==================== design 1
**Design 1: cell classes on the final placement**

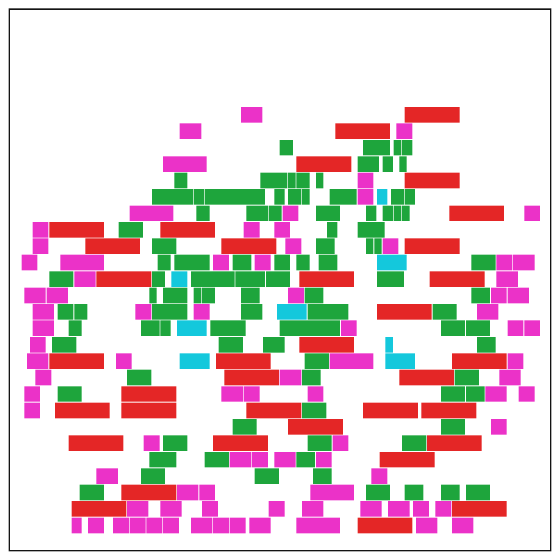
**Design 1: routing congestion map**

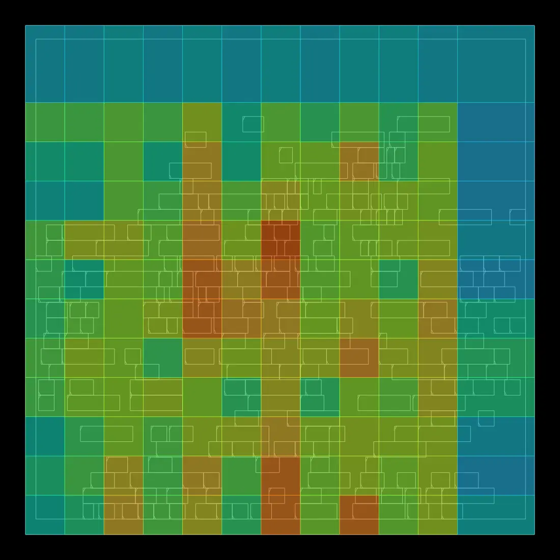
`src/rtl/hv_owt_rac_pkg.sv`:
```
// hv_owt_rac_pkg: shared types and constants for the HV one-wire register-access controller
//   rac_state_e  : controller FSM states
//   ADC_RD_ADDR  : read address that selects an ADC response frame
//   CMD_*        : field positions inside the received command byte
package hv_owt_rac_pkg;

    typedef enum logic [2:0] {
        ST_IDLE   = 3'd0,
        ST_REG_WR = 3'd1,
        ST_REG_RD = 3'd2,
        ST_TURN   = 3'd3,
        ST_TX     = 3'd4
    } rac_state_e;

    localparam int          ADDR_W       = 7;
    localparam logic [6:0]  ADC_RD_ADDR  = 7'h1F;
    localparam int          CMD_WR_BIT   = 7;
    localparam int          CMD_ADDR_MSB = 6;
    localparam int          CMD_ADDR_LSB = 0;

endpackage

```
`src/rtl/hv_owt_rac_ctrl.sv`:
```
// hv_owt_rac_ctrl: sequences a register write/read per received one-wire frame, then requests the response
//   i_clk / i_rst_n          : clock, asynchronous active-low reset
//   i_owt_rx_rac_*           : decoded rx frame (vld pulse, cmd, data, status)
//   o_rac_reg_* / i_reg_rac_*: register-file access strobes, address, data and ack
//   o_rac_owt_tx_* / i_owt_tx_rac_done : response request to the one-wire transmitter
//   o_rac_busy / o_rac_overrun / o_rac_reg_to : status and event pulses
module hv_owt_rac_ctrl
    import hv_owt_rac_pkg::*;
#(
    parameter int OWT_CMD_BIT_NUM  = 8,
    parameter int OWT_DATA_BIT_NUM = 8,
    parameter int TURN_CYC         = 16,
    parameter int ACK_TO_CYC       = 8,
    parameter int CNT_W            = 5
) (
    input  logic                        i_clk,
    input  logic                        i_rst_n,
    input  logic                        i_owt_rx_rac_vld,
    input  logic [OWT_CMD_BIT_NUM-1:0]  i_owt_rx_rac_cmd,
    input  logic [OWT_DATA_BIT_NUM-1:0] i_owt_rx_rac_data,
    input  logic                        i_owt_rx_rac_status,
    output logic                        o_rac_reg_wr_en,
    output logic                        o_rac_reg_rd_en,
    output logic [ADDR_W-1:0]           o_rac_reg_addr,
    output logic [OWT_DATA_BIT_NUM-1:0] o_rac_reg_wdata,
    input  logic                        i_reg_rac_ack,
    input  logic [OWT_DATA_BIT_NUM-1:0] i_reg_rac_rdata,
    output logic                        o_rac_owt_tx_req,
    output logic [OWT_CMD_BIT_NUM-1:0]  o_rac_owt_tx_cmd,
    output logic [OWT_DATA_BIT_NUM-1:0] o_rac_owt_tx_data,
    output logic                        o_rac_owt_tx_adc_sel,
    input  logic                        i_owt_tx_rac_done,
    output logic                        o_rac_busy,
    output logic                        o_rac_overrun,
    output logic                        o_rac_reg_to
);

    rac_state_e                  r_state;
    logic [CNT_W-1:0]            r_cnt;
    logic [OWT_CMD_BIT_NUM-1:0]  r_cmd;
    logic [OWT_DATA_BIT_NUM-1:0] r_data;
    logic [OWT_DATA_BIT_NUM-1:0] r_tx_data;
    logic                        r_adc_sel;
    logic                        r_overrun;
    logic                        r_reg_to;

    logic w_ack_last;
    logic w_turn_last;
    logic w_is_adc;

    assign w_ack_last  = r_cnt == CNT_W'(ACK_TO_CYC - 1);
    assign w_turn_last = r_cnt == CNT_W'(TURN_CYC - 1);
    assign w_is_adc    = i_owt_rx_rac_cmd[CMD_ADDR_MSB:CMD_ADDR_LSB] == ADC_RD_ADDR;

    always_ff @(posedge i_clk or negedge i_rst_n) begin
        if (!i_rst_n) begin
            r_state   <= ST_IDLE;
            r_cnt     <= '0;
            r_cmd     <= '0;
            r_data    <= '0;
            r_tx_data <= '0;
            r_adc_sel <= 1'b0;
            r_overrun <= 1'b0;
            r_reg_to  <= 1'b0;
        end else begin
            // any frame arriving outside IDLE is dropped, including one coincident with done
            r_overrun <= i_owt_rx_rac_vld && (r_state != ST_IDLE);
            r_reg_to  <= 1'b0;
            case (r_state)
                ST_IDLE: begin
                    if (i_owt_rx_rac_vld && !i_owt_rx_rac_status) begin
                        r_cmd  <= i_owt_rx_rac_cmd;
                        r_data <= i_owt_rx_rac_data;
                        r_cnt  <= '0;
                        if (i_owt_rx_rac_cmd[CMD_WR_BIT]) begin
                            r_state <= ST_REG_WR;
                        end else if (w_is_adc) begin
                            // ADC reads skip the register file; the transmitter supplies the payload
                            r_state   <= ST_TURN;
                            r_adc_sel <= 1'b1;
                            r_tx_data <= '0;
                        end else begin
                            r_state <= ST_REG_RD;
                        end
                    end
                end
                ST_REG_WR, ST_REG_RD: begin
                    // ack in the final cycle still completes the access
                    if (i_reg_rac_ack) begin
                        r_state   <= ST_TURN;
                        r_cnt     <= '0;
                        r_tx_data <= (r_state == ST_REG_RD) ? i_reg_rac_rdata : r_data;
                    end else if (w_ack_last) begin
                        r_state   <= ST_IDLE;
                        r_cnt     <= '0;
                        r_adc_sel <= 1'b0;
                        r_reg_to  <= 1'b1;
                    end else begin
                        r_cnt <= r_cnt + 1'b1;
                    end
                end
                ST_TURN: begin
                    r_state <= w_turn_last ? ST_TX : ST_TURN;
                    r_cnt   <= w_turn_last ? '0 : r_cnt + 1'b1;
                end
                ST_TX: begin
                    if (i_owt_tx_rac_done) begin
                        r_state   <= ST_IDLE;
                        r_adc_sel <= 1'b0;
                    end
                end
                default: begin
                    r_state   <= ST_IDLE;
                    r_cnt     <= '0;
                    r_adc_sel <= 1'b0;
                end
            endcase
        end
    end

    assign o_rac_reg_wr_en      = r_state == ST_REG_WR;
    assign o_rac_reg_rd_en      = r_state == ST_REG_RD;
    assign o_rac_reg_addr       = r_cmd[CMD_ADDR_MSB:CMD_ADDR_LSB];
    assign o_rac_reg_wdata      = r_data;
    assign o_rac_owt_tx_req     = r_state == ST_TX;
    assign o_rac_owt_tx_cmd     = r_cmd;
    assign o_rac_owt_tx_data    = r_tx_data;
    assign o_rac_owt_tx_adc_sel = r_adc_sel;
    assign o_rac_busy           = r_state != ST_IDLE;
    assign o_rac_overrun        = r_overrun;
    assign o_rac_reg_to         = r_reg_to;

endmodule

```
`config.mk`:
```
export PLATFORM = sky130hd
export DESIGN_NAME = hv_owt_rac_ctrl
export DESIGN_NICKNAME = d
export VERILOG_FILES = /design/src/rtl/hv_owt_rac_pkg.sv /design/src/rtl/hv_owt_rac_ctrl.sv
export SDC_FILE = /design/constraint.sdc
export NUM_CORES = 1
export LEC_CHECK = 0
export CAP_MARGIN = 25
export CORE_MARGIN = 1.5
export CORE_UTILIZATION = 25
export CTS_CLUSTER_SIZE = 25
export DETAILED_ROUTE_END_ITERATION = 10
export GPL_ROUTABILITY_DRIVEN = 0
export PLACE_DENSITY = 0.55
export SYNTH_ARGS = -nofsm -noshare
export SYNTH_HDL_FRONTEND = slang
export SYNTH_SLANG_ARGS = --single-unit
```
`constraint.sdc`:
```
create_clock -name i_clk -period 1.9 [get_ports i_clk]
set_input_delay 0.19 -clock i_clk [delete_from_list [all_inputs] [get_ports i_clk]]
set_output_delay 0.19 -clock i_clk [all_outputs]
set_load 0.1 [all_outputs]
```
==> results_slide.txt <==
Implementation Results

Clock network
  – H-Tree Level Count: 2
  – Clock Sinks: 35

Synth
  – Top post-synthesis cells by count: dfrtp_1, mux2_2, a22o_1
  – Main flop type: dfrtp_1

Finish
  – Fillers: roughly 700
  – Logic share of the area: 31.88%

Run status
  – Outcome: finished, final reports clean

STA
  – Hold_ws: 0.4893 ns
  – Setup TNS Final: 0 ns
  – Fmax: 561.8 MHz

Flow run
  – Maxcap violations: 0

Drt
  – Routed Antenna Nets: 0
  – Drc violations: 0

Critical path
  – Worst path bufs/invs: 3
  – Cell family contributing the most delay on the critical path: buffers and inverters
  – Reg-to-Reg Start: r_cnt[0]
  – RR Endpoint: r_state[1]

Floorplanning
  – I/O pin count: 68
  – Area of the core: 7253 um2
## Picture notes: 'cell classes on the final placement' of design 1
red -> sequential cells  # cells 35, share of their area 33%
green -> combinational and other logic  # cells 97, share of their area 35%
magenta -> remaining buffers and delay cells  # cells 85, share of their area 29%
cyan -> clock drivers and dummy loads  # cells 8, share of their area 3.2%

## Picture notes: 'routing congestion map' of design 1
Util after Layout: 38.47%
met3 Use GR: 3.047%

[registers in the layout, summed over array words and instances (netlist names)]
name and cells:
o_rac_owt_tx_cmd 8, o_rac_owt_tx_data 8, o_rac_reg_wdata 8, r_cnt 5
r_state 3, o_rac_overrun 1, o_rac_owt_tx_adc_sel 1, o_rac_reg_to 1
[per-layer routing]
| layer | GRT usage [%] | up-vias | routed length [um] |
|---|---|---|---|
| li1 | - | 689 | - |
| met1 | 16.81 | 731 | 2144 |
| met2 | 19.48 | 35 | 2193 |
| met3 | 3.047 | 2 | 197 |
| met4 | 3.357 | 0 | 30 |
| met5 | 0 | - | 0 |
[cell families (layout without fill, tap and decap cells)]
| logic type | Yosys count | in the layout | synth area share (%) |
|---|---|---|---|
| AND-OR/OR-AND | 30 | 30 | 13.86 |
| XOR/XNOR | 2 | 2 | 2.947 |
| adder cells (fa/ha/maj) | 3 | 3 | 2.010 |
| buffers and inverters | 20 | 101 | 7.033 |
| flip-flops | 35 | 35 | 46.89 |
| multiplexers | 26 | 26 | 15.67 |
| AND/OR/NAND/NOR | 28 | 28 | 11.59 |

==================== design 2
### src/rtl/sr_cmd_pkg.sv
// rtl/sr_cmd_pkg.sv - shared types and limits for the sr_cmd_seq sequencer
package sr_cmd_pkg;

    localparam int SR_CMD_CNT_W   = 4;
    localparam int SR_CMD_MAX_LEN = 15;

    typedef enum logic [1:0] {
        IDLE  = 2'd0,
        DRIVE = 2'd1,
        GAP   = 2'd2
    } sr_cmd_state_t;

endpackage

### src/rtl/sr_cmd_timer.sv
// rtl/sr_cmd_timer.sv - loadable down-counter that flags when it has reached zero
module sr_cmd_timer
    import sr_cmd_pkg::*;
(
    input  logic                    clk,
    input  logic                    rst_n,
    input  logic                    load_i,
    input  logic [SR_CMD_CNT_W-1:0] load_val_i,
    input  logic                    dec_i,
    output logic                    done_o
);

    logic [SR_CMD_CNT_W-1:0] cnt_q;
    logic [SR_CMD_CNT_W-1:0] cnt_d;

    // Load wins over decrement; the count holds at zero instead of wrapping.
    always_comb begin
        cnt_d = cnt_q;
        if (load_i) begin
            cnt_d = load_val_i;
        end else if (dec_i && (cnt_q != '0)) begin
            cnt_d = cnt_q - 1'b1;
        end
    end

    // Count register, cleared by the asynchronous reset.
    always_ff @(posedge clk or negedge rst_n) begin
        if (!rst_n) begin
            cnt_q <= '0;
        end else begin
            cnt_q <= cnt_d;
        end
    end

    assign done_o = (cnt_q == '0);

endmodule

### src/rtl/sr_cmd_seq.sv
// rtl/sr_cmd_seq.sv - set/reset pulse sequencer for sr3; readback checker under SR_CMD_READBACK_EN
module sr_cmd_seq
    import sr_cmd_pkg::*;
#(
    parameter int PULSE_LEN = 1,
    parameter int GAP_LEN   = 2
) (
    input  logic clk,
    input  logic reset,
    input  logic req_valid,
    input  logic req_set,
    output logic req_ready,
    output logic s,
    output logic r,
`ifdef SR_CMD_READBACK_EN
    input  logic q_fb,
    output logic mismatch,
`endif
    output logic busy
);

    if (PULSE_LEN < 1 || PULSE_LEN > SR_CMD_MAX_LEN) begin : g_bad_pulse
        $error("sr_cmd_seq: PULSE_LEN must be 1..15");
    end
    if (GAP_LEN < 0 || GAP_LEN > SR_CMD_MAX_LEN) begin : g_bad_gap
        $error("sr_cmd_seq: GAP_LEN must be 0..15");
    end
`ifdef SR_CMD_READBACK_EN
    if (GAP_LEN < 1) begin : g_bad_rb_gap
        $error("sr_cmd_seq: readback needs GAP_LEN >= 1");
    end
`endif

    localparam logic [SR_CMD_CNT_W-1:0] PULSE_LD = SR_CMD_CNT_W'(PULSE_LEN - 1);
    localparam logic [SR_CMD_CNT_W-1:0] GAP_LD   = (GAP_LEN > 0) ? SR_CMD_CNT_W'(GAP_LEN - 1) : '0;

    sr_cmd_state_t           state_q, state_d;
    logic                    set_q, set_d;
    logic                    s_q, s_d;
    logic                    r_q, r_d;
    logic                    tmr_load;
    logic [SR_CMD_CNT_W-1:0] tmr_load_val;
    logic                    tmr_dec;
    logic                    tmr_done;

    sr_cmd_timer u_timer (
        .clk        (clk),
        .rst_n      (reset),
        .load_i     (tmr_load),
        .load_val_i (tmr_load_val),
        .dec_i      (tmr_dec),
        .done_o     (tmr_done)
    );

    // Next state, timer control and the registered s/r drive derived from where we go next.
    always_comb begin
        state_d      = state_q;
        set_d        = set_q;
        tmr_load     = 1'b0;
        tmr_load_val = '0;
        tmr_dec      = 1'b0;
        case (state_q)
            IDLE: begin
                if (req_valid) begin
                    state_d      = DRIVE;
                    set_d        = req_set;
                    tmr_load     = 1'b1;
                    tmr_load_val = PULSE_LD;
                end
            end
            DRIVE: begin
                if (!tmr_done) begin
                    tmr_dec = 1'b1;
                end else if (GAP_LEN == 0) begin
                    state_d = IDLE;
                end else begin
                    state_d      = GAP;
                    tmr_load     = 1'b1;
                    tmr_load_val = GAP_LD;
                end
            end
            GAP: begin
                if (!tmr_done) begin
                    tmr_dec = 1'b1;
                end else begin
                    state_d = IDLE;
                end
            end
            default: state_d = IDLE;
        endcase
        s_d = (state_d == DRIVE) && set_d;
        r_d = (state_d == DRIVE) && !set_d;
    end

    // State, latched command type and output drive registers.
    always_ff @(posedge clk or negedge reset) begin
        if (!reset) begin
            state_q <= IDLE;
            set_q   <= 1'b0;
            s_q     <= 1'b0;
            r_q     <= 1'b0;
        end else begin
            state_q <= state_d;
            set_q   <= set_d;
            s_q     <= s_d;
            r_q     <= r_d;
        end
    end

    assign req_ready = (state_q == IDLE);
    assign busy      = (state_q != IDLE);
    assign s         = s_q;
    assign r         = r_q;

`ifdef SR_CMD_READBACK_EN
    logic chk_q, chk_d;
    logic mismatch_q, mismatch_d;

    // chk_q marks the first gap cycle, when sr3 has already absorbed the pulse.
    always_comb begin
        chk_d      = (state_q == DRIVE) && (state_d == GAP);
        mismatch_d = mismatch_q | (chk_q && (q_fb != set_q));
    end

    // Readback check flag and sticky error.
    always_ff @(posedge clk or negedge reset) begin
        if (!reset) begin
            chk_q      <= 1'b0;
            mismatch_q <= 1'b0;
        end else begin
            chk_q      <= chk_d;
            mismatch_q <= mismatch_d;
        end
    end

    assign mismatch = mismatch_q;
`endif

endmodule

### config.mk
export PLATFORM = sky130hd
export DESIGN_NAME = sr_cmd_seq
export DESIGN_NICKNAME = d
export VERILOG_FILES = /design/src/rtl/sr_cmd_pkg.sv /design/src/rtl/sr_cmd_timer.sv /design/src/rtl/sr_cmd_seq.sv
export SDC_FILE = /design/constraint.sdc
export NUM_CORES = 1
export LEC_CHECK = 0
export CAP_MARGIN = 20
export CORE_AREA = 5 5 42 44
export CTS_BUF_LIST = sky130_fd_sc_hd__clkbuf_8
export DETAILED_ROUTE_END_ITERATION = 16
export DIE_AREA = 0 0 47 49
export GPL_TIMING_DRIVEN = 1
export MAX_ROUTING_LAYER = met4
export PLACE_DENSITY = 0.72
export REMOVE_ABC_BUFFERS = 1
export SLEW_MARGIN = 20
export SYNTH_ARGS = -nofsm -noshare
export SYNTH_HDL_FRONTEND = slang
export SYNTH_SLANG_ARGS = --single-unit
### constraint.sdc
create_clock -name clk -period 1.49 [get_ports clk]
set_clock_uncertainty 0.1 [all_clocks]
set_input_delay 0.2235 -clock clk [delete_from_list [all_inputs] [get_ports clk]]
set_output_delay 0.2235 -clock clk [all_outputs]
set_load 0.01 [all_outputs]
**Design 2: sequential cells coloured by netlist name**

The bar under the picture is 10 um long. Other sequential cells in the stronger grey, the rest of the logic in the fainter grey.
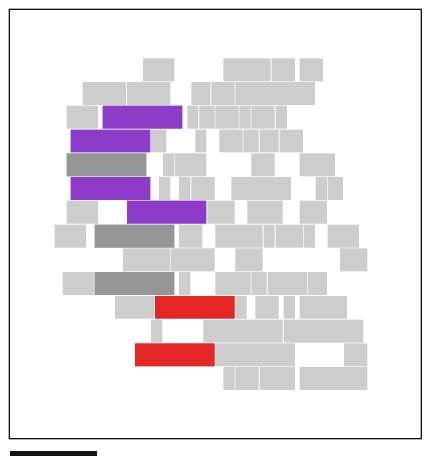
red -> state_q  # sequential cells 2
purple -> u_timer.cnt_q  # sequential cells 4
not coloured = 3
Seq group: 0.425 mW
Util after Layout: 61.96%

**Design 2: wiring heat map**

The bar under the picture is 10 um long. 9 x 10 tiles, from dark blue (low) to red (high), scaled to the fullest tile. Values are wire area over tile area, all layers added.
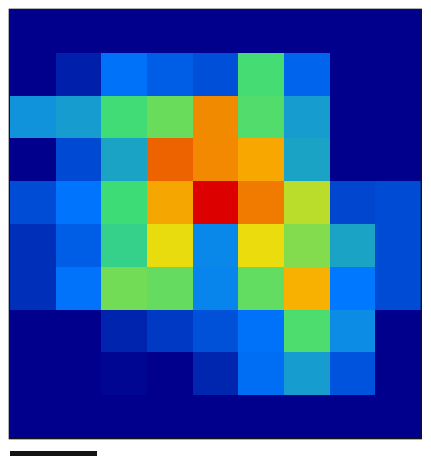
nearly empty tiles = 38%
emptiest ninth of the die = bottom left
densest ninth of the die = middle
tiles over half the peak = 23%
fullest tile = 0.36

==> results_slide.txt <==
Implementation Results

Run status
  – Outcome: complete, but fails checks
  – Failing checks: negative setup slack

Critical path
  – Cell family contributing the most delay on the critical path: flip-flops
  – Worst R2R Setup Slack: -0.02 ns

Power and ir drop
  – Sequential share of power: 21.3%
  – Total power draw: ~2.0 mW
  – Max power group: combinational logic
  – Power share of the clock group: a little over an eighth
  – Power Internal: between 1 and 1.5 mW

Drt
  – WL per Instance: 14.21 um
  – First-pass DRT Iterations: 4
  – WL final: 1307 um

STA
  – Worst slew pin tran: 0.3695 ns
  – Worst setup margin: -0.02105 ns
  – Setup violations, final: 2

GRT
  – Initial antenna violation count: 0
  – Vias in the first global route: 476

Finish
  – Fillers: around 120
  – Logic share of the area: 43.66%
  – Clock buf/inv share: 5.187%

Floorplanning
  – Die Height: 49 um
  – Chip area: 2303 um2

Synth
  – Distinct cells, synth: 26

Clock network
  – Clk buf depth: 2
-- worst max path at each step --
| stage | from | to | cells past startpoint |
|---|---|---|---|
| detailed placement | state_q[0] | req_ready | 3 |
| floorplan | state_q[1] | s | 5 |
| global route | state_q[1] | r | 5 |
| finish | state_q[1] | r | 5 |
| global placement | req_valid | r | 4 |
| CTS | state_q[0] | s | 5 |
-- worst reg2reg max path: stages (launching register included) --
cell and delay, ns:
dfrtp_1 0.38, inv_2 0.09, ha_4 0.19, and2_4 0.16
mux2_4 0.32, nor3_2 0.20
-- cell families (layout without fill, tap and decap cells) --
group	Yosys count	after routing
AOI/OAI and AO/OA	10	10
adders and majority gates	5	5
buffers and inverters	8	32
DFF	9	9
muxes	2	2
and+or+nand+nor	18	18
-- routing by layer --
layer,track usage (%),vias up,routed length (um)
met5,-,-,0
met4,4.147,0,19
met3,2.214,2,56
met2,19.46,12,641
met1,17.05,225,590
li1,-,235,-
-- state kept, by name, summed over array words and instances (netlist names) --
signal / count
u_timer.cnt_q: 4
state_q: 2
s: 1
r: 1
set_q: 1
-- timing repair --
action	CTS	global route
buffers inserted	0	2
setup endpoints to repair	7	9
pin swaps	5	3
hold buffers	0	0
resized	18	9

==================== design 3
## src/rtl/hi_xcorr_ssp_tx_pkg.sv

```systemverilog
// Shared definitions for the xcorr SSP transmitter: word width, FSM states, {I,Q} packing.
package hi_xcorr_ssp_tx_pkg;

  localparam int SSP_WORD_W = 16;

  typedef enum logic {
    ST_IDLE  = 1'b0,
    ST_SHIFT = 1'b1
  } state_t;

  function automatic logic [SSP_WORD_W-1:0] pack_word(input logic [7:0] i, input logic [7:0] q);
    return {i, q};
  endfunction

endpackage

```

## src/rtl/hi_xcorr_ssp_tx_fifo.sv

```systemverilog
// hi_ssp_fifo: small synchronous FIFO; pointers wrap naturally, so DEPTH must be a power of 2.
module hi_ssp_fifo #(
  parameter int WIDTH = 16,
  parameter int DEPTH = 4,
  localparam int AW   = $clog2(DEPTH)
) (
  input  logic             i_clk,
  input  logic             rst_n,
  input  logic             i_push,
  input  logic [WIDTH-1:0] i_wr_data,
  input  logic             i_pop,
  output logic [WIDTH-1:0] o_rd_data,
  output logic             o_full,
  output logic             o_empty,
  output logic [AW:0]      o_level
);

  localparam logic [AW:0] FULL_LVL = (AW+1)'(DEPTH);

  logic [WIDTH-1:0] r_mem [DEPTH];
  logic [AW-1:0]    r_wr_ptr;
  logic [AW-1:0]    r_rd_ptr;
  logic [AW:0]      r_level;
  logic             w_wr_en;
  logic             w_rd_en;

  assign o_full    = (r_level == FULL_LVL);
  assign o_empty   = (r_level == '0);
  assign o_level   = r_level;
  assign o_rd_data = r_mem[r_rd_ptr];

  // A push while full is only taken when the same cycle frees a slot.
  assign w_rd_en = i_pop && !o_empty;
  assign w_wr_en = i_push && (!o_full || w_rd_en);

  always_ff @(posedge i_clk) begin
    if (w_wr_en) r_mem[r_wr_ptr] <= i_wr_data;
  end

  always_ff @(posedge i_clk) begin
    if (!rst_n) begin
      r_wr_ptr <= '0;
      r_rd_ptr <= '0;
      r_level  <= '0;
    end else begin
      if (w_wr_en) r_wr_ptr <= r_wr_ptr + 1'b1;
      if (w_rd_en) r_rd_ptr <= r_rd_ptr + 1'b1;
      case ({w_wr_en, w_rd_en})
        2'b10:   r_level <= r_level + 1'b1;
        2'b01:   r_level <= r_level - 1'b1;
        default: r_level <= r_level;
      endcase
    end
  end

endmodule

```

## src/rtl/hi_xcorr_ssp_tx.sv

```systemverilog
// Buffers (I,Q) correlation pairs and shifts each out as a 16-bit {I,Q} SSP word, MSB first.
// Define HI_SSP_TX_OVERFLOW_EN to add the sticky overflow flag and saturating drop_cnt ports.
module hi_xcorr_ssp_tx
  import hi_xcorr_ssp_tx_pkg::*;
#(
  parameter int FIFO_DEPTH = 4,
  parameter int CLK_DIV    = 2
) (
  input  logic                          ck_1356meg,
  input  logic                          rst_n,
  input  logic                          pair_valid,
  input  logic [7:0]                    corr_i,
  input  logic [7:0]                    corr_q,
  output logic                          ssp_clk,
  output logic                          ssp_frame,
  output logic                          ssp_din,
  output logic [$clog2(FIFO_DEPTH):0]   fifo_level,
  output logic                          dbg
`ifdef HI_SSP_TX_OVERFLOW_EN
  ,
  output logic                          overflow,
  output logic [7:0]                    drop_cnt
`endif
);

  localparam int DIV_W = (CLK_DIV > 1) ? $clog2(CLK_DIV) : 1;
  localparam int BIT_W = $clog2(SSP_WORD_W);
  localparam logic [DIV_W-1:0] DIV_LAST = DIV_W'(CLK_DIV - 1);
  localparam logic [BIT_W-1:0] BIT_LAST = BIT_W'(SSP_WORD_W - 1);

  state_t                  r_state, w_state_nxt;
  logic [SSP_WORD_W-1:0]   r_shift, w_shift_nxt;
  logic [BIT_W-1:0]        r_bit_cnt, w_bit_cnt_nxt;
  logic [DIV_W-1:0]        r_div_cnt, w_div_cnt_nxt;
  logic                    r_ssp_clk, w_ssp_clk_nxt;
  logic                    r_frame, w_frame_nxt;
  logic                    r_din, w_din_nxt;
  logic                    w_pop;
  logic                    w_push;
  logic                    w_full;
  logic                    w_empty;
  logic                    w_wrap;
  logic [SSP_WORD_W-1:0]   w_fifo_word;

  assign w_push = pair_valid && (!w_full || w_pop);

  hi_ssp_fifo #(
    .WIDTH (SSP_WORD_W),
    .DEPTH (FIFO_DEPTH)
  ) u_fifo (
    .i_clk     (ck_1356meg),
    .rst_n     (rst_n),
    .i_push    (w_push),
    .i_wr_data (pack_word(corr_i, corr_q)),
    .i_pop     (w_pop),
    .o_rd_data (w_fifo_word),
    .o_full    (w_full),
    .o_empty   (w_empty),
    .o_level   (fifo_level)
  );

  assign ssp_clk   = r_ssp_clk;
  assign ssp_frame = r_frame;
  assign ssp_din   = r_din;
  assign dbg       = (r_state == ST_SHIFT);
  assign w_wrap    = (r_div_cnt == DIV_LAST);

  always_ff @(posedge ck_1356meg) begin
    if (!rst_n) r_state <= ST_IDLE;
    else        r_state <= w_state_nxt;
  end

  always_comb begin
    w_state_nxt   = r_state;
    w_shift_nxt   = r_shift;
    w_bit_cnt_nxt = r_bit_cnt;
    w_div_cnt_nxt = r_div_cnt;
    w_ssp_clk_nxt = r_ssp_clk;
    w_frame_nxt   = r_frame;
    w_din_nxt     = r_din;
    w_pop         = 1'b0;
    case (r_state)
      ST_IDLE: begin
        if (!w_empty) begin
          w_pop         = 1'b1;
          w_shift_nxt   = w_fifo_word;
          w_bit_cnt_nxt = '0;
          w_div_cnt_nxt = '0;
          w_ssp_clk_nxt = 1'b0;
          w_frame_nxt   = 1'b1;
          w_din_nxt     = w_fifo_word[SSP_WORD_W-1];
          w_state_nxt   = ST_SHIFT;
        end
      end
      ST_SHIFT: begin
        w_div_cnt_nxt = w_wrap ? '0 : r_div_cnt + 1'b1;
        // Data moves only on the falling toggle so the ARM sees it stable at the rising edge.
        if (w_wrap) begin
          w_ssp_clk_nxt = !r_ssp_clk;
          if (r_ssp_clk) begin
            w_frame_nxt = 1'b0;
            if (r_bit_cnt == BIT_LAST) begin
              w_din_nxt   = 1'b0;
              w_state_nxt = ST_IDLE;
            end else begin
              w_bit_cnt_nxt = r_bit_cnt + 1'b1;
              w_shift_nxt   = r_shift << 1;
              w_din_nxt     = r_shift[SSP_WORD_W-2];
            end
          end
        end
      end
      default: w_state_nxt = ST_IDLE;
    endcase
  end

  always_ff @(posedge ck_1356meg) begin
    if (!rst_n) begin
      r_ssp_clk <= 1'b0;
      r_frame   <= 1'b0;
      r_din     <= 1'b0;
      r_bit_cnt <= '0;
      r_div_cnt <= '0;
    end else begin
      r_ssp_clk <= w_ssp_clk_nxt;
      r_frame   <= w_frame_nxt;
      r_din     <= w_din_nxt;
      r_bit_cnt <= w_bit_cnt_nxt;
      r_div_cnt <= w_div_cnt_nxt;
    end
  end

  always_ff @(posedge ck_1356meg) begin
    r_shift <= w_shift_nxt;
  end

`ifdef HI_SSP_TX_OVERFLOW_EN
  logic       w_drop;
  logic       r_overflow;
  logic [7:0] r_drop_cnt;

  assign w_drop   = pair_valid && !w_push;
  assign overflow = r_overflow;
  assign drop_cnt = r_drop_cnt;

  always_ff @(posedge ck_1356meg) begin
    if (!rst_n) begin
      r_overflow <= 1'b0;
      r_drop_cnt <= '0;
    end else if (w_drop) begin
      r_overflow <= 1'b1;
      if (r_drop_cnt != 8'hFF) r_drop_cnt <= r_drop_cnt + 1'b1;
    end
  end
`endif

endmodule

```

## config.mk

```make
export PLATFORM = sky130hd
export DESIGN_NAME = hi_xcorr_ssp_tx
export DESIGN_NICKNAME = d
export VERILOG_FILES = /design/src/rtl/hi_xcorr_ssp_tx_pkg.sv /design/src/rtl/hi_xcorr_ssp_tx_fifo.sv /design/src/rtl/hi_xcorr_ssp_tx.sv
export SDC_FILE = /design/constraint.sdc
export NUM_CORES = 1
export LEC_CHECK = 0
export ABC_AREA = 0
export CAP_MARGIN = 10
export CORE_ASPECT_RATIO = 0.75
export CORE_MARGIN = 5
export CORE_UTILIZATION = 45
export CTS_BUF_LIST = sky130_fd_sc_hd__clkbuf_8
export DETAILED_ROUTE_END_ITERATION = 6
export GPL_ROUTABILITY_DRIVEN = 0
export PLACE_DENSITY = 0.67
export RECOVER_POWER = 100
export REMOVE_ABC_BUFFERS = 1
export SETUP_SLACK_MARGIN = 0.5
export SLEW_MARGIN = 20
export SYNTH_ARGS = -nofsm -noshare
export SYNTH_HDL_FRONTEND = slang
export SYNTH_HIERARCHICAL = 1
export SYNTH_SLANG_ARGS = --single-unit
export TNS_END_PERCENT = 30
```

## constraint.sdc

```tcl
create_clock -name ck_1356meg -period 6.2 [get_ports ck_1356meg]
set_input_delay 1.24 -clock ck_1356meg [delete_from_list [all_inputs] [get_ports ck_1356meg]]
set_output_delay 1.24 -clock ck_1356meg [all_outputs]
set_load 0.02 [all_outputs]
```

==> results_slide.txt <==
Implementation Results

Run status
  – Outcome: finished, final reports clean

Drt
  – Top Layer Used: met4
  – Routed Antenna Nets: 0
  – Via count: between 1500 and 2000

Finish
  – Number of logic inverters in the finished layout: 10
  – Flops: 97
  – Clock buf/inv share: 4.309%
  – Synth-to-layout area growth: 13.84%
  – Multi-input logic area: 1025 um2
  – Finished Cell Area: around 4400 um2

STA
  – Final Skew: roughly 0.011 ns
  – Setup TNS Final: 0 ns

Critical path
  – Crit path cell chain: dlygate4sd3_1, a21boi_0, a21boi_0, and2_0
  – CP startpoint kind: input pin
  – WS Path Type: in2reg
  – CP max stage cell: and2_0
  – Max FO, Critical Path: 16

Synth
  – Post-synthesis sequential area ratio: 70.96%
  – Fraction of registers with async set or reset after synthesis: 0%
  – Max-area cell share: 61.60%

Clock network
  – Clk slew on worst S/H paths: 0.08 ns
  – CTS tree: built

GRT
  – First-pass GRT wire length: 10080 um
  – Most Crowded Layer GR: met2
  – M2 GR Usage: 18.47%

Floorplanning
  – Area of the core: 8418 um2

Placement
  – Placed insts: 348
  – Dpl hpwl: 4023 um

Worst hold path
  – Hold path endpoint: ssp_frame
  – Worst Hold Class: reg2reg
kinds of logic after synthesis:
logic type	share of synthesized area [%]
AOI/OAI and AO/OA	4.061
xor gates and xnor gates	0.4549
adders and majority gates	2.469
buffers and inverters	2.339
DFF	70.96
muxes	13.97
and+or+nand+nor	5.751
placed cells by master (no fill, tap or decap), drive strengths merged, types with 2 or more instances in the layout:
cell type	n
or3	2
a21boi	4
a21oi	7
dfxtp	18
o21ai	6
nor2	2
mux2i	2
mux2	14
and3	2
edfxtp	79
nand2b	4
nand2	11
nand3	6
ha	6
dlygate4sd3	24
mux4	16
and2	6
inv	12
clkinvlp	3
clkbuf	11
sequential cells by signal (all words and copies together), names as in the netlist, named ones only:
register         count
ssp_clk              1
ssp_din              1
u_fifo/r_rd_ptr      2
r_bit_cnt            4
r_div_cnt            1
u_fifo/r_wr_ptr      2
u_fifo/r_mem        64
r_shift             15
dbg                  1
ssp_frame            1
u_fifo/o_level       3
power breakdown:
part           switching (mW)  internal, mW  leakage, nW
clock network           0.205         0.183       0.0938
registers              0.0642         0.878        0.875
logic                   0.239         0.209        0.465
**Design 3: wiring heat map**

The bar under the picture is 20 um long. 23 x 18 tiles, from dark blue (low) to red (high), scaled to the fullest tile. Values are wire area over tile area, all layers added.
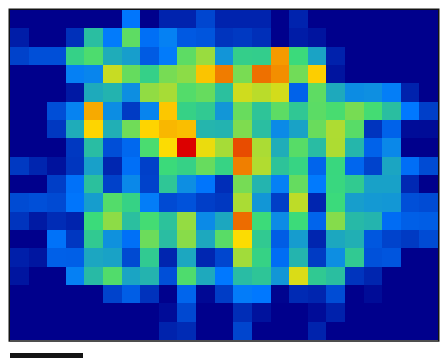
tiles over half the peak = 17%
fullest tile = 0.36
densest ninth of the die = middle
mean over tiles = 0.091
nearly empty tiles = 27%

**Design 3: cell classes on the final placement**

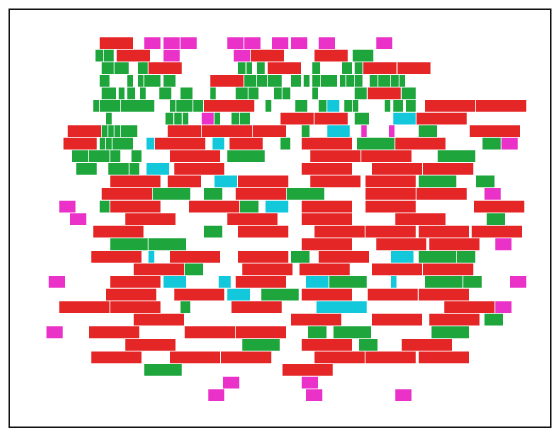
red -> sequential cells  # cells 97, share of their area 64%
magenta -> remaining buffers and delay cells  # cells 28, share of their area 6.2%
cyan -> clock drivers and dummy loads  # cells 16, share of their area 4.4%
green -> combinational and other logic  # cells 115, share of their area 25%


==================== design 4
$ cat src/rtl/serial_cmp_ctrl_pkg.sv
// Shared types for the bit-serial magnitude comparator.
package cmp_pkg;

  typedef enum logic [1:0] {
    IDLE = 2'd0,
    SCAN = 2'd1,
    DONE = 2'd2
  } state_t;

  typedef enum logic [1:0] {
    RES_NONE = 2'd0,
    RES_LT   = 2'd1,
    RES_EQ   = 2'd2,
    RES_GT   = 2'd3
  } result_t;

endpackage

$ cat src/rtl/serial_cmp_ctrl_bit_eq.sv
// Single-bit equality cell shared by every step of the serial scan.
module bit_eq (
  input  logic i0,
  input  logic i1,
  output logic eq
);

  assign eq = ~(i0 ^ i1);

endmodule

$ cat src/rtl/serial_cmp_ctrl.sv
// Bit-serial unsigned magnitude comparator: scans operands MSB-first and
// stops at the first differing bit.
//
// state | meaning
// IDLE  | waiting for start; last result held on the flags
// SCAN  | comparing sa/sb MSBs, one bit per clock
// DONE  | done pulse cycle, result valid
module serial_cmp_ctrl
  import cmp_pkg::*;
#(
  parameter int WIDTH = 8,
  parameter int CW    = $clog2(WIDTH + 1)
) (
  input  logic             clk,
  input  logic             rst_n,
  input  logic             start,
  input  logic [WIDTH-1:0] a,
  input  logic [WIDTH-1:0] b,
  output logic             busy,
  output logic             done,
  output logic             a_lt_b,
  output logic             a_eq_b,
  output logic             a_gt_b,
  output logic [CW-1:0]    cycles
);

  state_t           state;
  result_t          res;
  logic [WIDTH-1:0] sa;
  logic [WIDTH-1:0] sb;
  logic [CW-1:0]    idx;
  logic             bit_same;

  bit_eq u_bit_eq (
    .i0 (sa[WIDTH-1]),
    .i1 (sb[WIDTH-1]),
    .eq (bit_same)
  );

  always_ff @(posedge clk or negedge rst_n) begin
    if (!rst_n) begin
      state  <= IDLE;
      res    <= RES_NONE;
      sa     <= '0;
      sb     <= '0;
      idx    <= '0;
      busy   <= 1'b0;
      done   <= 1'b0;
      cycles <= '0;
    end else begin
      case (state)
        IDLE: begin
          if (start) begin
            sa     <= a;
            sb     <= b;
            idx    <= CW'(WIDTH - 1);
            res    <= RES_NONE;
            cycles <= '0;
            busy   <= 1'b1;
            state  <= SCAN;
          end
        end
        SCAN: begin
          if (!bit_same) begin
            // the first differing bit decides: A holding the 1 is the larger
            res    <= sa[WIDTH-1] ? RES_GT : RES_LT;
            cycles <= CW'(WIDTH) - idx;
            done   <= 1'b1;
            state  <= DONE;
          end else if (idx == '0) begin
            res    <= RES_EQ;
            cycles <= CW'(WIDTH);
            done   <= 1'b1;
            state  <= DONE;
          end else begin
            sa  <= sa << 1;
            sb  <= sb << 1;
            idx <= idx - 1'b1;
          end
        end
        DONE: begin
          done  <= 1'b0;
          busy  <= 1'b0;
          state <= IDLE;
        end
        default: state <= IDLE;
      endcase
    end
  end

  // flags decode from one result register, so they are one-hot by construction
  assign a_lt_b = (res == RES_LT);
  assign a_eq_b = (res == RES_EQ);
  assign a_gt_b = (res == RES_GT);

endmodule

$ cat config.mk
export PLATFORM = sky130hd
export DESIGN_NAME = serial_cmp_ctrl
export DESIGN_NICKNAME = d
export VERILOG_FILES = /design/src/rtl/serial_cmp_ctrl_pkg.sv /design/src/rtl/serial_cmp_ctrl_bit_eq.sv /design/src/rtl/serial_cmp_ctrl.sv
export SDC_FILE = /design/constraint.sdc
export NUM_CORES = 1
export LEC_CHECK = 0
export CAP_MARGIN = 20
export CORE_MARGIN = 2
export CORE_UTILIZATION = 30
export CTS_CLUSTER_SIZE = 16
export DETAILED_ROUTE_END_ITERATION = 7
export PLACE_DENSITY = 0.55
export RECOVER_POWER = 100
export SYNTH_ARGS = -nofsm -noshare
export SYNTH_HDL_FRONTEND = slang
export SYNTH_SLANG_ARGS = --single-unit
$ cat constraint.sdc
create_clock -name clk -period 5.6 [get_ports clk]
set_input_delay 0.84 -clock clk [delete_from_list [all_inputs] [get_ports clk]]
set_output_delay 0.84 -clock clk [all_outputs]
set_load 0.01 [all_outputs]
**Design 4: cell classes on the final placement**

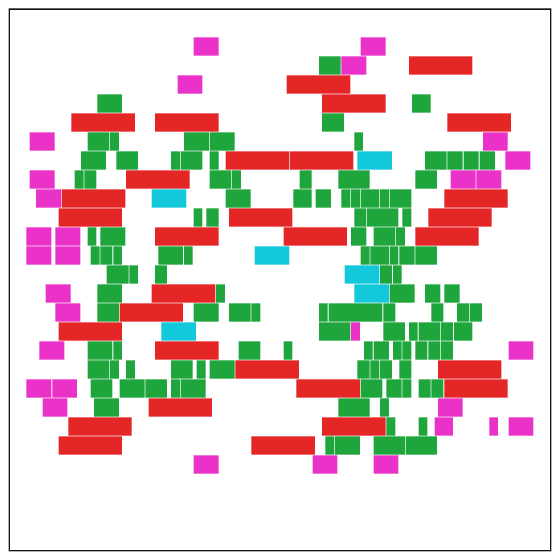
red -> sequential cells  # cells 30, share of their area 39%
cyan -> clock drivers and dummy loads  # cells 6, share of their area 4.3%
magenta -> remaining buffers and delay cells  # cells 30, share of their area 15%
green -> combinational and other logic  # cells 119, share of their area 42%

**Design 4: routed metal, one colour a layer**

The bar under the picture is 20 um long.
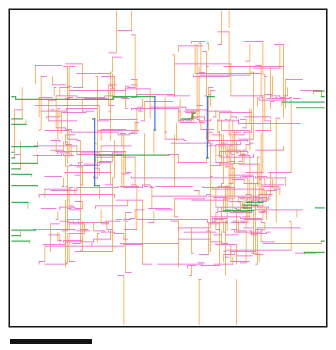
blue -> metal 4  # wire length 39.4 um
green -> metal 3  # wire length 157 um
orange -> metal 2  # wire length 1400 um
magenta -> metal 1  # wire length 1510 um

==> results_slide.txt <==
Implementation Results

Finish
  – Layout cell share with drive strength beyond 1: 11.35%
  – Buffer share of cell area: 14.25%
  – Nets@finish: 210
  – Fillers: 542

Clock network
  – CTS tree: built
  – Clock latency (worst-skew pair): about 0.27 ns

Critical path
  – Worst R2R Setup Slack: 2.55 ns
  – CP max stage cell: clkbuf_1
  – RR Endpoint: idx[0]
  – Worst Setup End Kind: register
  – WS Path Type: in2reg
  – Worst EP arrival: ~3.5 ns

Power and ir drop
  – Peak supply drop: 0.0001991 V
  – Power Internal: between 0.6 and 0.7 mW
  – P per Cell Area: 543.1 nW/um2

Floorplanning
  – Chip area: 5974 um2

Synth
  – Top post-synthesis cells by count: dfrtp_1, nor2_1, mux2i_1
  – Most frequent cell after synthesis: dfrtp_1

Worst hold path
  – Worst Min Path Start: cycles[1]

Flow run
  – Maxcap violations: 2

Drt
  – Drc violations: 0
  – WL per Instance: 12.15 um

Run status
  – Outcome: complete, but fails checks
  – Failing checks: max-capacitance violations, max-slew violations

Placement
  – Dpl hpwl: 2197 um
  – Port buffer count: 27

STA
  – Slew Limit Fails: roughly 66
routing by layer:
| metal | up-vias | track usage, % | wire [um] |
|---|---|---|---|
| met5 | - | 0 | 0 |
| met4 | 0 | 4.286 | 39 |
| met3 | 7 | 3.647 | 156 |
| met2 | 38 | 17.83 | 1395 |
| met1 | 546 | 14.02 | 1507 |
| li1 | 599 | - | - |
cell usage in the layout (no fill, tap or decap), types with 2 or more instances in the layout:
| cell type | Yosys | layout |
|---|---|---|
| a21oi_1 | 6 | 6 |
| a21oi_2 | 12 | 12 |
| a22o_1 | 4 | 4 |
| and2_1 | 2 | 2 |
| clkbuf_1 | 2 | 2 |
| clkbuf_8 | 0 | 6 |
| clkdlybuf4s50_1 | 0 | 16 |
| dfrtp_1 | 30 | 30 |
| dlygate4sd3_1 | 0 | 11 |
| ha_1 | 5 | 5 |
| inv_1 | 10 | 10 |
| mux2i_1 | 15 | 15 |
| nand2_1 | 10 | 10 |
| nand3_1 | 3 | 4 |
| nor2_1 | 19 | 19 |
| nor2b_1 | 4 | 4 |
| nor3_1 | 3 | 3 |
| o21ai_0 | 7 | 7 |
| xnor2_1 | 2 | 2 |

==================== design 5
**Design 5: routed metal, one colour a layer**

The bar under the picture is 50 um long.
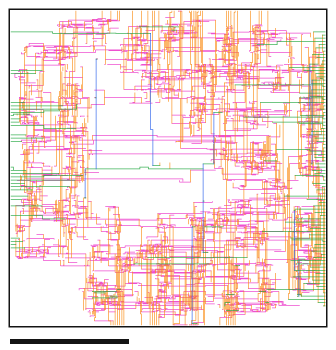
**Design 5: sequential cells coloured by netlist name**

The bar under the picture is 50 um long. Other sequential cells in the stronger grey, the rest of the logic in the fainter grey.
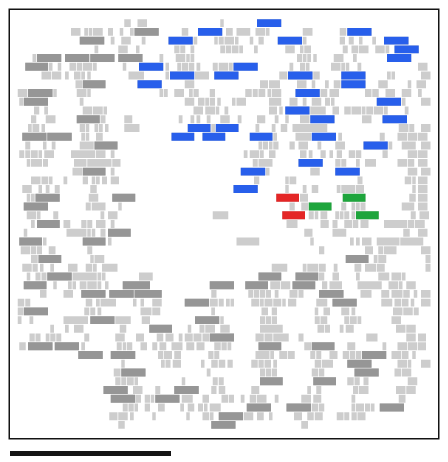
$ cat config.mk
export PLATFORM = sky130hd
export DESIGN_NAME = hazard_ctrl_flat
export DESIGN_NICKNAME = d
export VERILOG_FILES = /design/src/rtl/hazard_ctrl_if.sv /design/src/rtl/hazard_ctrl.sv /design/src/flat_wrapper.sv
export SDC_FILE = /design/constraint.sdc
export NUM_CORES = 1
export LEC_CHECK = 0
export ABC_AREA = 0
export CORE_MARGIN = 2
export CORE_UTILIZATION = 33
export CTS_BUF_LIST = sky130_fd_sc_hd__clkbuf_4 sky130_fd_sc_hd__clkbuf_8
export CTS_CLUSTER_DIAMETER = 200
export DETAILED_ROUTE_END_ITERATION = 10
export DONT_BUFFER_PORTS = 1
export HOLD_SLACK_MARGIN = 0.05
export PLACE_DENSITY = 0.47
export RECOVER_POWER = 50
export SYNTH_ARGS = -nofsm -noshare
export SYNTH_HDL_FRONTEND = slang
export SYNTH_SLANG_ARGS = --single-unit
$ cat constraint.sdc
create_clock -name clk -period 2.6 [get_ports clk]
set_clock_uncertainty 0.1 [all_clocks]
set_input_delay 0.39 -clock clk [delete_from_list [all_inputs] [get_ports clk]]
set_output_delay 0.39 -clock clk [all_outputs]
set_load 0.1 [all_outputs]
$ cat src/rtl/hazard_ctrl_if.sv
// Bundle between the pipeline stages and the hazard controller: DEC/EXE/MEM payloads in,
// per-stage stall/bubble/flush controls, FSM state and perf counters out.
interface hazard_ctrl_if #(
  parameter int RF_ADDR_WIDTH  = 5,
  parameter int CSR_ADDR_WIDTH = 12,
  parameter int CSR_CTRL_WIDTH = 2,
  parameter int PERF_WIDTH     = 32
);
  logic                      dec_valid;
  logic [RF_ADDR_WIDTH-1:0]  dec_rs1;
  logic [RF_ADDR_WIDTH-1:0]  dec_rs2;
  logic                      dec_rs1_used;
  logic                      dec_rs2_used;
  logic [CSR_ADDR_WIDTH-1:0] dec_csr_raddr;
  logic                      dec_csr_read;

  logic                      exe_valid;
  logic [RF_ADDR_WIDTH-1:0]  exe_rd;
  logic [CSR_ADDR_WIDTH-1:0] exe_csr_waddr;
  logic [CSR_CTRL_WIDTH-1:0] exe_csr_ctrl;
  logic                      exe_redirect;

  logic                      mem_valid;
  logic [RF_ADDR_WIDTH-1:0]  mem_rd;
  logic [CSR_ADDR_WIDTH-1:0] mem_csr_waddr;
  logic [CSR_CTRL_WIDTH-1:0] mem_csr_ctrl;
  logic                      mem_busy;

  logic                      if_stall;
  logic                      dec_stall;
  logic                      exe_stall;
  logic                      exe_bubble;
  logic                      if_flush;
  logic                      dec_flush;
  logic [1:0]                state_o;
  logic [PERF_WIDTH-1:0]     perf_raw;
  logic [PERF_WIDTH-1:0]     perf_mem;
  logic [PERF_WIDTH-1:0]     perf_flush;

  modport master (
    output dec_valid, dec_rs1, dec_rs2, dec_rs1_used, dec_rs2_used, dec_csr_raddr, dec_csr_read,
    output exe_valid, exe_rd, exe_csr_waddr, exe_csr_ctrl, exe_redirect,
    output mem_valid, mem_rd, mem_csr_waddr, mem_csr_ctrl, mem_busy,
    input  if_stall, dec_stall, exe_stall, exe_bubble, if_flush, dec_flush,
    input  state_o, perf_raw, perf_mem, perf_flush
  );

  modport slave (
    input  dec_valid, dec_rs1, dec_rs2, dec_rs1_used, dec_rs2_used, dec_csr_raddr, dec_csr_read,
    input  exe_valid, exe_rd, exe_csr_waddr, exe_csr_ctrl, exe_redirect,
    input  mem_valid, mem_rd, mem_csr_waddr, mem_csr_ctrl, mem_busy,
    output if_stall, dec_stall, exe_stall, exe_bubble, if_flush, dec_flush,
    output state_o, perf_raw, perf_mem, perf_flush
  );
endinterface

$ cat src/rtl/hazard_ctrl.sv
// Pipeline controller: RAW detection against EXE/MEM, multi-cycle flush after redirects,
// freeze on data-memory busy, and saturating performance counters.
module hazard_ctrl #(
  parameter int RF_ADDR_WIDTH  = 5,
  parameter int CSR_ADDR_WIDTH = 12,
  parameter int CSR_CTRL_WIDTH = 2,
  parameter int FLUSH_CYCLES   = 2,
  parameter int PERF_WIDTH     = 32
) (
  input logic           clk,
  input logic           rstn,
  hazard_ctrl_if.slave  bus
);

  typedef enum logic [1:0] {
    ST_RUN    = 2'b00,
    ST_FLUSH  = 2'b01,
    ST_FREEZE = 2'b10,
    ST_BAD    = 2'b11
  } state_e;

  localparam logic [2:0] CNT_RELOAD = 3'(FLUSH_CYCLES - 1);

  state_e                state_q, state_d;
  logic [2:0]            cnt_q, cnt_d;
  logic [PERF_WIDTH-1:0] perfRaw_q, perfRaw_d;
  logic [PERF_WIDTH-1:0] perfMem_q, perfMem_d;
  logic [PERF_WIDTH-1:0] perfFlush_q, perfFlush_d;
  logic                  incRaw, incMem, incFlush;
  logic                  gprHaz, csrHaz, rawHaz;

  // x0 is hard-wired zero, so a source or destination of 0 never forms a dependency
  function automatic logic gprMatch(input logic used, input logic [RF_ADDR_WIDTH-1:0] rs,
                                    input logic vld, input logic [RF_ADDR_WIDTH-1:0] rd);
    return used && (rs != '0) && vld && (rd == rs);
  endfunction

  function automatic logic csrMatch(input logic vld, input logic [CSR_CTRL_WIDTH-1:0] ctrl,
                                    input logic [CSR_ADDR_WIDTH-1:0] waddr,
                                    input logic [CSR_ADDR_WIDTH-1:0] raddr);
    return vld && (ctrl != '0) && (waddr == raddr);
  endfunction

  function automatic logic [PERF_WIDTH-1:0] satInc(input logic inc, input logic [PERF_WIDTH-1:0] val);
    return (inc && (val != '1)) ? val + PERF_WIDTH'(1) : val;
  endfunction

  always_comb begin
    gprHaz = bus.dec_valid &&
             (gprMatch(bus.dec_rs1_used, bus.dec_rs1, bus.exe_valid, bus.exe_rd) ||
              gprMatch(bus.dec_rs1_used, bus.dec_rs1, bus.mem_valid, bus.mem_rd) ||
              gprMatch(bus.dec_rs2_used, bus.dec_rs2, bus.exe_valid, bus.exe_rd) ||
              gprMatch(bus.dec_rs2_used, bus.dec_rs2, bus.mem_valid, bus.mem_rd));
    csrHaz = bus.dec_valid && bus.dec_csr_read &&
             (csrMatch(bus.exe_valid, bus.exe_csr_ctrl, bus.exe_csr_waddr, bus.dec_csr_raddr) ||
              csrMatch(bus.mem_valid, bus.mem_csr_ctrl, bus.mem_csr_waddr, bus.dec_csr_raddr));
    rawHaz = gprHaz || csrHaz;
  end

  always_comb begin
    bus.if_stall   = 1'b0;
    bus.dec_stall  = 1'b0;
    bus.exe_stall  = 1'b0;
    bus.exe_bubble = 1'b0;
    bus.if_flush   = 1'b0;
    bus.dec_flush  = 1'b0;
    state_d        = state_q;
    cnt_d          = cnt_q;
    incRaw         = 1'b0;
    incMem         = 1'b0;
    incFlush       = 1'b0;

    if (!rstn) begin
      bus.if_flush  = 1'b1;
      bus.dec_flush = 1'b1;
      state_d       = ST_RUN;
      cnt_d         = '0;
    end else begin
      case (state_q)
        ST_FLUSH: begin
          bus.if_flush   = 1'b1;
          bus.dec_flush  = 1'b1;
          bus.exe_bubble = 1'b1;
          if (bus.mem_busy) begin
            bus.exe_stall = 1'b1;
            incMem        = 1'b1;
          end else if (bus.exe_redirect) begin
            cnt_d    = CNT_RELOAD;
            incFlush = 1'b1;
            if (FLUSH_CYCLES <= 1) state_d = ST_RUN;
          end else if (cnt_q <= 3'd1) begin
            state_d = ST_RUN;
            cnt_d   = '0;
          end else begin
            cnt_d = cnt_q - 3'd1;
          end
        end
        // FREEZE and the unreachable encoding share RUN's decision so that leaving
        // the freeze costs no dead cycle and a corrupted state falls back to RUN
        default: begin
          if (bus.mem_busy) begin
            bus.if_stall  = 1'b1;
            bus.dec_stall = 1'b1;
            bus.exe_stall = 1'b1;
            incMem        = 1'b1;
            state_d       = ST_FREEZE;
          end else if (bus.exe_redirect) begin
            bus.if_flush   = 1'b1;
            bus.dec_flush  = 1'b1;
            bus.exe_bubble = 1'b1;
            incFlush       = 1'b1;
            if (FLUSH_CYCLES > 1) begin
              state_d = ST_FLUSH;
              cnt_d   = CNT_RELOAD;
            end else begin
              state_d = ST_RUN;
            end
          end else begin
            state_d = ST_RUN;
            if (rawHaz) begin
              bus.if_stall   = 1'b1;
              bus.dec_stall  = 1'b1;
              bus.exe_bubble = 1'b1;
              incRaw         = 1'b1;
            end
          end
        end
      endcase
    end

    perfRaw_d   = satInc(incRaw, perfRaw_q);
    perfMem_d   = satInc(incMem, perfMem_q);
    perfFlush_d = satInc(incFlush, perfFlush_q);
  end

  always_ff @(posedge clk) begin
    if (!rstn) begin
      state_q     <= ST_RUN;
      cnt_q       <= '0;
      perfRaw_q   <= '0;
      perfMem_q   <= '0;
      perfFlush_q <= '0;
    end else begin
      state_q     <= state_d;
      cnt_q       <= cnt_d;
      perfRaw_q   <= perfRaw_d;
      perfMem_q   <= perfMem_d;
      perfFlush_q <= perfFlush_d;
    end
  end

  assign bus.state_o    = state_q;
  assign bus.perf_raw   = perfRaw_q;
  assign bus.perf_mem   = perfMem_q;
  assign bus.perf_flush = perfFlush_q;

endmodule

$ cat src/flat_wrapper.sv
// flat-port wrapper written by rule: the top's interface ports become plain ports
module hazard_ctrl_flat 
#(
  parameter int RF_ADDR_WIDTH  = 5,
  parameter int CSR_ADDR_WIDTH = 12,
  parameter int CSR_CTRL_WIDTH = 2,
  parameter int FLUSH_CYCLES   = 2,
  parameter int PERF_WIDTH     = 32
)
  (clk, rstn, bus_dec_valid, bus_dec_rs1, bus_dec_rs2, bus_dec_rs1_used, bus_dec_rs2_used, bus_dec_csr_raddr, bus_dec_csr_read, bus_exe_valid, bus_exe_rd, bus_exe_csr_waddr, bus_exe_csr_ctrl, bus_exe_redirect, bus_mem_valid, bus_mem_rd, bus_mem_csr_waddr, bus_mem_csr_ctrl, bus_mem_busy, bus_if_stall, bus_dec_stall, bus_exe_stall, bus_exe_bubble, bus_if_flush, bus_dec_flush, bus_state_o, bus_perf_raw, bus_perf_mem, bus_perf_flush);
  hazard_ctrl_if #(.RF_ADDR_WIDTH(RF_ADDR_WIDTH), .CSR_ADDR_WIDTH(CSR_ADDR_WIDTH), .CSR_CTRL_WIDTH(CSR_CTRL_WIDTH), .PERF_WIDTH(PERF_WIDTH)) bus_i ();
  input logic clk;
  input logic rstn;
  input wire logic [$bits(bus_i.dec_valid)-1:0] bus_dec_valid;
  input wire logic [$bits(bus_i.dec_rs1)-1:0] bus_dec_rs1;
  input wire logic [$bits(bus_i.dec_rs2)-1:0] bus_dec_rs2;
  input wire logic [$bits(bus_i.dec_rs1_used)-1:0] bus_dec_rs1_used;
  input wire logic [$bits(bus_i.dec_rs2_used)-1:0] bus_dec_rs2_used;
  input wire logic [$bits(bus_i.dec_csr_raddr)-1:0] bus_dec_csr_raddr;
  input wire logic [$bits(bus_i.dec_csr_read)-1:0] bus_dec_csr_read;
  input wire logic [$bits(bus_i.exe_valid)-1:0] bus_exe_valid;
  input wire logic [$bits(bus_i.exe_rd)-1:0] bus_exe_rd;
  input wire logic [$bits(bus_i.exe_csr_waddr)-1:0] bus_exe_csr_waddr;
  input wire logic [$bits(bus_i.exe_csr_ctrl)-1:0] bus_exe_csr_ctrl;
  input wire logic [$bits(bus_i.exe_redirect)-1:0] bus_exe_redirect;
  input wire logic [$bits(bus_i.mem_valid)-1:0] bus_mem_valid;
  input wire logic [$bits(bus_i.mem_rd)-1:0] bus_mem_rd;
  input wire logic [$bits(bus_i.mem_csr_waddr)-1:0] bus_mem_csr_waddr;
  input wire logic [$bits(bus_i.mem_csr_ctrl)-1:0] bus_mem_csr_ctrl;
  input wire logic [$bits(bus_i.mem_busy)-1:0] bus_mem_busy;
  output wire logic [$bits(bus_i.if_stall)-1:0] bus_if_stall;
  output wire logic [$bits(bus_i.dec_stall)-1:0] bus_dec_stall;
  output wire logic [$bits(bus_i.exe_stall)-1:0] bus_exe_stall;
  output wire logic [$bits(bus_i.exe_bubble)-1:0] bus_exe_bubble;
  output wire logic [$bits(bus_i.if_flush)-1:0] bus_if_flush;
  output wire logic [$bits(bus_i.dec_flush)-1:0] bus_dec_flush;
  output wire logic [$bits(bus_i.state_o)-1:0] bus_state_o;
  output wire logic [$bits(bus_i.perf_raw)-1:0] bus_perf_raw;
  output wire logic [$bits(bus_i.perf_mem)-1:0] bus_perf_mem;
  output wire logic [$bits(bus_i.perf_flush)-1:0] bus_perf_flush;
  assign bus_i.dec_valid = bus_dec_valid;
  assign bus_i.dec_rs1 = bus_dec_rs1;
  assign bus_i.dec_rs2 = bus_dec_rs2;
  assign bus_i.dec_rs1_used = bus_dec_rs1_used;
  assign bus_i.dec_rs2_used = bus_dec_rs2_used;
  assign bus_i.dec_csr_raddr = bus_dec_csr_raddr;
  assign bus_i.dec_csr_read = bus_dec_csr_read;
  assign bus_i.exe_valid = bus_exe_valid;
  assign bus_i.exe_rd = bus_exe_rd;
  assign bus_i.exe_csr_waddr = bus_exe_csr_waddr;
  assign bus_i.exe_csr_ctrl = bus_exe_csr_ctrl;
  assign bus_i.exe_redirect = bus_exe_redirect;
  assign bus_i.mem_valid = bus_mem_valid;
  assign bus_i.mem_rd = bus_mem_rd;
  assign bus_i.mem_csr_waddr = bus_mem_csr_waddr;
  assign bus_i.mem_csr_ctrl = bus_mem_csr_ctrl;
  assign bus_i.mem_busy = bus_mem_busy;
  assign bus_if_stall = bus_i.if_stall;
  assign bus_dec_stall = bus_i.dec_stall;
  assign bus_exe_stall = bus_i.exe_stall;
  assign bus_exe_bubble = bus_i.exe_bubble;
  assign bus_if_flush = bus_i.if_flush;
  assign bus_dec_flush = bus_i.dec_flush;
  assign bus_state_o = bus_i.state_o;
  assign bus_perf_raw = bus_i.perf_raw;
  assign bus_perf_mem = bus_i.perf_mem;
  assign bus_perf_flush = bus_i.perf_flush;
  hazard_ctrl #(.RF_ADDR_WIDTH(RF_ADDR_WIDTH), .CSR_ADDR_WIDTH(CSR_ADDR_WIDTH), .CSR_CTRL_WIDTH(CSR_CTRL_WIDTH), .FLUSH_CYCLES(FLUSH_CYCLES), .PERF_WIDTH(PERF_WIDTH)) u_core (.clk(clk), .rstn(rstn), .bus(bus_i));
endmodule
==> results_slide.txt <==
Implementation Results

Run status
  – Outcome: finished, final reports clean

Drt
  – Initial DRC count: 299
  – Via count: 5188

Synth
  – Post-synthesis instance total: roughly 660
  – Mux share: 1.089%
  – Yosys cell count: 656
  – Top area cell types: dfxtp_1, xor2_1, xnor2_1
  – Aoi share: 11.64%

STA
  – Fmax: around 400 MHz
  – Final Cycle Share: 96.76%

Power and ir drop
  – P_comb: 0.289 mW
  – Total power draw: 2.887 mW

Finish
  – Layout cell share with drive strength beyond 1: 17.97%
  – Synth-to-layout area growth: 20.00%
  – Signal buffers: 122
  – Flops: 101

Critical path
  – Crit. Startpoint: bus_dec_rs1[1]
  – CP max stage cell: or4_1
  – Setup crit end: bus_if_stall
  – Cell family contributing the most delay on the critical path: AND-OR/OR-AND gates
  – Crit path cell chain: or4_1, o21a_1, a32o_1, o21a_1, a21oi_1, nor2_4, buf_12
  – Reg-to-Reg Start: u_core.bus.perf_mem[7]
  – Cell mode on critical path: o21a_1

Clock network
  – Postcts setup bufs: 0

GRT
  – Total gr overflow: 0
## Picture notes: 'routed metal, one colour a layer' of design 5
green -> metal 3  # wire length 1340 um
magenta -> metal 1  # wire length 6800 um
blue -> metal 4  # wire length 310 um
orange -> metal 2  # wire length 7910 um

## Picture notes: 'sequential cells coloured by netlist name' of design 5
blue -> u_core.bus.perf_mem  # sequential cells 32
red -> u_core.bus.state_o  # sequential cells 2
green -> u_core.cnt_q  # sequential cells 3
not coloured = 64
Seq group: 1.56 mW
Seq/total area: 31.92%
Util after Layout: 40.21%
register area: 2113 um2

==> synth_stat cells (12+ instances only) <==
cell type	n
a21oi_1	37
and3_1	15
and4_1	14
clkbuf_1	12
dfxtp_1	101
inv_1	16
nand2_1	45
nand3_1	48
nand4_1	25
nor2_1	67
nor3_1	14
nor4_1	14
o21ai_0	25
or3_1	25
xnor2_1	41
xor2_1	52
==> cells in the final DEF, fill, tap and decap left out, drive strengths merged, types with 3 or more instances in the layout <==
cell type	instances
and4	14
dlygate4sd3	4
o21ai	32
nand2b	7
dfxtp	101
o21a	7
o31ai	6
nand3	51
o31a	4
xnor2	41
buf	27
clkbuf	101
nand2	45
nor3	15
xor2	52
nor4	19
a21o	3
and2	6
or3	26
nor2	67
inv	18
or4	9
a21oi	38
mux2i	6
ha	5
and3	15
nand4	28
==> metrics by stage <==
step	cell area [um2]	setup WS, ns	instances
after floorplan	5629	-0.1450	656
after global placement	6701	0.09048	968
after detailed placement	6701	0.07873	968
after CTS	6939	0.09100	987
after global routing	6620	0.04007	989
final	6620	0.08413	989

==================== design 6
**Design 6: routing congestion map**

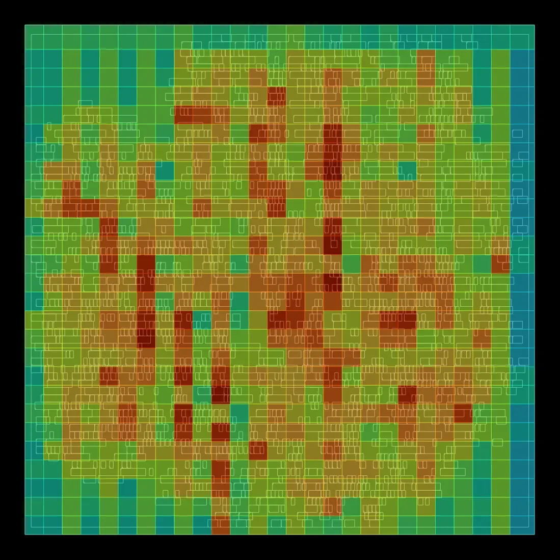
**Design 6: routed metal, one colour a layer**

The bar under the picture is 50 um long.
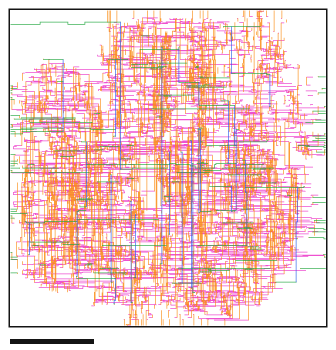
--- config.mk ---
export PLATFORM = sky130hd
export DESIGN_NAME = vga_symbol_overlay
export DESIGN_NICKNAME = d
export VERILOG_FILES = /design/src/rtl/vga_symbol_overlay.sv
export SDC_FILE = /design/constraint.sdc
export NUM_CORES = 1
export LEC_CHECK = 0
export ABC_AREA = 1
export CAP_MARGIN = 20
export CORE_MARGIN = 2
export CORE_UTILIZATION = 40
export CTS_BUF_LIST = sky130_fd_sc_hd__clkbuf_4 sky130_fd_sc_hd__clkbuf_8
export CTS_CLUSTER_SIZE = 30
export DETAILED_ROUTE_END_ITERATION = 16
export SYNTH_ARGS = -nofsm -noshare
export SYNTH_HDL_FRONTEND = slang
export SYNTH_SLANG_ARGS = --single-unit
--- constraint.sdc ---
create_clock -name clk -period 19.57 [get_ports clk]
set_clock_uncertainty 0.1 [all_clocks]
set_input_delay 2.9355 -clock clk [delete_from_list [all_inputs] [get_ports clk]]
set_output_delay 2.9355 -clock clk [all_outputs]
set_load 0.01 [all_outputs]
--- src/rtl/vga_symbol_overlay.sv ---
// ============================================================================
// vga_symbol_overlay
//
// Draws font-ROM glyphs at run-time-configurable screen positions on the VGA
// pixel stream. Each slot has its own position, glyph, colour, and blink
// control. Glyphs can be scaled by powers of two.
//
// The overlay has three pipeline stages:
//   S1 : slot hit detection and priority selection; registers the ROM address
//   S2 : waits for the synchronous font ROM to return the glyph row
//   S3 : picks the glyph column bit and produces the output colour
// A pixel presented in cycle n appears on rgbtext/symbol_on in cycle n+3.
//
// Ports
//   clk, reset          pixel clock, asynchronous active-high reset
//   okmaquina           render enable (0 = transparent)
//   video_on            active-video flag aligned with pix_x/pix_y
//   pix_x, pix_y        current pixel coordinates
//   frame_start         one-cycle pulse per frame (drives the blink timer)
//   cfg_*               slot register write port (cfg_we strobe)
//   rom_addr/rom_data   synchronous font ROM port, {glyph,row} -> 8-bit row
//   rgbtext, symbol_on  overlay colour and lit-pixel flag
// ============================================================================
module vga_symbol_overlay #(
    parameter int NUM_SLOTS    = 4,
    parameter int GLYPH_BITS   = 4,
    parameter int X_SHIFT      = 0,
    parameter int Y_SHIFT      = 2,
    parameter int BLINK_FRAMES = 30
) (
    input  logic                  clk,
    input  logic                  reset,
    input  logic                  okmaquina,
    input  logic                  video_on,
    input  logic [9:0]            pix_x,
    input  logic [9:0]            pix_y,
    input  logic                  frame_start,
    input  logic                  cfg_we,
    input  logic [2:0]            cfg_slot,
    input  logic                  cfg_en,
    input  logic                  cfg_blink,
    input  logic [9:0]            cfg_x,
    input  logic [9:0]            cfg_y,
    input  logic [GLYPH_BITS-1:0] cfg_glyph,
    input  logic [11:0]           cfg_rgb,
    output logic [GLYPH_BITS+3:0] rom_addr,
    input  logic [7:0]            rom_data,
    output logic [11:0]           rgbtext,
    output logic                  symbol_on
);

    // Glyph footprint on screen, in pixels. These widths match the 11-bit
    // offset arithmetic below.
    localparam logic [10:0] GLYPH_W = 11'(8 << X_SHIFT);
    localparam logic [10:0] GLYPH_H = 11'(16 << Y_SHIFT);

    // ------------------------------------------------------------------
    // Blink generator: the phase toggles every BLINK_FRAMES frame pulses.
    // It runs independently of okmaquina.
    // ------------------------------------------------------------------
    logic [7:0] frame_cnt_reg;
    logic       blink_phase_reg;

    always_ff @(posedge clk or posedge reset) begin
        if (reset) begin
            frame_cnt_reg   <= 8'd0;
            blink_phase_reg <= 1'b0;
        end else if (frame_start) begin
            if (frame_cnt_reg == 8'(BLINK_FRAMES - 1)) begin
                frame_cnt_reg   <= 8'd0;
                blink_phase_reg <= ~blink_phase_reg;
            end else begin
                frame_cnt_reg <= frame_cnt_reg + 8'd1;
            end
        end
    end

    // ------------------------------------------------------------------
    // Slot register file and per-slot hit detection
    // ------------------------------------------------------------------
    logic [NUM_SLOTS-1:0]  hit_vec;
    logic [3:0]            slot_row   [NUM_SLOTS];
    logic [2:0]            slot_col   [NUM_SLOTS];
    logic [GLYPH_BITS-1:0] slot_glyph [NUM_SLOTS];
    logic [11:0]           slot_rgb   [NUM_SLOTS];

    generate
        for (genvar gi = 0; gi < NUM_SLOTS; gi++) begin : g_slot
            logic                  en_reg;
            logic                  blink_reg;
            logic [9:0]            x_reg;
            logic [9:0]            y_reg;
            logic [GLYPH_BITS-1:0] glyph_reg;
            logic [11:0]           rgb_reg;

            // Slot indices at or above NUM_SLOTS match no generated slot,
            // so writes to them are ignored.
            always_ff @(posedge clk or posedge reset) begin
                if (reset) begin
                    en_reg    <= 1'b0;
                    blink_reg <= 1'b0;
                    x_reg     <= 10'd0;
                    y_reg     <= 10'd0;
                    glyph_reg <= '0;
                    rgb_reg   <= 12'h0ff;
                end else if (cfg_we && (cfg_slot == 3'(gi))) begin
                    en_reg    <= cfg_en;
                    blink_reg <= cfg_blink;
                    x_reg     <= cfg_x;
                    y_reg     <= cfg_y;
                    glyph_reg <= cfg_glyph;
                    rgb_reg   <= cfg_rgb;
                end
            end

            // Offsets use 11-bit arithmetic. A slot near the right or bottom
            // edge therefore extends past 1023 instead of wrapping onto
            // column or row 0. The explicit >= guards reject pixels that lie
            // before the slot corner.
            logic [10:0] dx;
            logic [10:0] dy;
            logic        x_in;
            logic        y_in;

            assign dx   = {1'b0, pix_x} - {1'b0, x_reg};
            assign dy   = {1'b0, pix_y} - {1'b0, y_reg};
            assign x_in = (pix_x >= x_reg) && (dx < GLYPH_W);
            assign y_in = (pix_y >= y_reg) && (dy < GLYPH_H);

            // A blinked-off slot is not a hit, so a lower-priority slot
            // underneath can show through.
            assign hit_vec[gi]    = en_reg && !(blink_reg && blink_phase_reg) && x_in && y_in;
            assign slot_row[gi]   = dy[Y_SHIFT +: 4];
            assign slot_col[gi]   = dx[X_SHIFT +: 3];
            assign slot_glyph[gi] = glyph_reg;
            assign slot_rgb[gi]   = rgb_reg;
        end
    endgenerate

    // ------------------------------------------------------------------
    // Priority select: the lowest-indexed hit slot wins. The loop scans
    // downward so that the last assignment comes from the lowest index.
    // ------------------------------------------------------------------
    logic                  sel_hit;
    logic [GLYPH_BITS-1:0] sel_glyph;
    logic [3:0]            sel_row;
    logic [2:0]            sel_col;
    logic [11:0]           sel_rgb;

    always_comb begin
        sel_hit   = 1'b0;
        sel_glyph = '0;
        sel_row   = 4'd0;
        sel_col   = 3'd0;
        sel_rgb   = 12'd0;
        for (int i = NUM_SLOTS - 1; i >= 0; i--) begin
            if (hit_vec[i]) begin
                sel_hit   = 1'b1;
                sel_glyph = slot_glyph[i];
                sel_row   = slot_row[i];
                sel_col   = slot_col[i];
                sel_rgb   = slot_rgb[i];
            end
        end
    end

    // ------------------------------------------------------------------
    // S1: register the ROM address and the per-pixel attributes.
    // ------------------------------------------------------------------
    logic [GLYPH_BITS+3:0] rom_addr_reg;
    logic [2:0]            col_s1_reg;
    logic                  hit_s1_reg;
    logic [11:0]           rgb_s1_reg;
    logic                  vid_s1_reg;
    logic                  ok_s1_reg;

    always_ff @(posedge clk or posedge reset) begin
        if (reset) begin
            rom_addr_reg <= '0;
            col_s1_reg   <= 3'd0;
            hit_s1_reg   <= 1'b0;
            rgb_s1_reg   <= 12'd0;
            vid_s1_reg   <= 1'b0;
            ok_s1_reg    <= 1'b0;
        end else begin
            // When no slot is hit, the address holds its previous value to
            // avoid needless ROM toggling. The hit flag masks the output.
            if (sel_hit) begin
                rom_addr_reg <= {sel_glyph, sel_row};
            end
            col_s1_reg <= sel_col;
            hit_s1_reg <= sel_hit;
            rgb_s1_reg <= sel_rgb;
            vid_s1_reg <= video_on;
            ok_s1_reg  <= okmaquina;
        end
    end

    assign rom_addr = rom_addr_reg;

    // ------------------------------------------------------------------
    // S2: carry the attributes forward while the ROM returns the row data.
    // ------------------------------------------------------------------
    logic [2:0]  col_s2_reg;
    logic        hit_s2_reg;
    logic [11:0] rgb_s2_reg;
    logic        vid_s2_reg;
    logic        ok_s2_reg;

    always_ff @(posedge clk or posedge reset) begin
        if (reset) begin
            col_s2_reg <= 3'd0;
            hit_s2_reg <= 1'b0;
            rgb_s2_reg <= 12'd0;
            vid_s2_reg <= 1'b0;
            ok_s2_reg  <= 1'b0;
        end else begin
            col_s2_reg <= col_s1_reg;
            hit_s2_reg <= hit_s1_reg;
            rgb_s2_reg <= rgb_s1_reg;
            vid_s2_reg <= vid_s1_reg;
            ok_s2_reg  <= ok_s1_reg;
        end
    end

    // ------------------------------------------------------------------
    // S3: pick the glyph column (bit 7 is the leftmost pixel) and gate it
    // with the hit, video_on, and okmaquina flags.
    // ------------------------------------------------------------------
    logic        pix_bit;
    logic        lit_next;
    logic [11:0] rgbtext_reg;
    logic        symbol_on_reg;

    assign pix_bit  = rom_data[3'd7 - col_s2_reg];
    assign lit_next = hit_s2_reg && pix_bit && vid_s2_reg && ok_s2_reg;

    always_ff @(posedge clk or posedge reset) begin
        if (reset) begin
            rgbtext_reg   <= 12'd0;
            symbol_on_reg <= 1'b0;
        end else begin
            symbol_on_reg <= lit_next;
            rgbtext_reg   <= lit_next ? rgb_s2_reg : 12'd0;
        end
    end

    assign rgbtext   = rgbtext_reg;
    assign symbol_on = symbol_on_reg;

endmodule
==> results_slide.txt <==
Implementation Results

Worst hold path
  – Worst Hold Class: reg2reg

Finish
  – Nets@finish: roughly 2100
  – Clock buf/inv share: 5.653%
  – Logic share of the area: 42.86%
  – Flops: 218
  – Final Non-Filler Cells: 2448
  – Register area: 5495 um2

Critical path
  – Max FO, Critical Path: 19
  – Setup crit end: col_s1_reg[1]
  – Crit path required time: approximately 20 ns

Power and ir drop
  – P_sw: 0.5658 mW
  – Seq group: 0.568 mW

Synth
  – Yosys cell count: 1872
  – Distinct cells, synth: between 40 and 50

Run status
  – Outcome: finished, final reports clean
About 'routing congestion map' of design 6:
WL per Instance: 15.54 um
Global Route Usage Sum: 21.77%
Util after Layout: 47.39%
met1 Use GR: 30.19%

About 'routed metal, one colour a layer' of design 6:
blue -> metal 4  # wire length 1280 um
orange -> metal 2  # wire length 16600 um
magenta -> metal 1  # wire length 18400 um
green -> metal 3  # wire length 1830 um
WL final: 38050 um
via count: 12000

-- cell usage after synthesis (all sizes together) --
| library cell | n | share of area (%) |
|---|---|---|
| a211oi | 1 | 0.092 |
| a21boi | 3 | 0.17 |
| a21o | 4 | 0.22 |
| a21oi | 52 | 2.0 |
| a31oi | 7 | 0.32 |
| and2 | 1 | 0.046 |
| and3 | 3 | 0.14 |
| buf | 14 | 0.57 |
| clkbuf | 32 | 0.89 |
| dfrtp | 186 | 34 |
| dfstp | 32 | 6.2 |
| fa | 4 | 0.59 |
| ha | 82 | 7.5 |
| inv | 297 | 8.2 |
| nand2 | 585 | 16 |
| nand3 | 115 | 4.3 |
| nand3b | 19 | 1.1 |
| nand4 | 58 | 2.7 |
| nor2 | 130 | 3.9 |
| nor3 | 14 | 0.63 |
| nor3b | 3 | 0.17 |
| nor4 | 1 | 0.046 |
| o211ai | 2 | 0.11 |
| o21a | 1 | 0.055 |
| o21ai | 175 | 6.5 |
| o21bai | 8 | 0.44 |
| o22ai | 1 | 0.046 |
| o32ai | 2 | 0.13 |
| or2 | 4 | 0.18 |
| xnor2 | 12 | 0.77 |
| xor2 | 24 | 1.5 |

==================== design 7
**Design 7: wiring heat map**

The bar under the picture is 20 um long. 12 x 12 tiles, from dark blue (low) to red (high), scaled to the fullest tile. Values are wire area over tile area, all layers added.
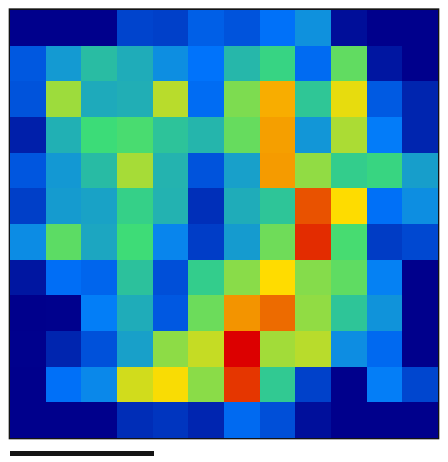
**Design 7: sequential cells coloured by netlist name**

The bar under the picture is 20 um long. Other sequential cells in the stronger grey, the rest of the logic in the fainter grey.
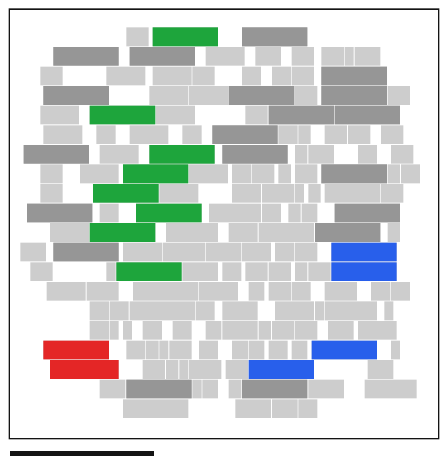
===== src/rtl/pga_spi_responder_if.sv =====
// Gain-link bundle between the PGA writer and the responder.
// Serial select/data in, latched code and status back out.
interface pga_spi_responder_if #(
  parameter int WIDTH = 8
);
  logic             cs_n;
  logic             mosi;
  logic [WIDTH-1:0] code_o;
  logic             valid_o;
  logic             err_o;
  logic             busy_o;
  logic [7:0]       frames_o;

  modport master (
    output cs_n, mosi,
    input  code_o, valid_o, err_o, busy_o, frames_o
  );

  modport slave (
    input  cs_n, mosi,
    output code_o, valid_o, err_o, busy_o, frames_o
  );
endinterface


===== src/rtl/pga_spi_responder.sv =====
// Receive side of the PGA gain link: assembles MSB-first
// frames, latches good ones as the gain code, flags framing errors.
module pga_spi_responder #(
  parameter int             WIDTH      = 8,
  parameter logic [WIDTH-1:0] RESET_CODE = '0
) (
  input  logic sck,
  input  logic rst_n,
  pga_spi_responder_if.slave bus
);

  localparam int CW = $clog2(WIDTH + 1);
  localparam logic [CW-1:0] FULL = CW'(WIDTH);
  localparam logic [CW-1:0] ONE  = CW'(1);

  typedef enum logic [1:0] {
    SYNC,
    IDLE,
    SHIFT,
    OVERRUN
  } state_e;

  state_e           state_q;
  logic [WIDTH-1:0] shift_q;
  logic [WIDTH-1:0] code_q;
  logic [CW-1:0]    bit_cnt_q;
  logic             valid_q;
  logic             err_q;
  logic             busy_q;
  logic [7:0]       frames_q;

  always_ff @(posedge sck or negedge rst_n) begin
    if (!rst_n) begin
      state_q   <= SYNC;
      shift_q   <= '0;
      code_q    <= RESET_CODE;
      bit_cnt_q <= '0;
      valid_q   <= 1'b0;
      err_q     <= 1'b0;
      busy_q    <= 1'b0;
      frames_q  <= 8'd0;
    end else begin
      valid_q <= 1'b0;
      err_q   <= 1'b0;
      unique case (state_q)
        // Wait out any frame that reset cut in half.
        SYNC: begin
          if (bus.cs_n) begin
            state_q <= IDLE;
            busy_q  <= 1'b0;
          end
        end
        IDLE: begin
          if (!bus.cs_n) begin
            shift_q   <= {shift_q[WIDTH-2:0], bus.mosi};
            bit_cnt_q <= ONE;
            state_q   <= SHIFT;
            busy_q    <= 1'b1;
          end
        end
        SHIFT: begin
          if (!bus.cs_n) begin
            if (bit_cnt_q < FULL) begin
              shift_q   <= {shift_q[WIDTH-2:0], bus.mosi};
              bit_cnt_q <= bit_cnt_q + ONE;
            end else begin
              state_q <= OVERRUN;
            end
          end else begin
            if (bit_cnt_q == FULL) begin
              code_q   <= shift_q;
              valid_q  <= 1'b1;
              frames_q <= frames_q + 8'd1;
            end else begin
              err_q <= 1'b1;
            end
            bit_cnt_q <= '0;
            state_q   <= IDLE;
            busy_q    <= 1'b0;
          end
        end
        OVERRUN: begin
          if (bus.cs_n) begin
            err_q     <= 1'b1;
            bit_cnt_q <= '0;
            state_q   <= IDLE;
            busy_q    <= 1'b0;
          end
        end
      endcase
    end
  end

  assign bus.code_o   = code_q;
  assign bus.valid_o  = valid_q;
  assign bus.err_o    = err_q;
  assign bus.busy_o   = busy_q;
  assign bus.frames_o = frames_q;

endmodule


===== src/flat_wrapper.sv =====
// flat-port wrapper written by rule: the top's interface ports become plain ports
module pga_spi_responder_flat 
#(
  parameter int             WIDTH      = 8,
  parameter logic [WIDTH-1:0] RESET_CODE = '0
)
  (sck, rst_n, bus_cs_n, bus_mosi, bus_code_o, bus_valid_o, bus_err_o, bus_busy_o, bus_frames_o);
  pga_spi_responder_if #(.WIDTH(WIDTH)) bus_i ();
  input  logic sck;
  input  logic rst_n;
  input wire logic [$bits(bus_i.cs_n)-1:0] bus_cs_n;
  input wire logic [$bits(bus_i.mosi)-1:0] bus_mosi;
  output wire logic [$bits(bus_i.code_o)-1:0] bus_code_o;
  output wire logic [$bits(bus_i.valid_o)-1:0] bus_valid_o;
  output wire logic [$bits(bus_i.err_o)-1:0] bus_err_o;
  output wire logic [$bits(bus_i.busy_o)-1:0] bus_busy_o;
  output wire logic [$bits(bus_i.frames_o)-1:0] bus_frames_o;
  assign bus_i.cs_n = bus_cs_n;
  assign bus_i.mosi = bus_mosi;
  assign bus_code_o = bus_i.code_o;
  assign bus_valid_o = bus_i.valid_o;
  assign bus_err_o = bus_i.err_o;
  assign bus_busy_o = bus_i.busy_o;
  assign bus_frames_o = bus_i.frames_o;
  pga_spi_responder #(.WIDTH(WIDTH), .RESET_CODE(RESET_CODE)) u_core (.sck(sck), .rst_n(rst_n), .bus(bus_i));
endmodule

===== config.mk =====
export PLATFORM = sky130hd
export DESIGN_NAME = pga_spi_responder_flat
export DESIGN_NICKNAME = d
export VERILOG_FILES = /design/src/rtl/pga_spi_responder_if.sv /design/src/rtl/pga_spi_responder.sv /design/src/flat_wrapper.sv
export SDC_FILE = /design/constraint.sdc
export NUM_CORES = 1
export LEC_CHECK = 0
export ABC_AREA = 0
export CORE_UTILIZATION = 48
export DETAILED_ROUTE_END_ITERATION = 7
export PLACE_DENSITY = 0.75
export SLEW_MARGIN = 20
export SYNTH_ARGS = -nofsm -noshare
export SYNTH_HDL_FRONTEND = slang
export SYNTH_SLANG_ARGS = --single-unit

===== constraint.sdc =====
create_clock -name sck -period 1.5 [get_ports sck]
set_input_delay 0.375 -clock sck [delete_from_list [all_inputs] [get_ports sck]]
set_output_delay 0.375 -clock sck [all_outputs]
set_load 0.02 [all_outputs]

==> results_slide.txt <==
Implementation Results

Drt
  – Post-Route M1 WL: 1433 um

STA
  – Setup violations, final: 1
  – Worst setup margin: -0.003556 ns

Placement
  – Port buffer count: 22

Power and ir drop
  – Net Sw Frac: about a third
  – Clock distribution power: 0.497 mW
  – Total power draw: 3.200 mW

Synth
  – Synth area leader: dfrtp_1
  – Netlist Area Pre-Place: ~1600 um2
  – Top area cell types: dfrtp_1, mux2_4, mux2_2
  – Adder Area Share: 5.521%
  – Fraction of registers with async set or reset after synthesis: 100.0%
  – Aoi share: 7.256%
  – Distinct cells, synth: 33

GRT
  – Largest net degree at the start of global routing: 34
  – First-pass GRT wire length: 5071 um

Clock network
  – CTS tree: built
  – H-Tree Level Count: 2
  – CTS root buf: clkbuf_4

Critical path
  – Crit path cell chain: ha_4, nand2b_4, a21oi_4, buf_12, mux2_4
  – Crit path depth: 5

Run status
  – Failing checks: negative setup slack
  – Outcome: complete, but fails checks

Floorplanning
  – Num rows: 20
  – Die Height: 59.49 um
Notes on 'wiring heat map' of design 7 above:
tiles over half the peak = 26%
mean over tiles = 0.14
nearly empty tiles = 14%
emptiest ninth of the die = bottom left
fullest tile = 0.42
densest ninth of the die = bottom middle
Global Route Usage Sum: 19.73%
WL per Instance: 15.13 um
WL final: 3193 um
via count: 1090

Notes on 'sequential cells coloured by netlist name' of design 7 above:
red -> u_core.state_q  # sequential cells 2
blue -> u_core.bit_cnt_q  # sequential cells 4
green -> u_core.shift_q  # sequential cells 8
not coloured = 19
Util after Layout: 71.37%
register area: 827.0 um2

[flip-flops by register name, indices dropped and copies added (netlist names)]
signal and cells:
u_core.bit_cnt_q 4, u_core.bus.busy_o 1, u_core.bus.code_o 8, u_core.bus.err_o 1, u_core.bus.frames_o 8, u_core.bus.valid_o 1
u_core.shift_q 8, u_core.state_q 2
[final cells by class]
class	instances	area [um2]	area share, %
multi-input combinational	77	858.3	38.76
sequential	33	827.0	37.34
timing repair buffer	44	396.6	17.91
clock buffer	7	55.05	2.486
tap	44	55.05	2.486
inverter	6	22.52	1.017
[per-stage QoR]
step | util [%] | setup slack [ns]
5_1_grt | 71.37 | -0.04235
3_3_place_gp | 64.64 | -0.2171
6_report | 71.37 | -0.003556
2_1_floorplan | - | -0.08403
3_5_place_dp | 64.64 | -0.2673
4_1_cts | 67.46 | -0.06166
[how the worst max path moves through the flow]
| stage | endpoint | slack, ns |
|---|---|---|
| global route | u_core.shift_q[7] | -0.04 |
| global placement | u_core.shift_q[7] | -0.22 |
| floorplan | u_core.shift_q[0] | -0.08 |
| detailed placement | u_core.bit_cnt_q[1] | -0.27 |
| finish | u_core.shift_q[7] | -0.004 |
| CTS | u_core.shift_q[6] | -0.06 |

==================== design 8
[config.mk]
export PLATFORM = sky130hd
export DESIGN_NAME = f_fetch_unit
export DESIGN_NICKNAME = d
export VERILOG_FILES = /design/src/rtl/f_fetch_unit.sv
export SDC_FILE = /design/constraint.sdc
export NUM_CORES = 1
export LEC_CHECK = 0
export CAP_MARGIN = 20
export CORE_AREA = 2 2 102 104
export DETAILED_ROUTE_END_ITERATION = 7
export DIE_AREA = 0 0 104 106
export GPL_TIMING_DRIVEN = 0
export PLACE_DENSITY_LB_ADDON = 0.05
export SETUP_SLACK_MARGIN = 0.3
export SLEW_MARGIN = 20
export SYNTH_ARGS = -nofsm -noshare
export SYNTH_HDL_FRONTEND = slang
export SYNTH_SLANG_ARGS = --single-unit
[constraint.sdc]
create_clock -name clk -period 3.2 [get_ports clk]
set_clock_uncertainty 0.1 [all_clocks]
set_input_delay 0.8 -clock clk [delete_from_list [all_inputs] [get_ports clk]]
set_output_delay 0.8 -clock clk [all_outputs]
set_load 0.02 [all_outputs]
[src/rtl/f_fetch_unit.sv]
// f_fetch_unit
//   Holds the architectural fetch PC and reads instruction words from
//   instruction memory over a req/ack handshake. It presents the instruction
//   and its PC to the F/D register, holds them while the hazard unit stalls,
//   and flags fetch addresses that are misaligned or out of range.
//
// Ports
//   clk         system clock, rising edge
//   reset       asynchronous, active-low reset
//   stall       hazard-unit stall; holds the PC and the presented instruction
//   Npc         next PC, loaded only when a presented instruction is accepted
//   im_ack      instruction memory has im_rdata valid this cycle
//   im_rdata    instruction word from memory
//   im_req      read request to instruction memory
//   im_addr     read address (always F_PC)
//   F_PC        PC of the presented instruction
//   F_Instr     presented instruction (0 when the address is illegal)
//   F_valid     F_PC / F_Instr are valid for the F/D register
//   F_addr_err  F_PC is misaligned or outside instruction memory
//
// state  | meaning
// -------+------------------------------------------------------------
// FETCH  | request issued this cycle; an ack in the same cycle bypasses
// WAIT   | request outstanding, address held until im_ack
// HOLD   | stalled with the instruction captured; no request issued
module f_fetch_unit #(
   parameter logic [31:0] RESET_PC = 32'h0000_3000,
   parameter logic [31:0] IM_BASE  = 32'h0000_3000,
   parameter int          IM_WORDS = 4096
) (
   input  logic        clk,
   input  logic        reset,
   input  logic        stall,
   input  logic [31:0] Npc,
   input  logic        im_ack,
   input  logic [31:0] im_rdata,
   output logic        im_req,
   output logic [31:0] im_addr,
   output logic [31:0] F_PC,
   output logic [31:0] F_Instr,
   output logic        F_valid,
   output logic        F_addr_err
);

   localparam logic [31:0] IM_LAST = IM_BASE + 32'(4 * IM_WORDS) - 32'd4;

   typedef enum logic [1:0] {
      S_FETCH = 2'd0,
      S_WAIT  = 2'd1,
      S_HOLD  = 2'd2
   } state_t;

   state_t      state;
   logic [31:0] pc;
   logic [31:0] hold;
   logic        hold_valid;

   logic        err;
   logic        ack_ok;
   logic        valid_int;

   assign err = (pc[1:0] != 2'b00) || (pc < IM_BASE) || (pc > IM_LAST);

   // An ack only counts while a legal request is outstanding; acks in HOLD or
   // against an illegal address are ignored.
   assign ack_ok = ((state == S_FETCH) || (state == S_WAIT)) && !err && im_ack;

   // Illegal addresses are never requested: they present a nop at once.
   assign valid_int = (state == S_HOLD) || ((state == S_FETCH) && err) || ack_ok;

   // Outputs are gated by reset so the interface is quiet while it is held,
   // even though the state register already sits in FETCH at RESET_PC.
   always_comb begin
      im_req     = 1'b0;
      F_valid    = 1'b0;
      F_Instr    = 32'h0;
      F_addr_err = 1'b0;
      if (reset) begin
         im_req     = ((state == S_FETCH) && !err) || (state == S_WAIT);
         F_valid    = valid_int;
         F_addr_err = err;
         if (!err) begin
            if (state == S_HOLD)
               F_Instr = hold_valid ? hold : 32'h0;
            else if (ack_ok)
               F_Instr = im_rdata;
         end
      end
   end

   assign im_addr = pc;
   assign F_PC    = pc;

   always_ff @(posedge clk or negedge reset) begin
      if (!reset) begin
         state      <= S_FETCH;
         pc         <= RESET_PC;
         hold       <= 32'h0;
         hold_valid <= 1'b0;
      end else if (valid_int) begin
         if (!stall) begin
            pc         <= Npc;
            hold_valid <= 1'b0;
            state      <= S_FETCH;
         end else begin
            if (ack_ok) begin
               hold       <= im_rdata;
               hold_valid <= 1'b1;
            end
            state <= S_HOLD;
         end
      end else if (state == S_FETCH) begin
         state <= S_WAIT;
      end
   end

endmodule

**Design 8: routing congestion map**

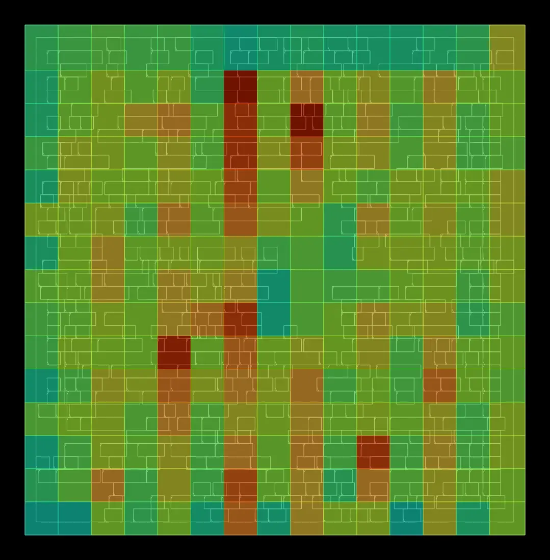
Util after Layout: 58.96%
met1 Use GR: 20.59%

==> results_slide.txt <==
Implementation Results

Finish
  – Nets@finish: 535

Power and ir drop
  – P per Cell Area: roughly 400 nW/um2
  – Power share of the clock group: 36.9%
  – Clock distribution power: 0.877 mW
  – Net Sw Frac: 25.40%

STA
  – Final Cycle Share: 98.47%
  – RSZ-0062 raised after global routing: yes
  – Fin. Hold Viols: 0

Run status
  – Outcome: finished, final reports clean

Synth
  – Aoi share: under 10%
  – Fraction of registers with async set or reset after synthesis: 100.0%
  – Post-synth EDFFs: 0

Drt
  – WL final: 9103 um
  – Routed Antenna Nets: 0
  – WL per Instance: 14.97 um
  – First-pass DRT Iterations: 4
  – DR vias/cell: 4.579

Placement
  – Port buffer count: 166

GRT
  – Vias in the first global route: 2735

Flow run
  – Maxcap violations: 0
  – Tool warning count: 28

Critical path
  – Worst EP arrival: 2.25 ns
  – R2r worst-path depth: 7

Clock network
  – Postcts setup bufs: 5

Floorplanning
  – Num rows: 37
[Yosys cell counts, drive strengths merged (2+ instances only)]
| master | instances | area share, % |
|---|---|---|
| a22oi | 32 | 7.0 |
| buf | 41 | 9.0 |
| clkbuf | 7 | 0.77 |
| dfrtp | 65 | 48 |
| dfstp | 2 | 1.5 |
| inv | 3 | 0.33 |
| mux2 | 64 | 24 |
| nand2 | 3 | 0.40 |
| nor2 | 36 | 4.0 |
| nor2b | 2 | 0.37 |
| nor4 | 5 | 1.7 |
[layer usage]
metal	global-route usage (%)	routed length (um)	up-vias
li1	-	-	1324
met1	20.59	4100	1337
met2	26.74	4233	107
met3	3.801	614	16
met4	5.502	155	0
met5	0	0	-
[cell type report]
type	count	share of cell area, %
clock buffer	12	2.462
multi-input combinational	155	27.02
tap	136	2.886
clock inverter	4	1.655
timing repair buffer	183	30.28
sequential	67	28.52
inverter	3	0.1910
buffer	48	6.982
[sequential cells by signal (all words and copies together), names as in the netlist]
name,count
F_PC,32
hold,32
hold_valid,1
state,2

==================== design 9
**Design 9: wiring heat map**

The bar under the picture is 20 um long. 20 x 20 tiles, from dark blue (low) to red (high), scaled to the fullest tile. Values are wire area over tile area, all layers added.
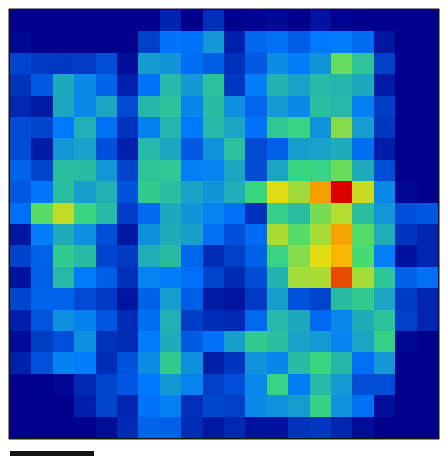
**Design 9: sequential cells coloured by netlist name**

The bar under the picture is 20 um long. Other sequential cells in the stronger grey, the rest of the logic in the fainter grey.
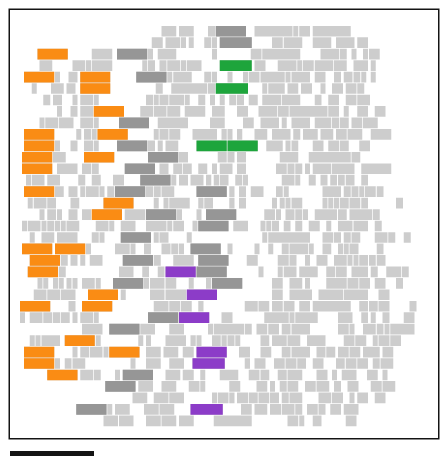
**Design 9: cell classes on the final placement**

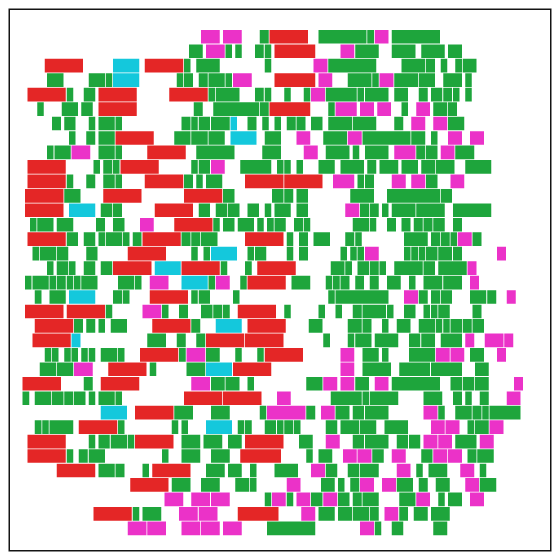
### src/rtl/uart_msg_pkg.sv
// Shared encodings and ASCII helpers for the UART message scheduler.
package uart_msg_pkg;

  // Message source selected for the message in flight.
  typedef enum logic [1:0] {
    SRC_ERR  = 2'd0,
    SRC_EVT  = 2'd1,
    SRC_STAT = 2'd2
  } src_t;

  // Scheduler FSM states.
  localparam logic [1:0] ST_IDLE = 2'd0;
  localparam logic [1:0] ST_LOAD = 2'd1;
  localparam logic [1:0] ST_SEND = 2'd2;

  // Message lengths in bytes, CR/LF included.
  localparam logic [3:0] LEN_ERR       = 4'd9;
  localparam logic [3:0] LEN_EVT       = 4'd8;
  localparam logic [3:0] LEN_STAT_UP   = 4'd13;
  localparam logic [3:0] LEN_STAT_LONG = 4'd15;
  localparam logic [3:0] LEN_STAT_INV  = 4'd12;

  // Number of STAT bytes that are not direction text ("F:nn,DIR:" plus CR LF).
  localparam logic [3:0] STAT_FIXED    = 4'd11;
  localparam logic [3:0] STAT_PREFIX   = 4'd9;

  localparam logic [7:0] ASCII_CR   = 8'h0D;
  localparam logic [7:0] ASCII_LF   = 8'h0A;
  localparam logic [7:0] ASCII_ZERO = 8'd48;

  // Direction codes from the elevator FSM.
  localparam logic [1:0] DIR_UP   = 2'b00;
  localparam logic [1:0] DIR_STOP = 2'b01;
  localparam logic [1:0] DIR_DOWN = 2'b10;
  localparam logic [1:0] DIR_INV  = 2'b11;

  function automatic logic [7:0] tens_char(input logic [5:0] v);
    return ASCII_ZERO + 8'(v / 6'd10);
  endfunction

  function automatic logic [7:0] ones_char(input logic [5:0] v);
    return ASCII_ZERO + 8'(v % 6'd10);
  endfunction

  // Total STAT message length for a given direction code.
  function automatic logic [3:0] stat_len(input logic [1:0] dir);
    logic [3:0] l;
    case (dir)
      DIR_UP:  l = LEN_STAT_UP;
      DIR_INV: l = LEN_STAT_INV;
      default: l = LEN_STAT_LONG;
    endcase
    return l;
  endfunction

  // Character k of the direction word (UP, STOP, DOWN or ?).
  function automatic logic [7:0] dir_char(input logic [1:0] dir, input logic [3:0] k);
    logic [7:0] c;
    c = "?";
    case (dir)
      DIR_UP:   c = (k == 4'd0) ? "U" : "P";
      DIR_STOP: case (k)
                  4'd0:    c = "S";
                  4'd1:    c = "T";
                  4'd2:    c = "O";
                  default: c = "P";
                endcase
      DIR_DOWN: case (k)
                  4'd0:    c = "D";
                  4'd1:    c = "O";
                  4'd2:    c = "W";
                  default: c = "N";
                endcase
      default:  c = "?";
    endcase
    return c;
  endfunction

endpackage

### src/rtl/uart_sec_tick.sv
// Free-running status-period counter: one-cycle tick on the cycle it wraps.
module uart_sec_tick
  import uart_msg_pkg::*;
#(
  parameter int T_TICK = 50_000_000,
  parameter int TICK_W = 26
) (
  input  logic CLK,
  input  logic RST,
  output logic tick
);

  localparam logic [TICK_W-1:0] LAST = TICK_W'(T_TICK - 1);

  logic [TICK_W-1:0] cnt;

  assign tick = (cnt == LAST);

  // Count 0..T_TICK-1 and wrap; keeps running regardless of pause.
  // NOTE: clocked state uses <= so every register samples pre-edge values.
  always_ff @(posedge CLK) begin
    if (RST)       cnt <= '0;
    else if (tick) cnt <= '0;
    else           cnt <= cnt + TICK_W'(1);
  end

endmodule

### src/rtl/uart_msg_sched.sv
// Shares one byte serializer among error, arrival and periodic status messages.
module uart_msg_sched
  import uart_msg_pkg::*;
#(
  parameter int T_TICK = 50_000_000,
  parameter int TICK_W = 26
) (
  input  logic       CLK,
  input  logic       RST,
  input  logic [5:0] FLOOR,
  input  logic [1:0] DIR,
  input  logic       ERR_REQ,
  input  logic       EVT_REQ,
  input  logic [5:0] EVT_FLOOR,
  input  logic       TX_PAUSE,
  output logic [7:0] TXB_DATA,
  output logic       TXB_VALID,
  input  logic       TXB_READY,
  output logic       BUSY
);

  logic       tick;
  logic [1:0] state;
  logic       err_pend, evt_pend, stat_pend;
  logic [5:0] evt_floor;
  src_t       src, sel_src;
  logic [3:0] len, sel_len, idx;
  logic [5:0] snap_floor;
  logic [1:0] snap_dir;
  logic       xfer, last_byte, done, abort;
  logic       clr_err, clr_evt, clr_stat;
  logic [3:0] dir_len, dir_k;
  logic [7:0] cur_byte;

  uart_sec_tick #(.T_TICK(T_TICK), .TICK_W(TICK_W)) u_tick (
    .CLK  (CLK),
    .RST  (RST),
    .tick (tick)
  );

  assign xfer      = (state == ST_SEND) && TXB_READY;
  assign last_byte = (idx == len - 4'd1);
  assign done      = xfer && last_byte;
  assign abort     = xfer && !last_byte && TX_PAUSE;

  // A dropped status message counts as served; ERR/EVT survive an abort.
  assign clr_err  = done && (src == SRC_ERR);
  assign clr_evt  = done && (src == SRC_EVT);
  assign clr_stat = (done || abort) && (src == SRC_STAT);

  // Pending request flags; a new request outranks a same-cycle clear.
  always_ff @(posedge CLK) begin
    if (RST) begin
      err_pend  <= 1'b0;
      evt_pend  <= 1'b0;
      stat_pend <= 1'b0;
      evt_floor <= '0;
    end else begin
      err_pend  <= ERR_REQ | (err_pend  & ~clr_err);
      evt_pend  <= EVT_REQ | (evt_pend  & ~clr_evt);
      stat_pend <= tick    | (stat_pend & ~clr_stat);
      if (EVT_REQ) evt_floor <= EVT_FLOOR;
    end
  end

  // Fixed priority ERR > EVT > STAT, evaluated when the message is loaded.
  // NOTE: every always_comb output gets a default first so no latch is inferred.
  always_comb begin
    sel_src = SRC_STAT;
    sel_len = stat_len(DIR);
    if (err_pend) begin
      sel_src = SRC_ERR;
      sel_len = LEN_ERR;
    end else if (evt_pend) begin
      sel_src = SRC_EVT;
      sel_len = LEN_EVT;
    end
  end

  // Scheduler FSM: IDLE -> LOAD (snapshot) -> SEND (one byte per handshake).
  always_ff @(posedge CLK) begin
    if (RST) begin
      state      <= ST_IDLE;
      src        <= SRC_STAT;
      len        <= '0;
      idx        <= '0;
      snap_floor <= '0;
      snap_dir   <= '0;
    end else begin
      case (state)
        ST_IDLE: begin
          if (!TX_PAUSE && (err_pend || evt_pend || stat_pend)) state <= ST_LOAD;
        end
        ST_LOAD: begin
          src        <= sel_src;
          len        <= sel_len;
          snap_floor <= (sel_src == SRC_EVT) ? evt_floor : FLOOR;
          snap_dir   <= DIR;
          idx        <= '0;
          state      <= ST_SEND;
        end
        ST_SEND: begin
          // Pause is only honoured at a byte boundary, i.e. on a handshake.
          if (xfer) begin
            if (last_byte || TX_PAUSE) state <= ST_IDLE;
            else                       idx   <= idx + 4'd1;
          end
        end
        default: state <= ST_IDLE;
      endcase
    end
  end

  assign dir_len = stat_len(snap_dir) - STAT_FIXED;
  assign dir_k   = idx - STAT_PREFIX;

  // Byte at position idx of the loaded message, from the snapshots only.
  always_comb begin
    cur_byte = 8'h00;
    case (src)
      SRC_ERR: begin
        case (idx)
          4'd0:    cur_byte = "E";
          4'd1:    cur_byte = "R";
          4'd2:    cur_byte = "R";
          4'd3:    cur_byte = ":";
          4'd4:    cur_byte = "C";
          4'd5:    cur_byte = "M";
          4'd6:    cur_byte = "D";
          4'd7:    cur_byte = ASCII_CR;
          default: cur_byte = ASCII_LF;
        endcase
      end
      SRC_EVT: begin
        case (idx)
          4'd0:    cur_byte = "A";
          4'd1:    cur_byte = "R";
          4'd2:    cur_byte = "R";
          4'd3:    cur_byte = ":";
          4'd4:    cur_byte = tens_char(snap_floor);
          4'd5:    cur_byte = ones_char(snap_floor);
          4'd6:    cur_byte = ASCII_CR;
          default: cur_byte = ASCII_LF;
        endcase
      end
      default: begin
        if (idx < STAT_PREFIX) begin
          case (idx)
            4'd0:    cur_byte = "F";
            4'd1:    cur_byte = ":";
            4'd2:    cur_byte = tens_char(snap_floor);
            4'd3:    cur_byte = ones_char(snap_floor);
            4'd4:    cur_byte = ",";
            4'd5:    cur_byte = "D";
            4'd6:    cur_byte = "I";
            4'd7:    cur_byte = "R";
            default: cur_byte = ":";
          endcase
        end else if (dir_k < dir_len) begin
          cur_byte = dir_char(snap_dir, dir_k);
        end else if (dir_k == dir_len) begin
          cur_byte = ASCII_CR;
        end else begin
          cur_byte = ASCII_LF;
        end
      end
    endcase
  end

  assign TXB_VALID = (state == ST_SEND);
  assign TXB_DATA  = TXB_VALID ? cur_byte : 8'h00;
  assign BUSY      = (state != ST_IDLE);

endmodule

### config.mk
export PLATFORM = sky130hd
export DESIGN_NAME = uart_msg_sched
export DESIGN_NICKNAME = d
export VERILOG_FILES = /design/src/rtl/uart_msg_pkg.sv /design/src/rtl/uart_sec_tick.sv /design/src/rtl/uart_msg_sched.sv
export SDC_FILE = /design/constraint.sdc
export NUM_CORES = 1
export LEC_CHECK = 0
export CAP_MARGIN = 20
export CORE_MARGIN = 2
export CORE_UTILIZATION = 45
export CTS_BUF_LIST = sky130_fd_sc_hd__clkbuf_8
export CTS_CLUSTER_DIAMETER = 150
export DETAILED_ROUTE_END_ITERATION = 10
export HOLD_SLACK_MARGIN = 0.03
export PLACE_DENSITY = 0.63
export SYNTH_ARGS = -nofsm -noshare
export SYNTH_HDL_FRONTEND = slang
export SYNTH_SLANG_ARGS = --single-unit
### constraint.sdc
create_clock -name CLK -period 3.3 [get_ports CLK]
set_input_delay 0.495 -clock CLK [delete_from_list [all_inputs] [get_ports CLK]]
set_output_delay 0.495 -clock CLK [all_outputs]
set_load 0.005 [all_outputs]
==> results_slide.txt <==
Implementation Results

Worst hold path
  – Hold path endpoint: u_tick.cnt[0]

Synth
  – Top area cell types: dfxtp_1, nor2_1, ha_1
  – Avg Inst Size Synth: 7.766 um2
  – Yosys stat area: 4287 um2

GRT
  – Largest net degree at the start of global routing: 26

STA
  – Slew Limit Fails: 0
  – Setup violations, final: 4
  – Worst setup margin: -0.2324 ns

Drt
  – WL per Instance: about 14 um
  – Via count: 4134

Critical path
  – Crit path cell chain: inv_2, ha_4, a21oi_2, o31ai_1, nand3_1, xnor2_2, ha_2, a211oi_2, o22ai_2, xor2_1, buf_4, xnor2_2, o211ai_1, a22oi_1, buf_2

Run status
  – Outcome: complete, but fails checks
  – Failing checks: negative setup slack

Finish
  – Flops: 62

Placement
  – Placed insts: around 730
## Picture notes: 'wiring heat map' of design 9
mean over tiles = 0.17
fullest tile = 0.71
tiles over half the peak = 6.2%
emptiest ninth of the die = bottom left
nearly empty tiles = 15%
densest ninth of the die = right middle

## Picture notes: 'sequential cells coloured by netlist name' of design 9
orange -> u_tick.cnt  # sequential cells 26
green -> idx  # sequential cells 4, where top middle
purple -> snap_floor  # sequential cells 6, where bottom middle
Seq group: 0.793 mW
Seq/total area: 22.61%
Util after Layout: 59.70%
register area: 1247 um2

## Picture notes: 'cell classes on the final placement' of design 9
red -> sequential cells  # cells 62, share of their area 23%
green -> combinational and other logic  # cells 457, share of their area 59%
magenta -> remaining buffers and delay cells  # cells 98, share of their area 15%
cyan -> clock drivers and dummy loads  # cells 14, share of their area 3.2%

==> power breakdown <==
| group | internal, mW | total (mW) | leakage [nW] | switching, mW |
|---|---|---|---|---|
| clock | 0.322 | 0.586 | 0.0955 | 0.265 |
| sequential | 0.771 | 0.793 | 0.506 | 0.0216 |
| combinational | 0.224 | 0.431 | 1.64 | 0.207 |
==> worst max-delay path by stage <==
stage / from / endpoint / cells past startpoint
2_1_floorplan: snap_floor[3] / TXB_DATA[5] / 15
3_3_place_gp: idx[0] / TXB_DATA[0] / 12
3_5_place_dp: idx[0] / TXB_DATA[0] / 12
4_1_cts: snap_floor[4] / TXB_DATA[5] / 15
5_1_grt: snap_floor[4] / TXB_DATA[5] / 15
6_report: snap_floor[4] / TXB_DATA[5] / 15
==> cells by family (layout without fill, tap and decap cells) <==
| family | Yosys count | count (layout) | synth area share [%] |
|---|---|---|---|
| simple gates | 232 | 232 | 26.50 |
| compound gates | 117 | 117 | 19.26 |
| buf+inv | 61 | 140 | 5.954 |
| xor+xnor | 39 | 39 | 8.319 |
| mux | 17 | 17 | 3.999 |
| flops | 62 | 62 | 28.96 |
| fa+ha+maj | 24 | 24 | 7.005 |

==================== design 10
===== config.mk =====
export PLATFORM = sky130hd
export DESIGN_NAME = axi_burst_packer
export DESIGN_NICKNAME = d
export VERILOG_FILES = /design/src/rtl/axi_pkg.sv /design/src/rtl/sync_fifo.sv /design/src/rtl/axi_burst_packer.sv
export SDC_FILE = /design/constraint.sdc
export NUM_CORES = 1
export LEC_CHECK = 0
export CORE_ASPECT_RATIO = 0.8
export CORE_MARGIN = 8
export CORE_UTILIZATION = 60
export DETAILED_ROUTE_END_ITERATION = 10
export PLACE_DENSITY = 0.79
export SKIP_CTS_REPAIR_TIMING = 1
export SLEW_MARGIN = 10
export SYNTH_ARGS = -nofsm -noshare
export SYNTH_HDL_FRONTEND = slang
export SYNTH_HIERARCHICAL = 1
export SYNTH_SLANG_ARGS = --single-unit

===== constraint.sdc =====
create_clock -name clk -period 7.18 [get_ports clk]
set_input_delay 1.077 -clock clk [delete_from_list [all_inputs] [get_ports clk]]
set_output_delay 1.077 -clock clk [all_outputs]
set_load 0.005 [all_outputs]

===== src/rtl/axi_pkg.sv =====
// Shared AXI4 encodings and packer state type for the write-burst coalescer.
package axi_pkg;

    localparam logic [1:0] BURST_INCR = 2'b01;
    localparam logic [1:0] RESP_OKAY  = 2'b00;
    localparam int         ADDR_INCR  = 4;

    typedef enum logic [1:0] {
        COLLECT,
        SEND_AW,
        SEND_W,
        WAIT_B
    } state_e;

    // AxSIZE is log2 of the bytes moved per beat.
    function automatic logic [2:0] axSize(input int bytes);
        axSize = 3'd0;
        for (int i = 0; i < 8; i++) begin
            if ((1 << i) == bytes) axSize = 3'(i);
        end
    endfunction

endpackage


===== src/rtl/sync_fifo.sv =====
// Single-clock FIFO holding the beats of the burst currently being built or drained.
module sync_fifo #(
    parameter int DEPTH = 16,
    parameter int WIDTH = 36
) (
    input  logic                         clk,
    input  logic                         resetn,
    input  logic                         push_i,
    input  logic                         pop_i,
    input  logic [WIDTH-1:0]             wdata_i,
    output logic [WIDTH-1:0]             rdata_o,
    output logic                         full_o,
    output logic                         empty_o,
    output logic [$clog2(DEPTH+1)-1:0]   count_o
);

    localparam int PTR_W = (DEPTH > 1) ? $clog2(DEPTH) : 1;
    localparam int CNT_W = $clog2(DEPTH + 1);
    localparam logic [PTR_W-1:0] LAST_PTR = PTR_W'(DEPTH - 1);
    localparam logic [CNT_W-1:0] FULL_CNT = CNT_W'(DEPTH);

    logic [WIDTH-1:0] mem_q [DEPTH];
    logic [PTR_W-1:0] wrPtr_q, rdPtr_q;
    logic [CNT_W-1:0] count_q;
    logic             doPush, doPop;

    assign doPush  = push_i && !full_o;
    assign doPop   = pop_i && !empty_o;
    assign full_o  = (count_q == FULL_CNT);
    assign empty_o = (count_q == '0);
    assign count_o = count_q;
    assign rdata_o = mem_q[rdPtr_q];

    always_ff @(posedge clk) begin
        if (doPush) mem_q[wrPtr_q] <= wdata_i;
    end

    // Pointers wrap explicitly so non-power-of-two depths work.
    always_ff @(posedge clk or negedge resetn) begin
        if (!resetn) begin
            wrPtr_q <= '0;
            rdPtr_q <= '0;
            count_q <= '0;
        end else begin
            if (doPush) wrPtr_q <= (wrPtr_q == LAST_PTR) ? '0 : wrPtr_q + 1'b1;
            if (doPop)  rdPtr_q <= (rdPtr_q == LAST_PTR) ? '0 : rdPtr_q + 1'b1;
            if (doPush && !doPop)      count_q <= count_q + 1'b1;
            else if (doPop && !doPush) count_q <= count_q - 1'b1;
        end
    end

endmodule


===== src/rtl/axi_burst_packer.sv =====
// Coalesces contiguous (address, data) beats into AXI4 INCR write bursts,
// one burst outstanding, and records any non-OKAY write response.
module axi_burst_packer
    import axi_pkg::*;
#(
    parameter int ADDR_WIDTH = 12,
    parameter int DATA_WIDTH = 32,
    parameter int MAX_BEATS  = 16,
    parameter int IDLE_FLUSH = 4
) (
    input  logic                    clk,
    input  logic                    resetn,
    input  logic [ADDR_WIDTH-1:0]   i_beat_addr,
    input  logic [DATA_WIDTH-1:0]   i_beat_data,
    input  logic [DATA_WIDTH/8-1:0] i_beat_strb,
    input  logic                    i_beat_valid,
    output logic                    i_beat_ready,
    output logic [ADDR_WIDTH-1:0]   o_awaddr,
    output logic [7:0]              o_awlen,
    output logic [2:0]              o_awsize,
    output logic [1:0]              o_awburst,
    output logic                    o_awvalid,
    input  logic                    o_awready,
    output logic [DATA_WIDTH-1:0]   o_wdata,
    output logic [DATA_WIDTH/8-1:0] o_wstrb,
    output logic                    o_wlast,
    output logic                    o_wvalid,
    input  logic                    o_wready,
    input  logic [1:0]              i_bresp,
    input  logic                    i_bvalid,
    output logic                    i_bready,
    output logic                    o_err
);

    localparam int STRB_W = DATA_WIDTH / 8;
    localparam int FIFO_W = DATA_WIDTH + STRB_W;
    localparam int CNT_W  = $clog2(MAX_BEATS + 1);
    localparam int IDLE_W = $clog2(IDLE_FLUSH + 1);
    localparam logic [CNT_W-1:0]      MAX_CNT   = CNT_W'(MAX_BEATS);
    localparam logic [CNT_W-1:0]      ONE_CNT   = CNT_W'(1);
    localparam logic [IDLE_W-1:0]     IDLE_MAX  = IDLE_W'(IDLE_FLUSH);
    localparam logic [ADDR_WIDTH-1:0] ADDR_STEP = ADDR_WIDTH'(ADDR_INCR);

    state_e                  state_q;
    logic [ADDR_WIDTH-1:0]   baseAddr_q, nextAddr_q, awAddr_q;
    logic [7:0]              awLen_q;
    logic [IDLE_W-1:0]       idleCnt_q;
    logic                    awValid_q, wValid_q, bReady_q, err_q;

    logic [CNT_W-1:0]        count;
    logic [FIFO_W-1:0]       fifoHead;
    logic                    fifoFull, fifoEmpty;
    logic                    wrapHit, contiguous, beatAccept, closeBurst, wPop;

    sync_fifo #(
        .DEPTH (MAX_BEATS),
        .WIDTH (FIFO_W)
    ) u_fifo (
        .clk     (clk),
        .resetn  (resetn),
        .push_i  (beatAccept),
        .pop_i   (wPop),
        .wdata_i ({i_beat_strb, i_beat_data}),
        .rdata_o (fifoHead),
        .full_o  (fifoFull),
        .empty_o (fifoEmpty),
        .count_o (count)
    );

    // A buffered beat at the top of the address space must not be extended past the wrap.
    assign wrapHit      = (count != '0) && (nextAddr_q == '0);
    assign contiguous   = (count == '0) || (i_beat_addr == nextAddr_q);
    assign i_beat_ready = resetn && (state_q == COLLECT) && (count < MAX_CNT) && contiguous && !wrapHit;
    assign beatAccept   = i_beat_valid && i_beat_ready;
    assign wPop         = wValid_q && o_wready;
    assign closeBurst   = (state_q == COLLECT) && (count != '0) &&
                          ((count == MAX_CNT) || (i_beat_valid && !contiguous) || wrapHit ||
                           (!i_beat_valid && idleCnt_q == IDLE_MAX));

    assign o_awaddr  = awAddr_q;
    assign o_awlen   = awLen_q;
    assign o_awsize  = axSize(STRB_W);
    assign o_awburst = BURST_INCR;
    assign o_awvalid = awValid_q;
    assign o_wvalid  = wValid_q;
    assign o_wdata   = wValid_q ? fifoHead[DATA_WIDTH-1:0] : '0;
    assign o_wstrb   = wValid_q ? fifoHead[FIFO_W-1:DATA_WIDTH] : '0;
    assign o_wlast   = wValid_q && (count == ONE_CNT);
    assign i_bready  = bReady_q;
    assign o_err     = err_q;

    always_ff @(posedge clk or negedge resetn) begin
        if (!resetn) begin
            state_q    <= COLLECT;
            baseAddr_q <= '0;
            nextAddr_q <= '0;
            awAddr_q   <= '0;
            awLen_q    <= '0;
            idleCnt_q  <= '0;
            awValid_q  <= 1'b0;
            wValid_q   <= 1'b0;
            bReady_q   <= 1'b0;
            err_q      <= 1'b0;
        end else begin
            if (beatAccept) begin
                if (count == '0) baseAddr_q <= i_beat_addr;
                nextAddr_q <= i_beat_addr + ADDR_STEP;
            end
            if (beatAccept || count == '0 || state_q != COLLECT) idleCnt_q <= '0;
            else if (!i_beat_valid) idleCnt_q <= idleCnt_q + 1'b1;

            case (state_q)
                COLLECT: if (closeBurst) begin
                    state_q   <= SEND_AW;
                    awValid_q <= 1'b1;
                    awAddr_q  <= baseAddr_q;
                    awLen_q   <= 8'(count - 1'b1);
                end
                SEND_AW: if (o_awready) begin
                    state_q   <= SEND_W;
                    awValid_q <= 1'b0;
                    wValid_q  <= 1'b1;
                end
                SEND_W: if (wPop && count == ONE_CNT) begin
                    state_q  <= WAIT_B;
                    wValid_q <= 1'b0;
                    bReady_q <= 1'b1;
                end
                WAIT_B: if (i_bvalid) begin
                    state_q  <= COLLECT;
                    bReady_q <= 1'b0;
                    if (i_bresp != RESP_OKAY) err_q <= 1'b1;
                end
                default: state_q <= COLLECT;
            endcase
        end
    end

`ifndef SYNTHESIS
    always_ff @(posedge clk) begin
        if (resetn && i_beat_valid) assert (i_beat_addr[1:0] == 2'b00);
        if (resetn) assert (!(beatAccept && fifoFull) && !(wPop && fifoEmpty));
    end
`endif

`ifdef FORMAL
    logic [8:0]            fBeats_q;
    logic [ADDR_WIDTH+9:0] fEnd;

    always_ff @(posedge clk or negedge resetn) begin
        if (!resetn) fBeats_q <= '0;
        else if (o_awvalid && o_awready) fBeats_q <= '0;
        else if (wPop) fBeats_q <= fBeats_q + 9'd1;
    end

    assign fEnd = (ADDR_WIDTH+10)'(o_awaddr) + ((ADDR_WIDTH+10)'(o_awlen) + 1) * ADDR_INCR;

    assume property (@(posedge clk) disable iff (!resetn)
        i_bvalid && !i_bready |=> i_bvalid && $stable(i_bresp));
    assert property (@(posedge clk) disable iff (!resetn)
        o_awvalid && !o_awready |=> o_awvalid && $stable(o_awaddr) && $stable(o_awlen));
    assert property (@(posedge clk) disable iff (!resetn)
        o_wvalid && !o_wready |=> o_wvalid && $stable(o_wdata) && $stable(o_wstrb) && $stable(o_wlast));
    assert property (@(posedge clk) disable iff (!resetn)
        wPop && o_wlast |-> fBeats_q == {1'b0, o_awlen});
    assert property (@(posedge clk) disable iff (!resetn)
        o_awvalid |-> fEnd <= (ADDR_WIDTH+10)'(2**ADDR_WIDTH));
`endif

endmodule


==> results_slide.txt <==
Implementation Results

Finish
  – Layout cell share with drive strength beyond 1: between 20% and 30%
  – Ant. Diodes: 0

Floorplanning
  – Chip area: 49310 um2
  – Core Util at FP: between 60% and 70%
  – Area of the core: 41830 um2

Clock network
  – Clk slew on worst S/H paths: about 0.070 ns
  – Clock Sinks: between 600 and 700
  – CTS tree: built

Run status
  – Outcome: finished, final reports clean

STA
  – Worst slew pin tran: roughly 1.3 ns

Synth
  – Avg Inst Size Synth: about 20 um2

Worst hold path
  – Worst Min Path Start: o_err

Critical path
  – Worst path bufs/invs: 2
  – Crit. Startpoint: i_beat_addr[2]

Drt
  – Post-Route M1 WL: 23500 um
  – Met3 Routed Length: 5627 um

GRT
  – Largest net degree at the start of global routing: a little under 80
==> layout by cell type (no fill, tap or decap), drive strengths merged, types with 20 or more instances in the layout <==
cell / instances
edfxtp: 576
mux4: 144
clkdlybuf4s50: 116
o22ai: 73
clkbuf: 73
dfrtp: 64
nor2: 54
mux2: 42
and2: 37
buf: 24
inv: 23
clkinv: 22
xor2: 21
ha: 20
nand2: 20
==> sequential cells by signal (all words and copies together) (netlist names) <==
name,count
baseAddr_q,12
i_bready,1
idleCnt_q,3
nextAddr_q,12
o_awaddr,12
o_awlen,6
o_awvalid,1
o_err,1
o_wvalid,1
state_q,2
u_fifo/count_o,5
u_fifo/mem_q,576
u_fifo/rdPtr_q,4
u_fifo/wrPtr_q,4
==> where the power goes <==
part,switching (mW),internal (mW),total (mW)
Sequential,0.292,4.20,4.49
Combinational,1.56,1.74,3.30
Clock,1.31,1.62,2.93
==> layout make-up <==
cell class | count | area (um2) | share of cell area (%)
tap | 552 | 690.7 | 2.379
timing repair buffer | 140 | 1446 | 4.983
clock buffer | 73 | 1508 | 5.194
sequential | 640 | 18910 | 65.15
inverter | 23 | 86.33 | 0.2974
clock inverter | 28 | 249.0 | 0.8578
multi-input combinational | 518 | 6137 | 21.14
**Design 10: wiring heat map**

The bar under the picture is 50 um long. 25 x 20 tiles, from dark blue (low) to red (high), scaled to the fullest tile. Values are wire area over tile area, all layers added.
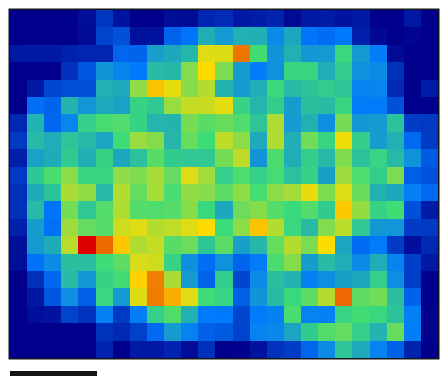
tiles over half the peak = 27%
mean over tiles = 0.19
densest ninth of the die = middle
fullest tile = 0.55
nearly empty tiles = 10%

**Design 10: sequential cells coloured by netlist name**

The bar under the picture is 50 um long. Other sequential cells in the stronger grey, the rest of the logic in the fainter grey.
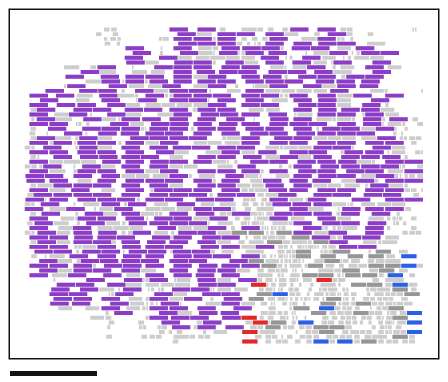
red -> o_awlen  # sequential cells 6, where bottom middle
purple -> u_fifo/mem_q  # sequential cells 576
blue -> o_awaddr  # sequential cells 12, where bottom right
Util after Layout: 69.39%
Seq group: 4.49 mW

**Design 10: routing congestion map**

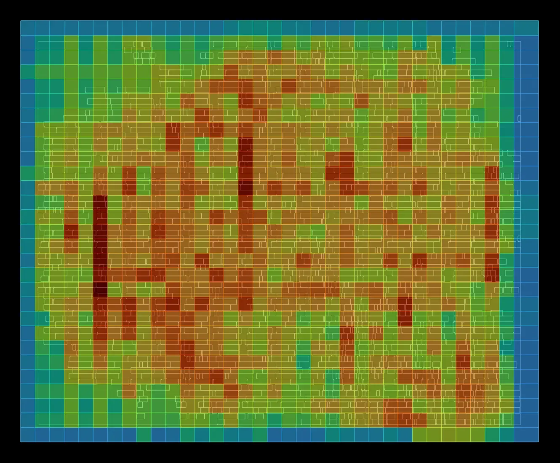
M2 GR Usage: 34.98%
met3 Use GR: 5.093%
Global Route Usage Sum: 23.35%
WL per Instance: 29.04 um
met1 Use GR: 34.66%



## Gallery

Cell classes on the final placement.
(a)
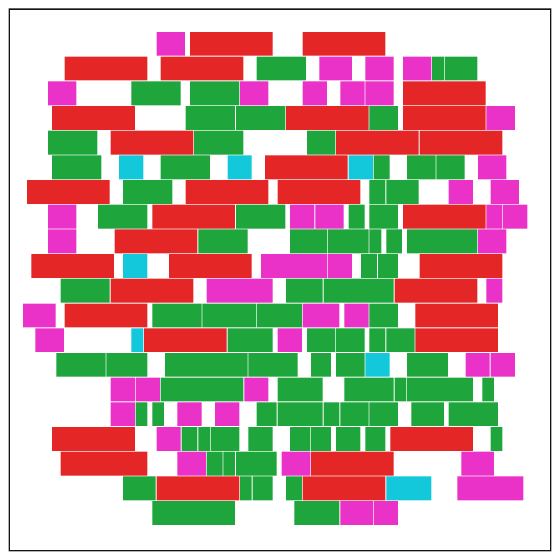
(b)
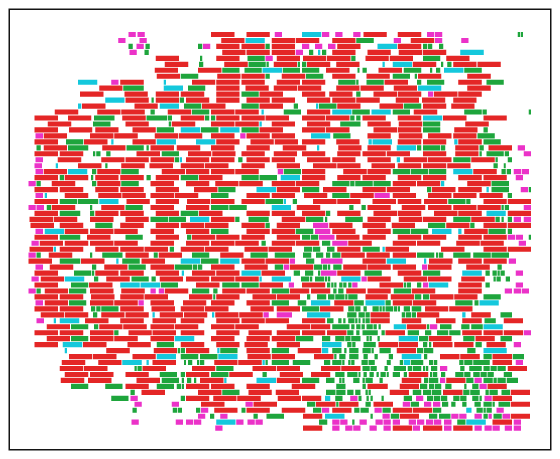
(c)
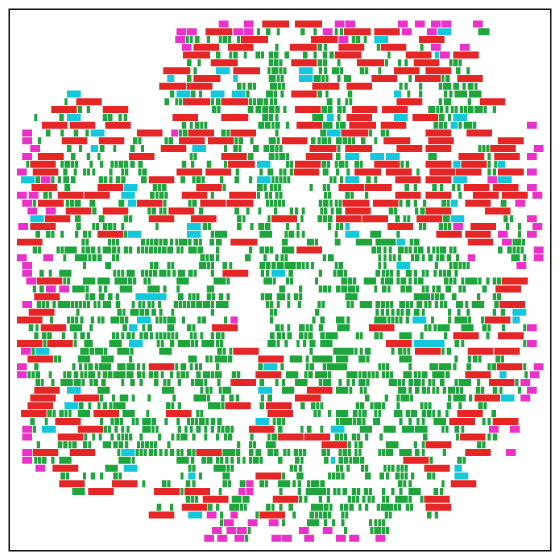
(d)
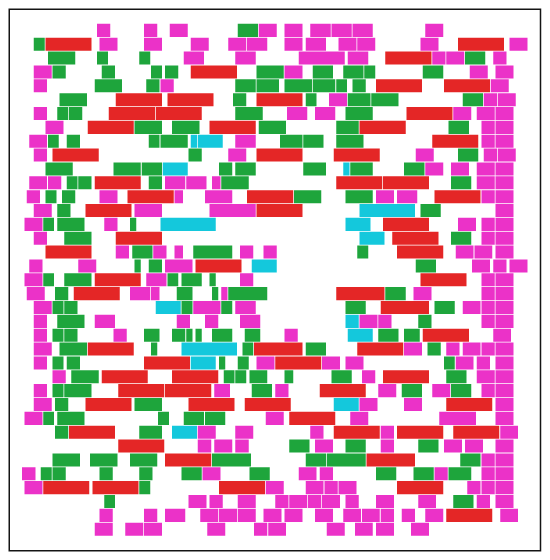
(e)
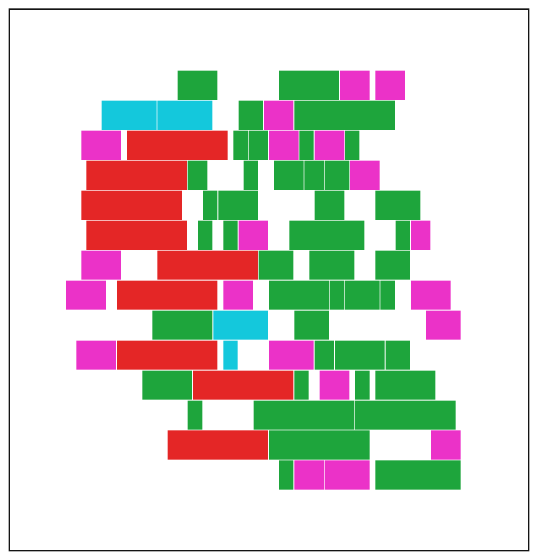
(f)
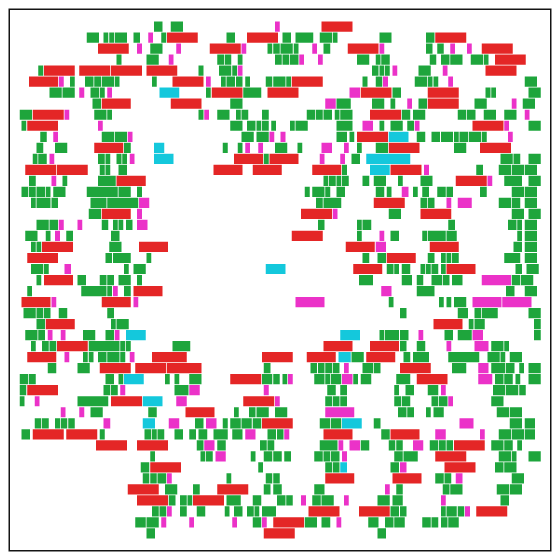
Design 2 is (e).
Design 8 is (d).
Design 10 is (b).
Design 5 is (f).
Design 6 is (c).
Design 7 is (a).
Of these, lowest utilization: (f)
Of these, fewest cells: (e)


==> notes/layouts.md <==
Pictures saved along the way, in no particular order.

Routed metal, one colour a layer.
panel A
The bar under the picture is 20 um long.
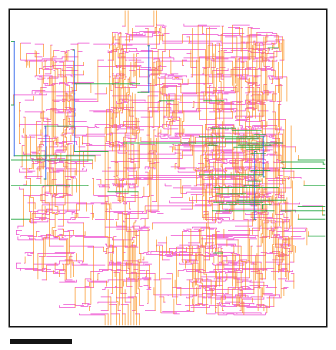
panel B
The bar under the picture is 10 um long.
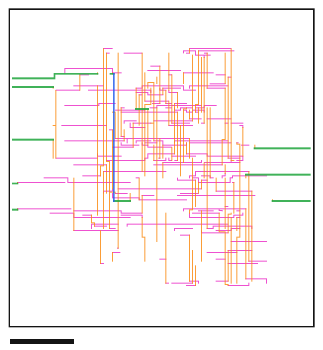
panel C
The bar under the picture is 20 um long.
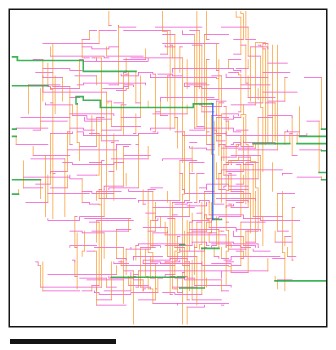
panel D
The bar under the picture is 50 um long.
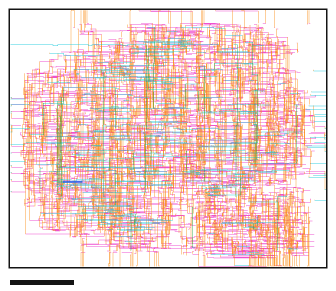
panel E
The bar under the picture is 20 um long.
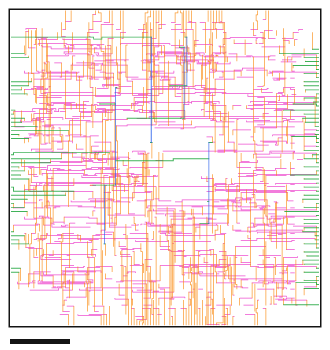
panel F
The bar under the picture is 20 um long.
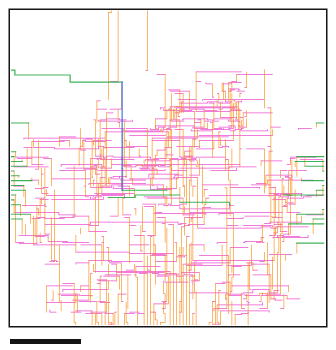
Panel E is design 8.
Panel F is design 1.
Panel A is design 9.
Panel C is design 7.
Panel D is design 10.
Panel B is design 2.
Of these, least wire: panel B
Of these, most wire: panel D

Key to panel C:
green -> metal 3  # wire length 124 um
orange -> metal 2  # wire length 1610 um
magenta -> metal 1  # wire length 1430 um
blue -> metal 4  # wire length 21.8 um

No activity file was given, so power comes from the tool's default toggle rates.
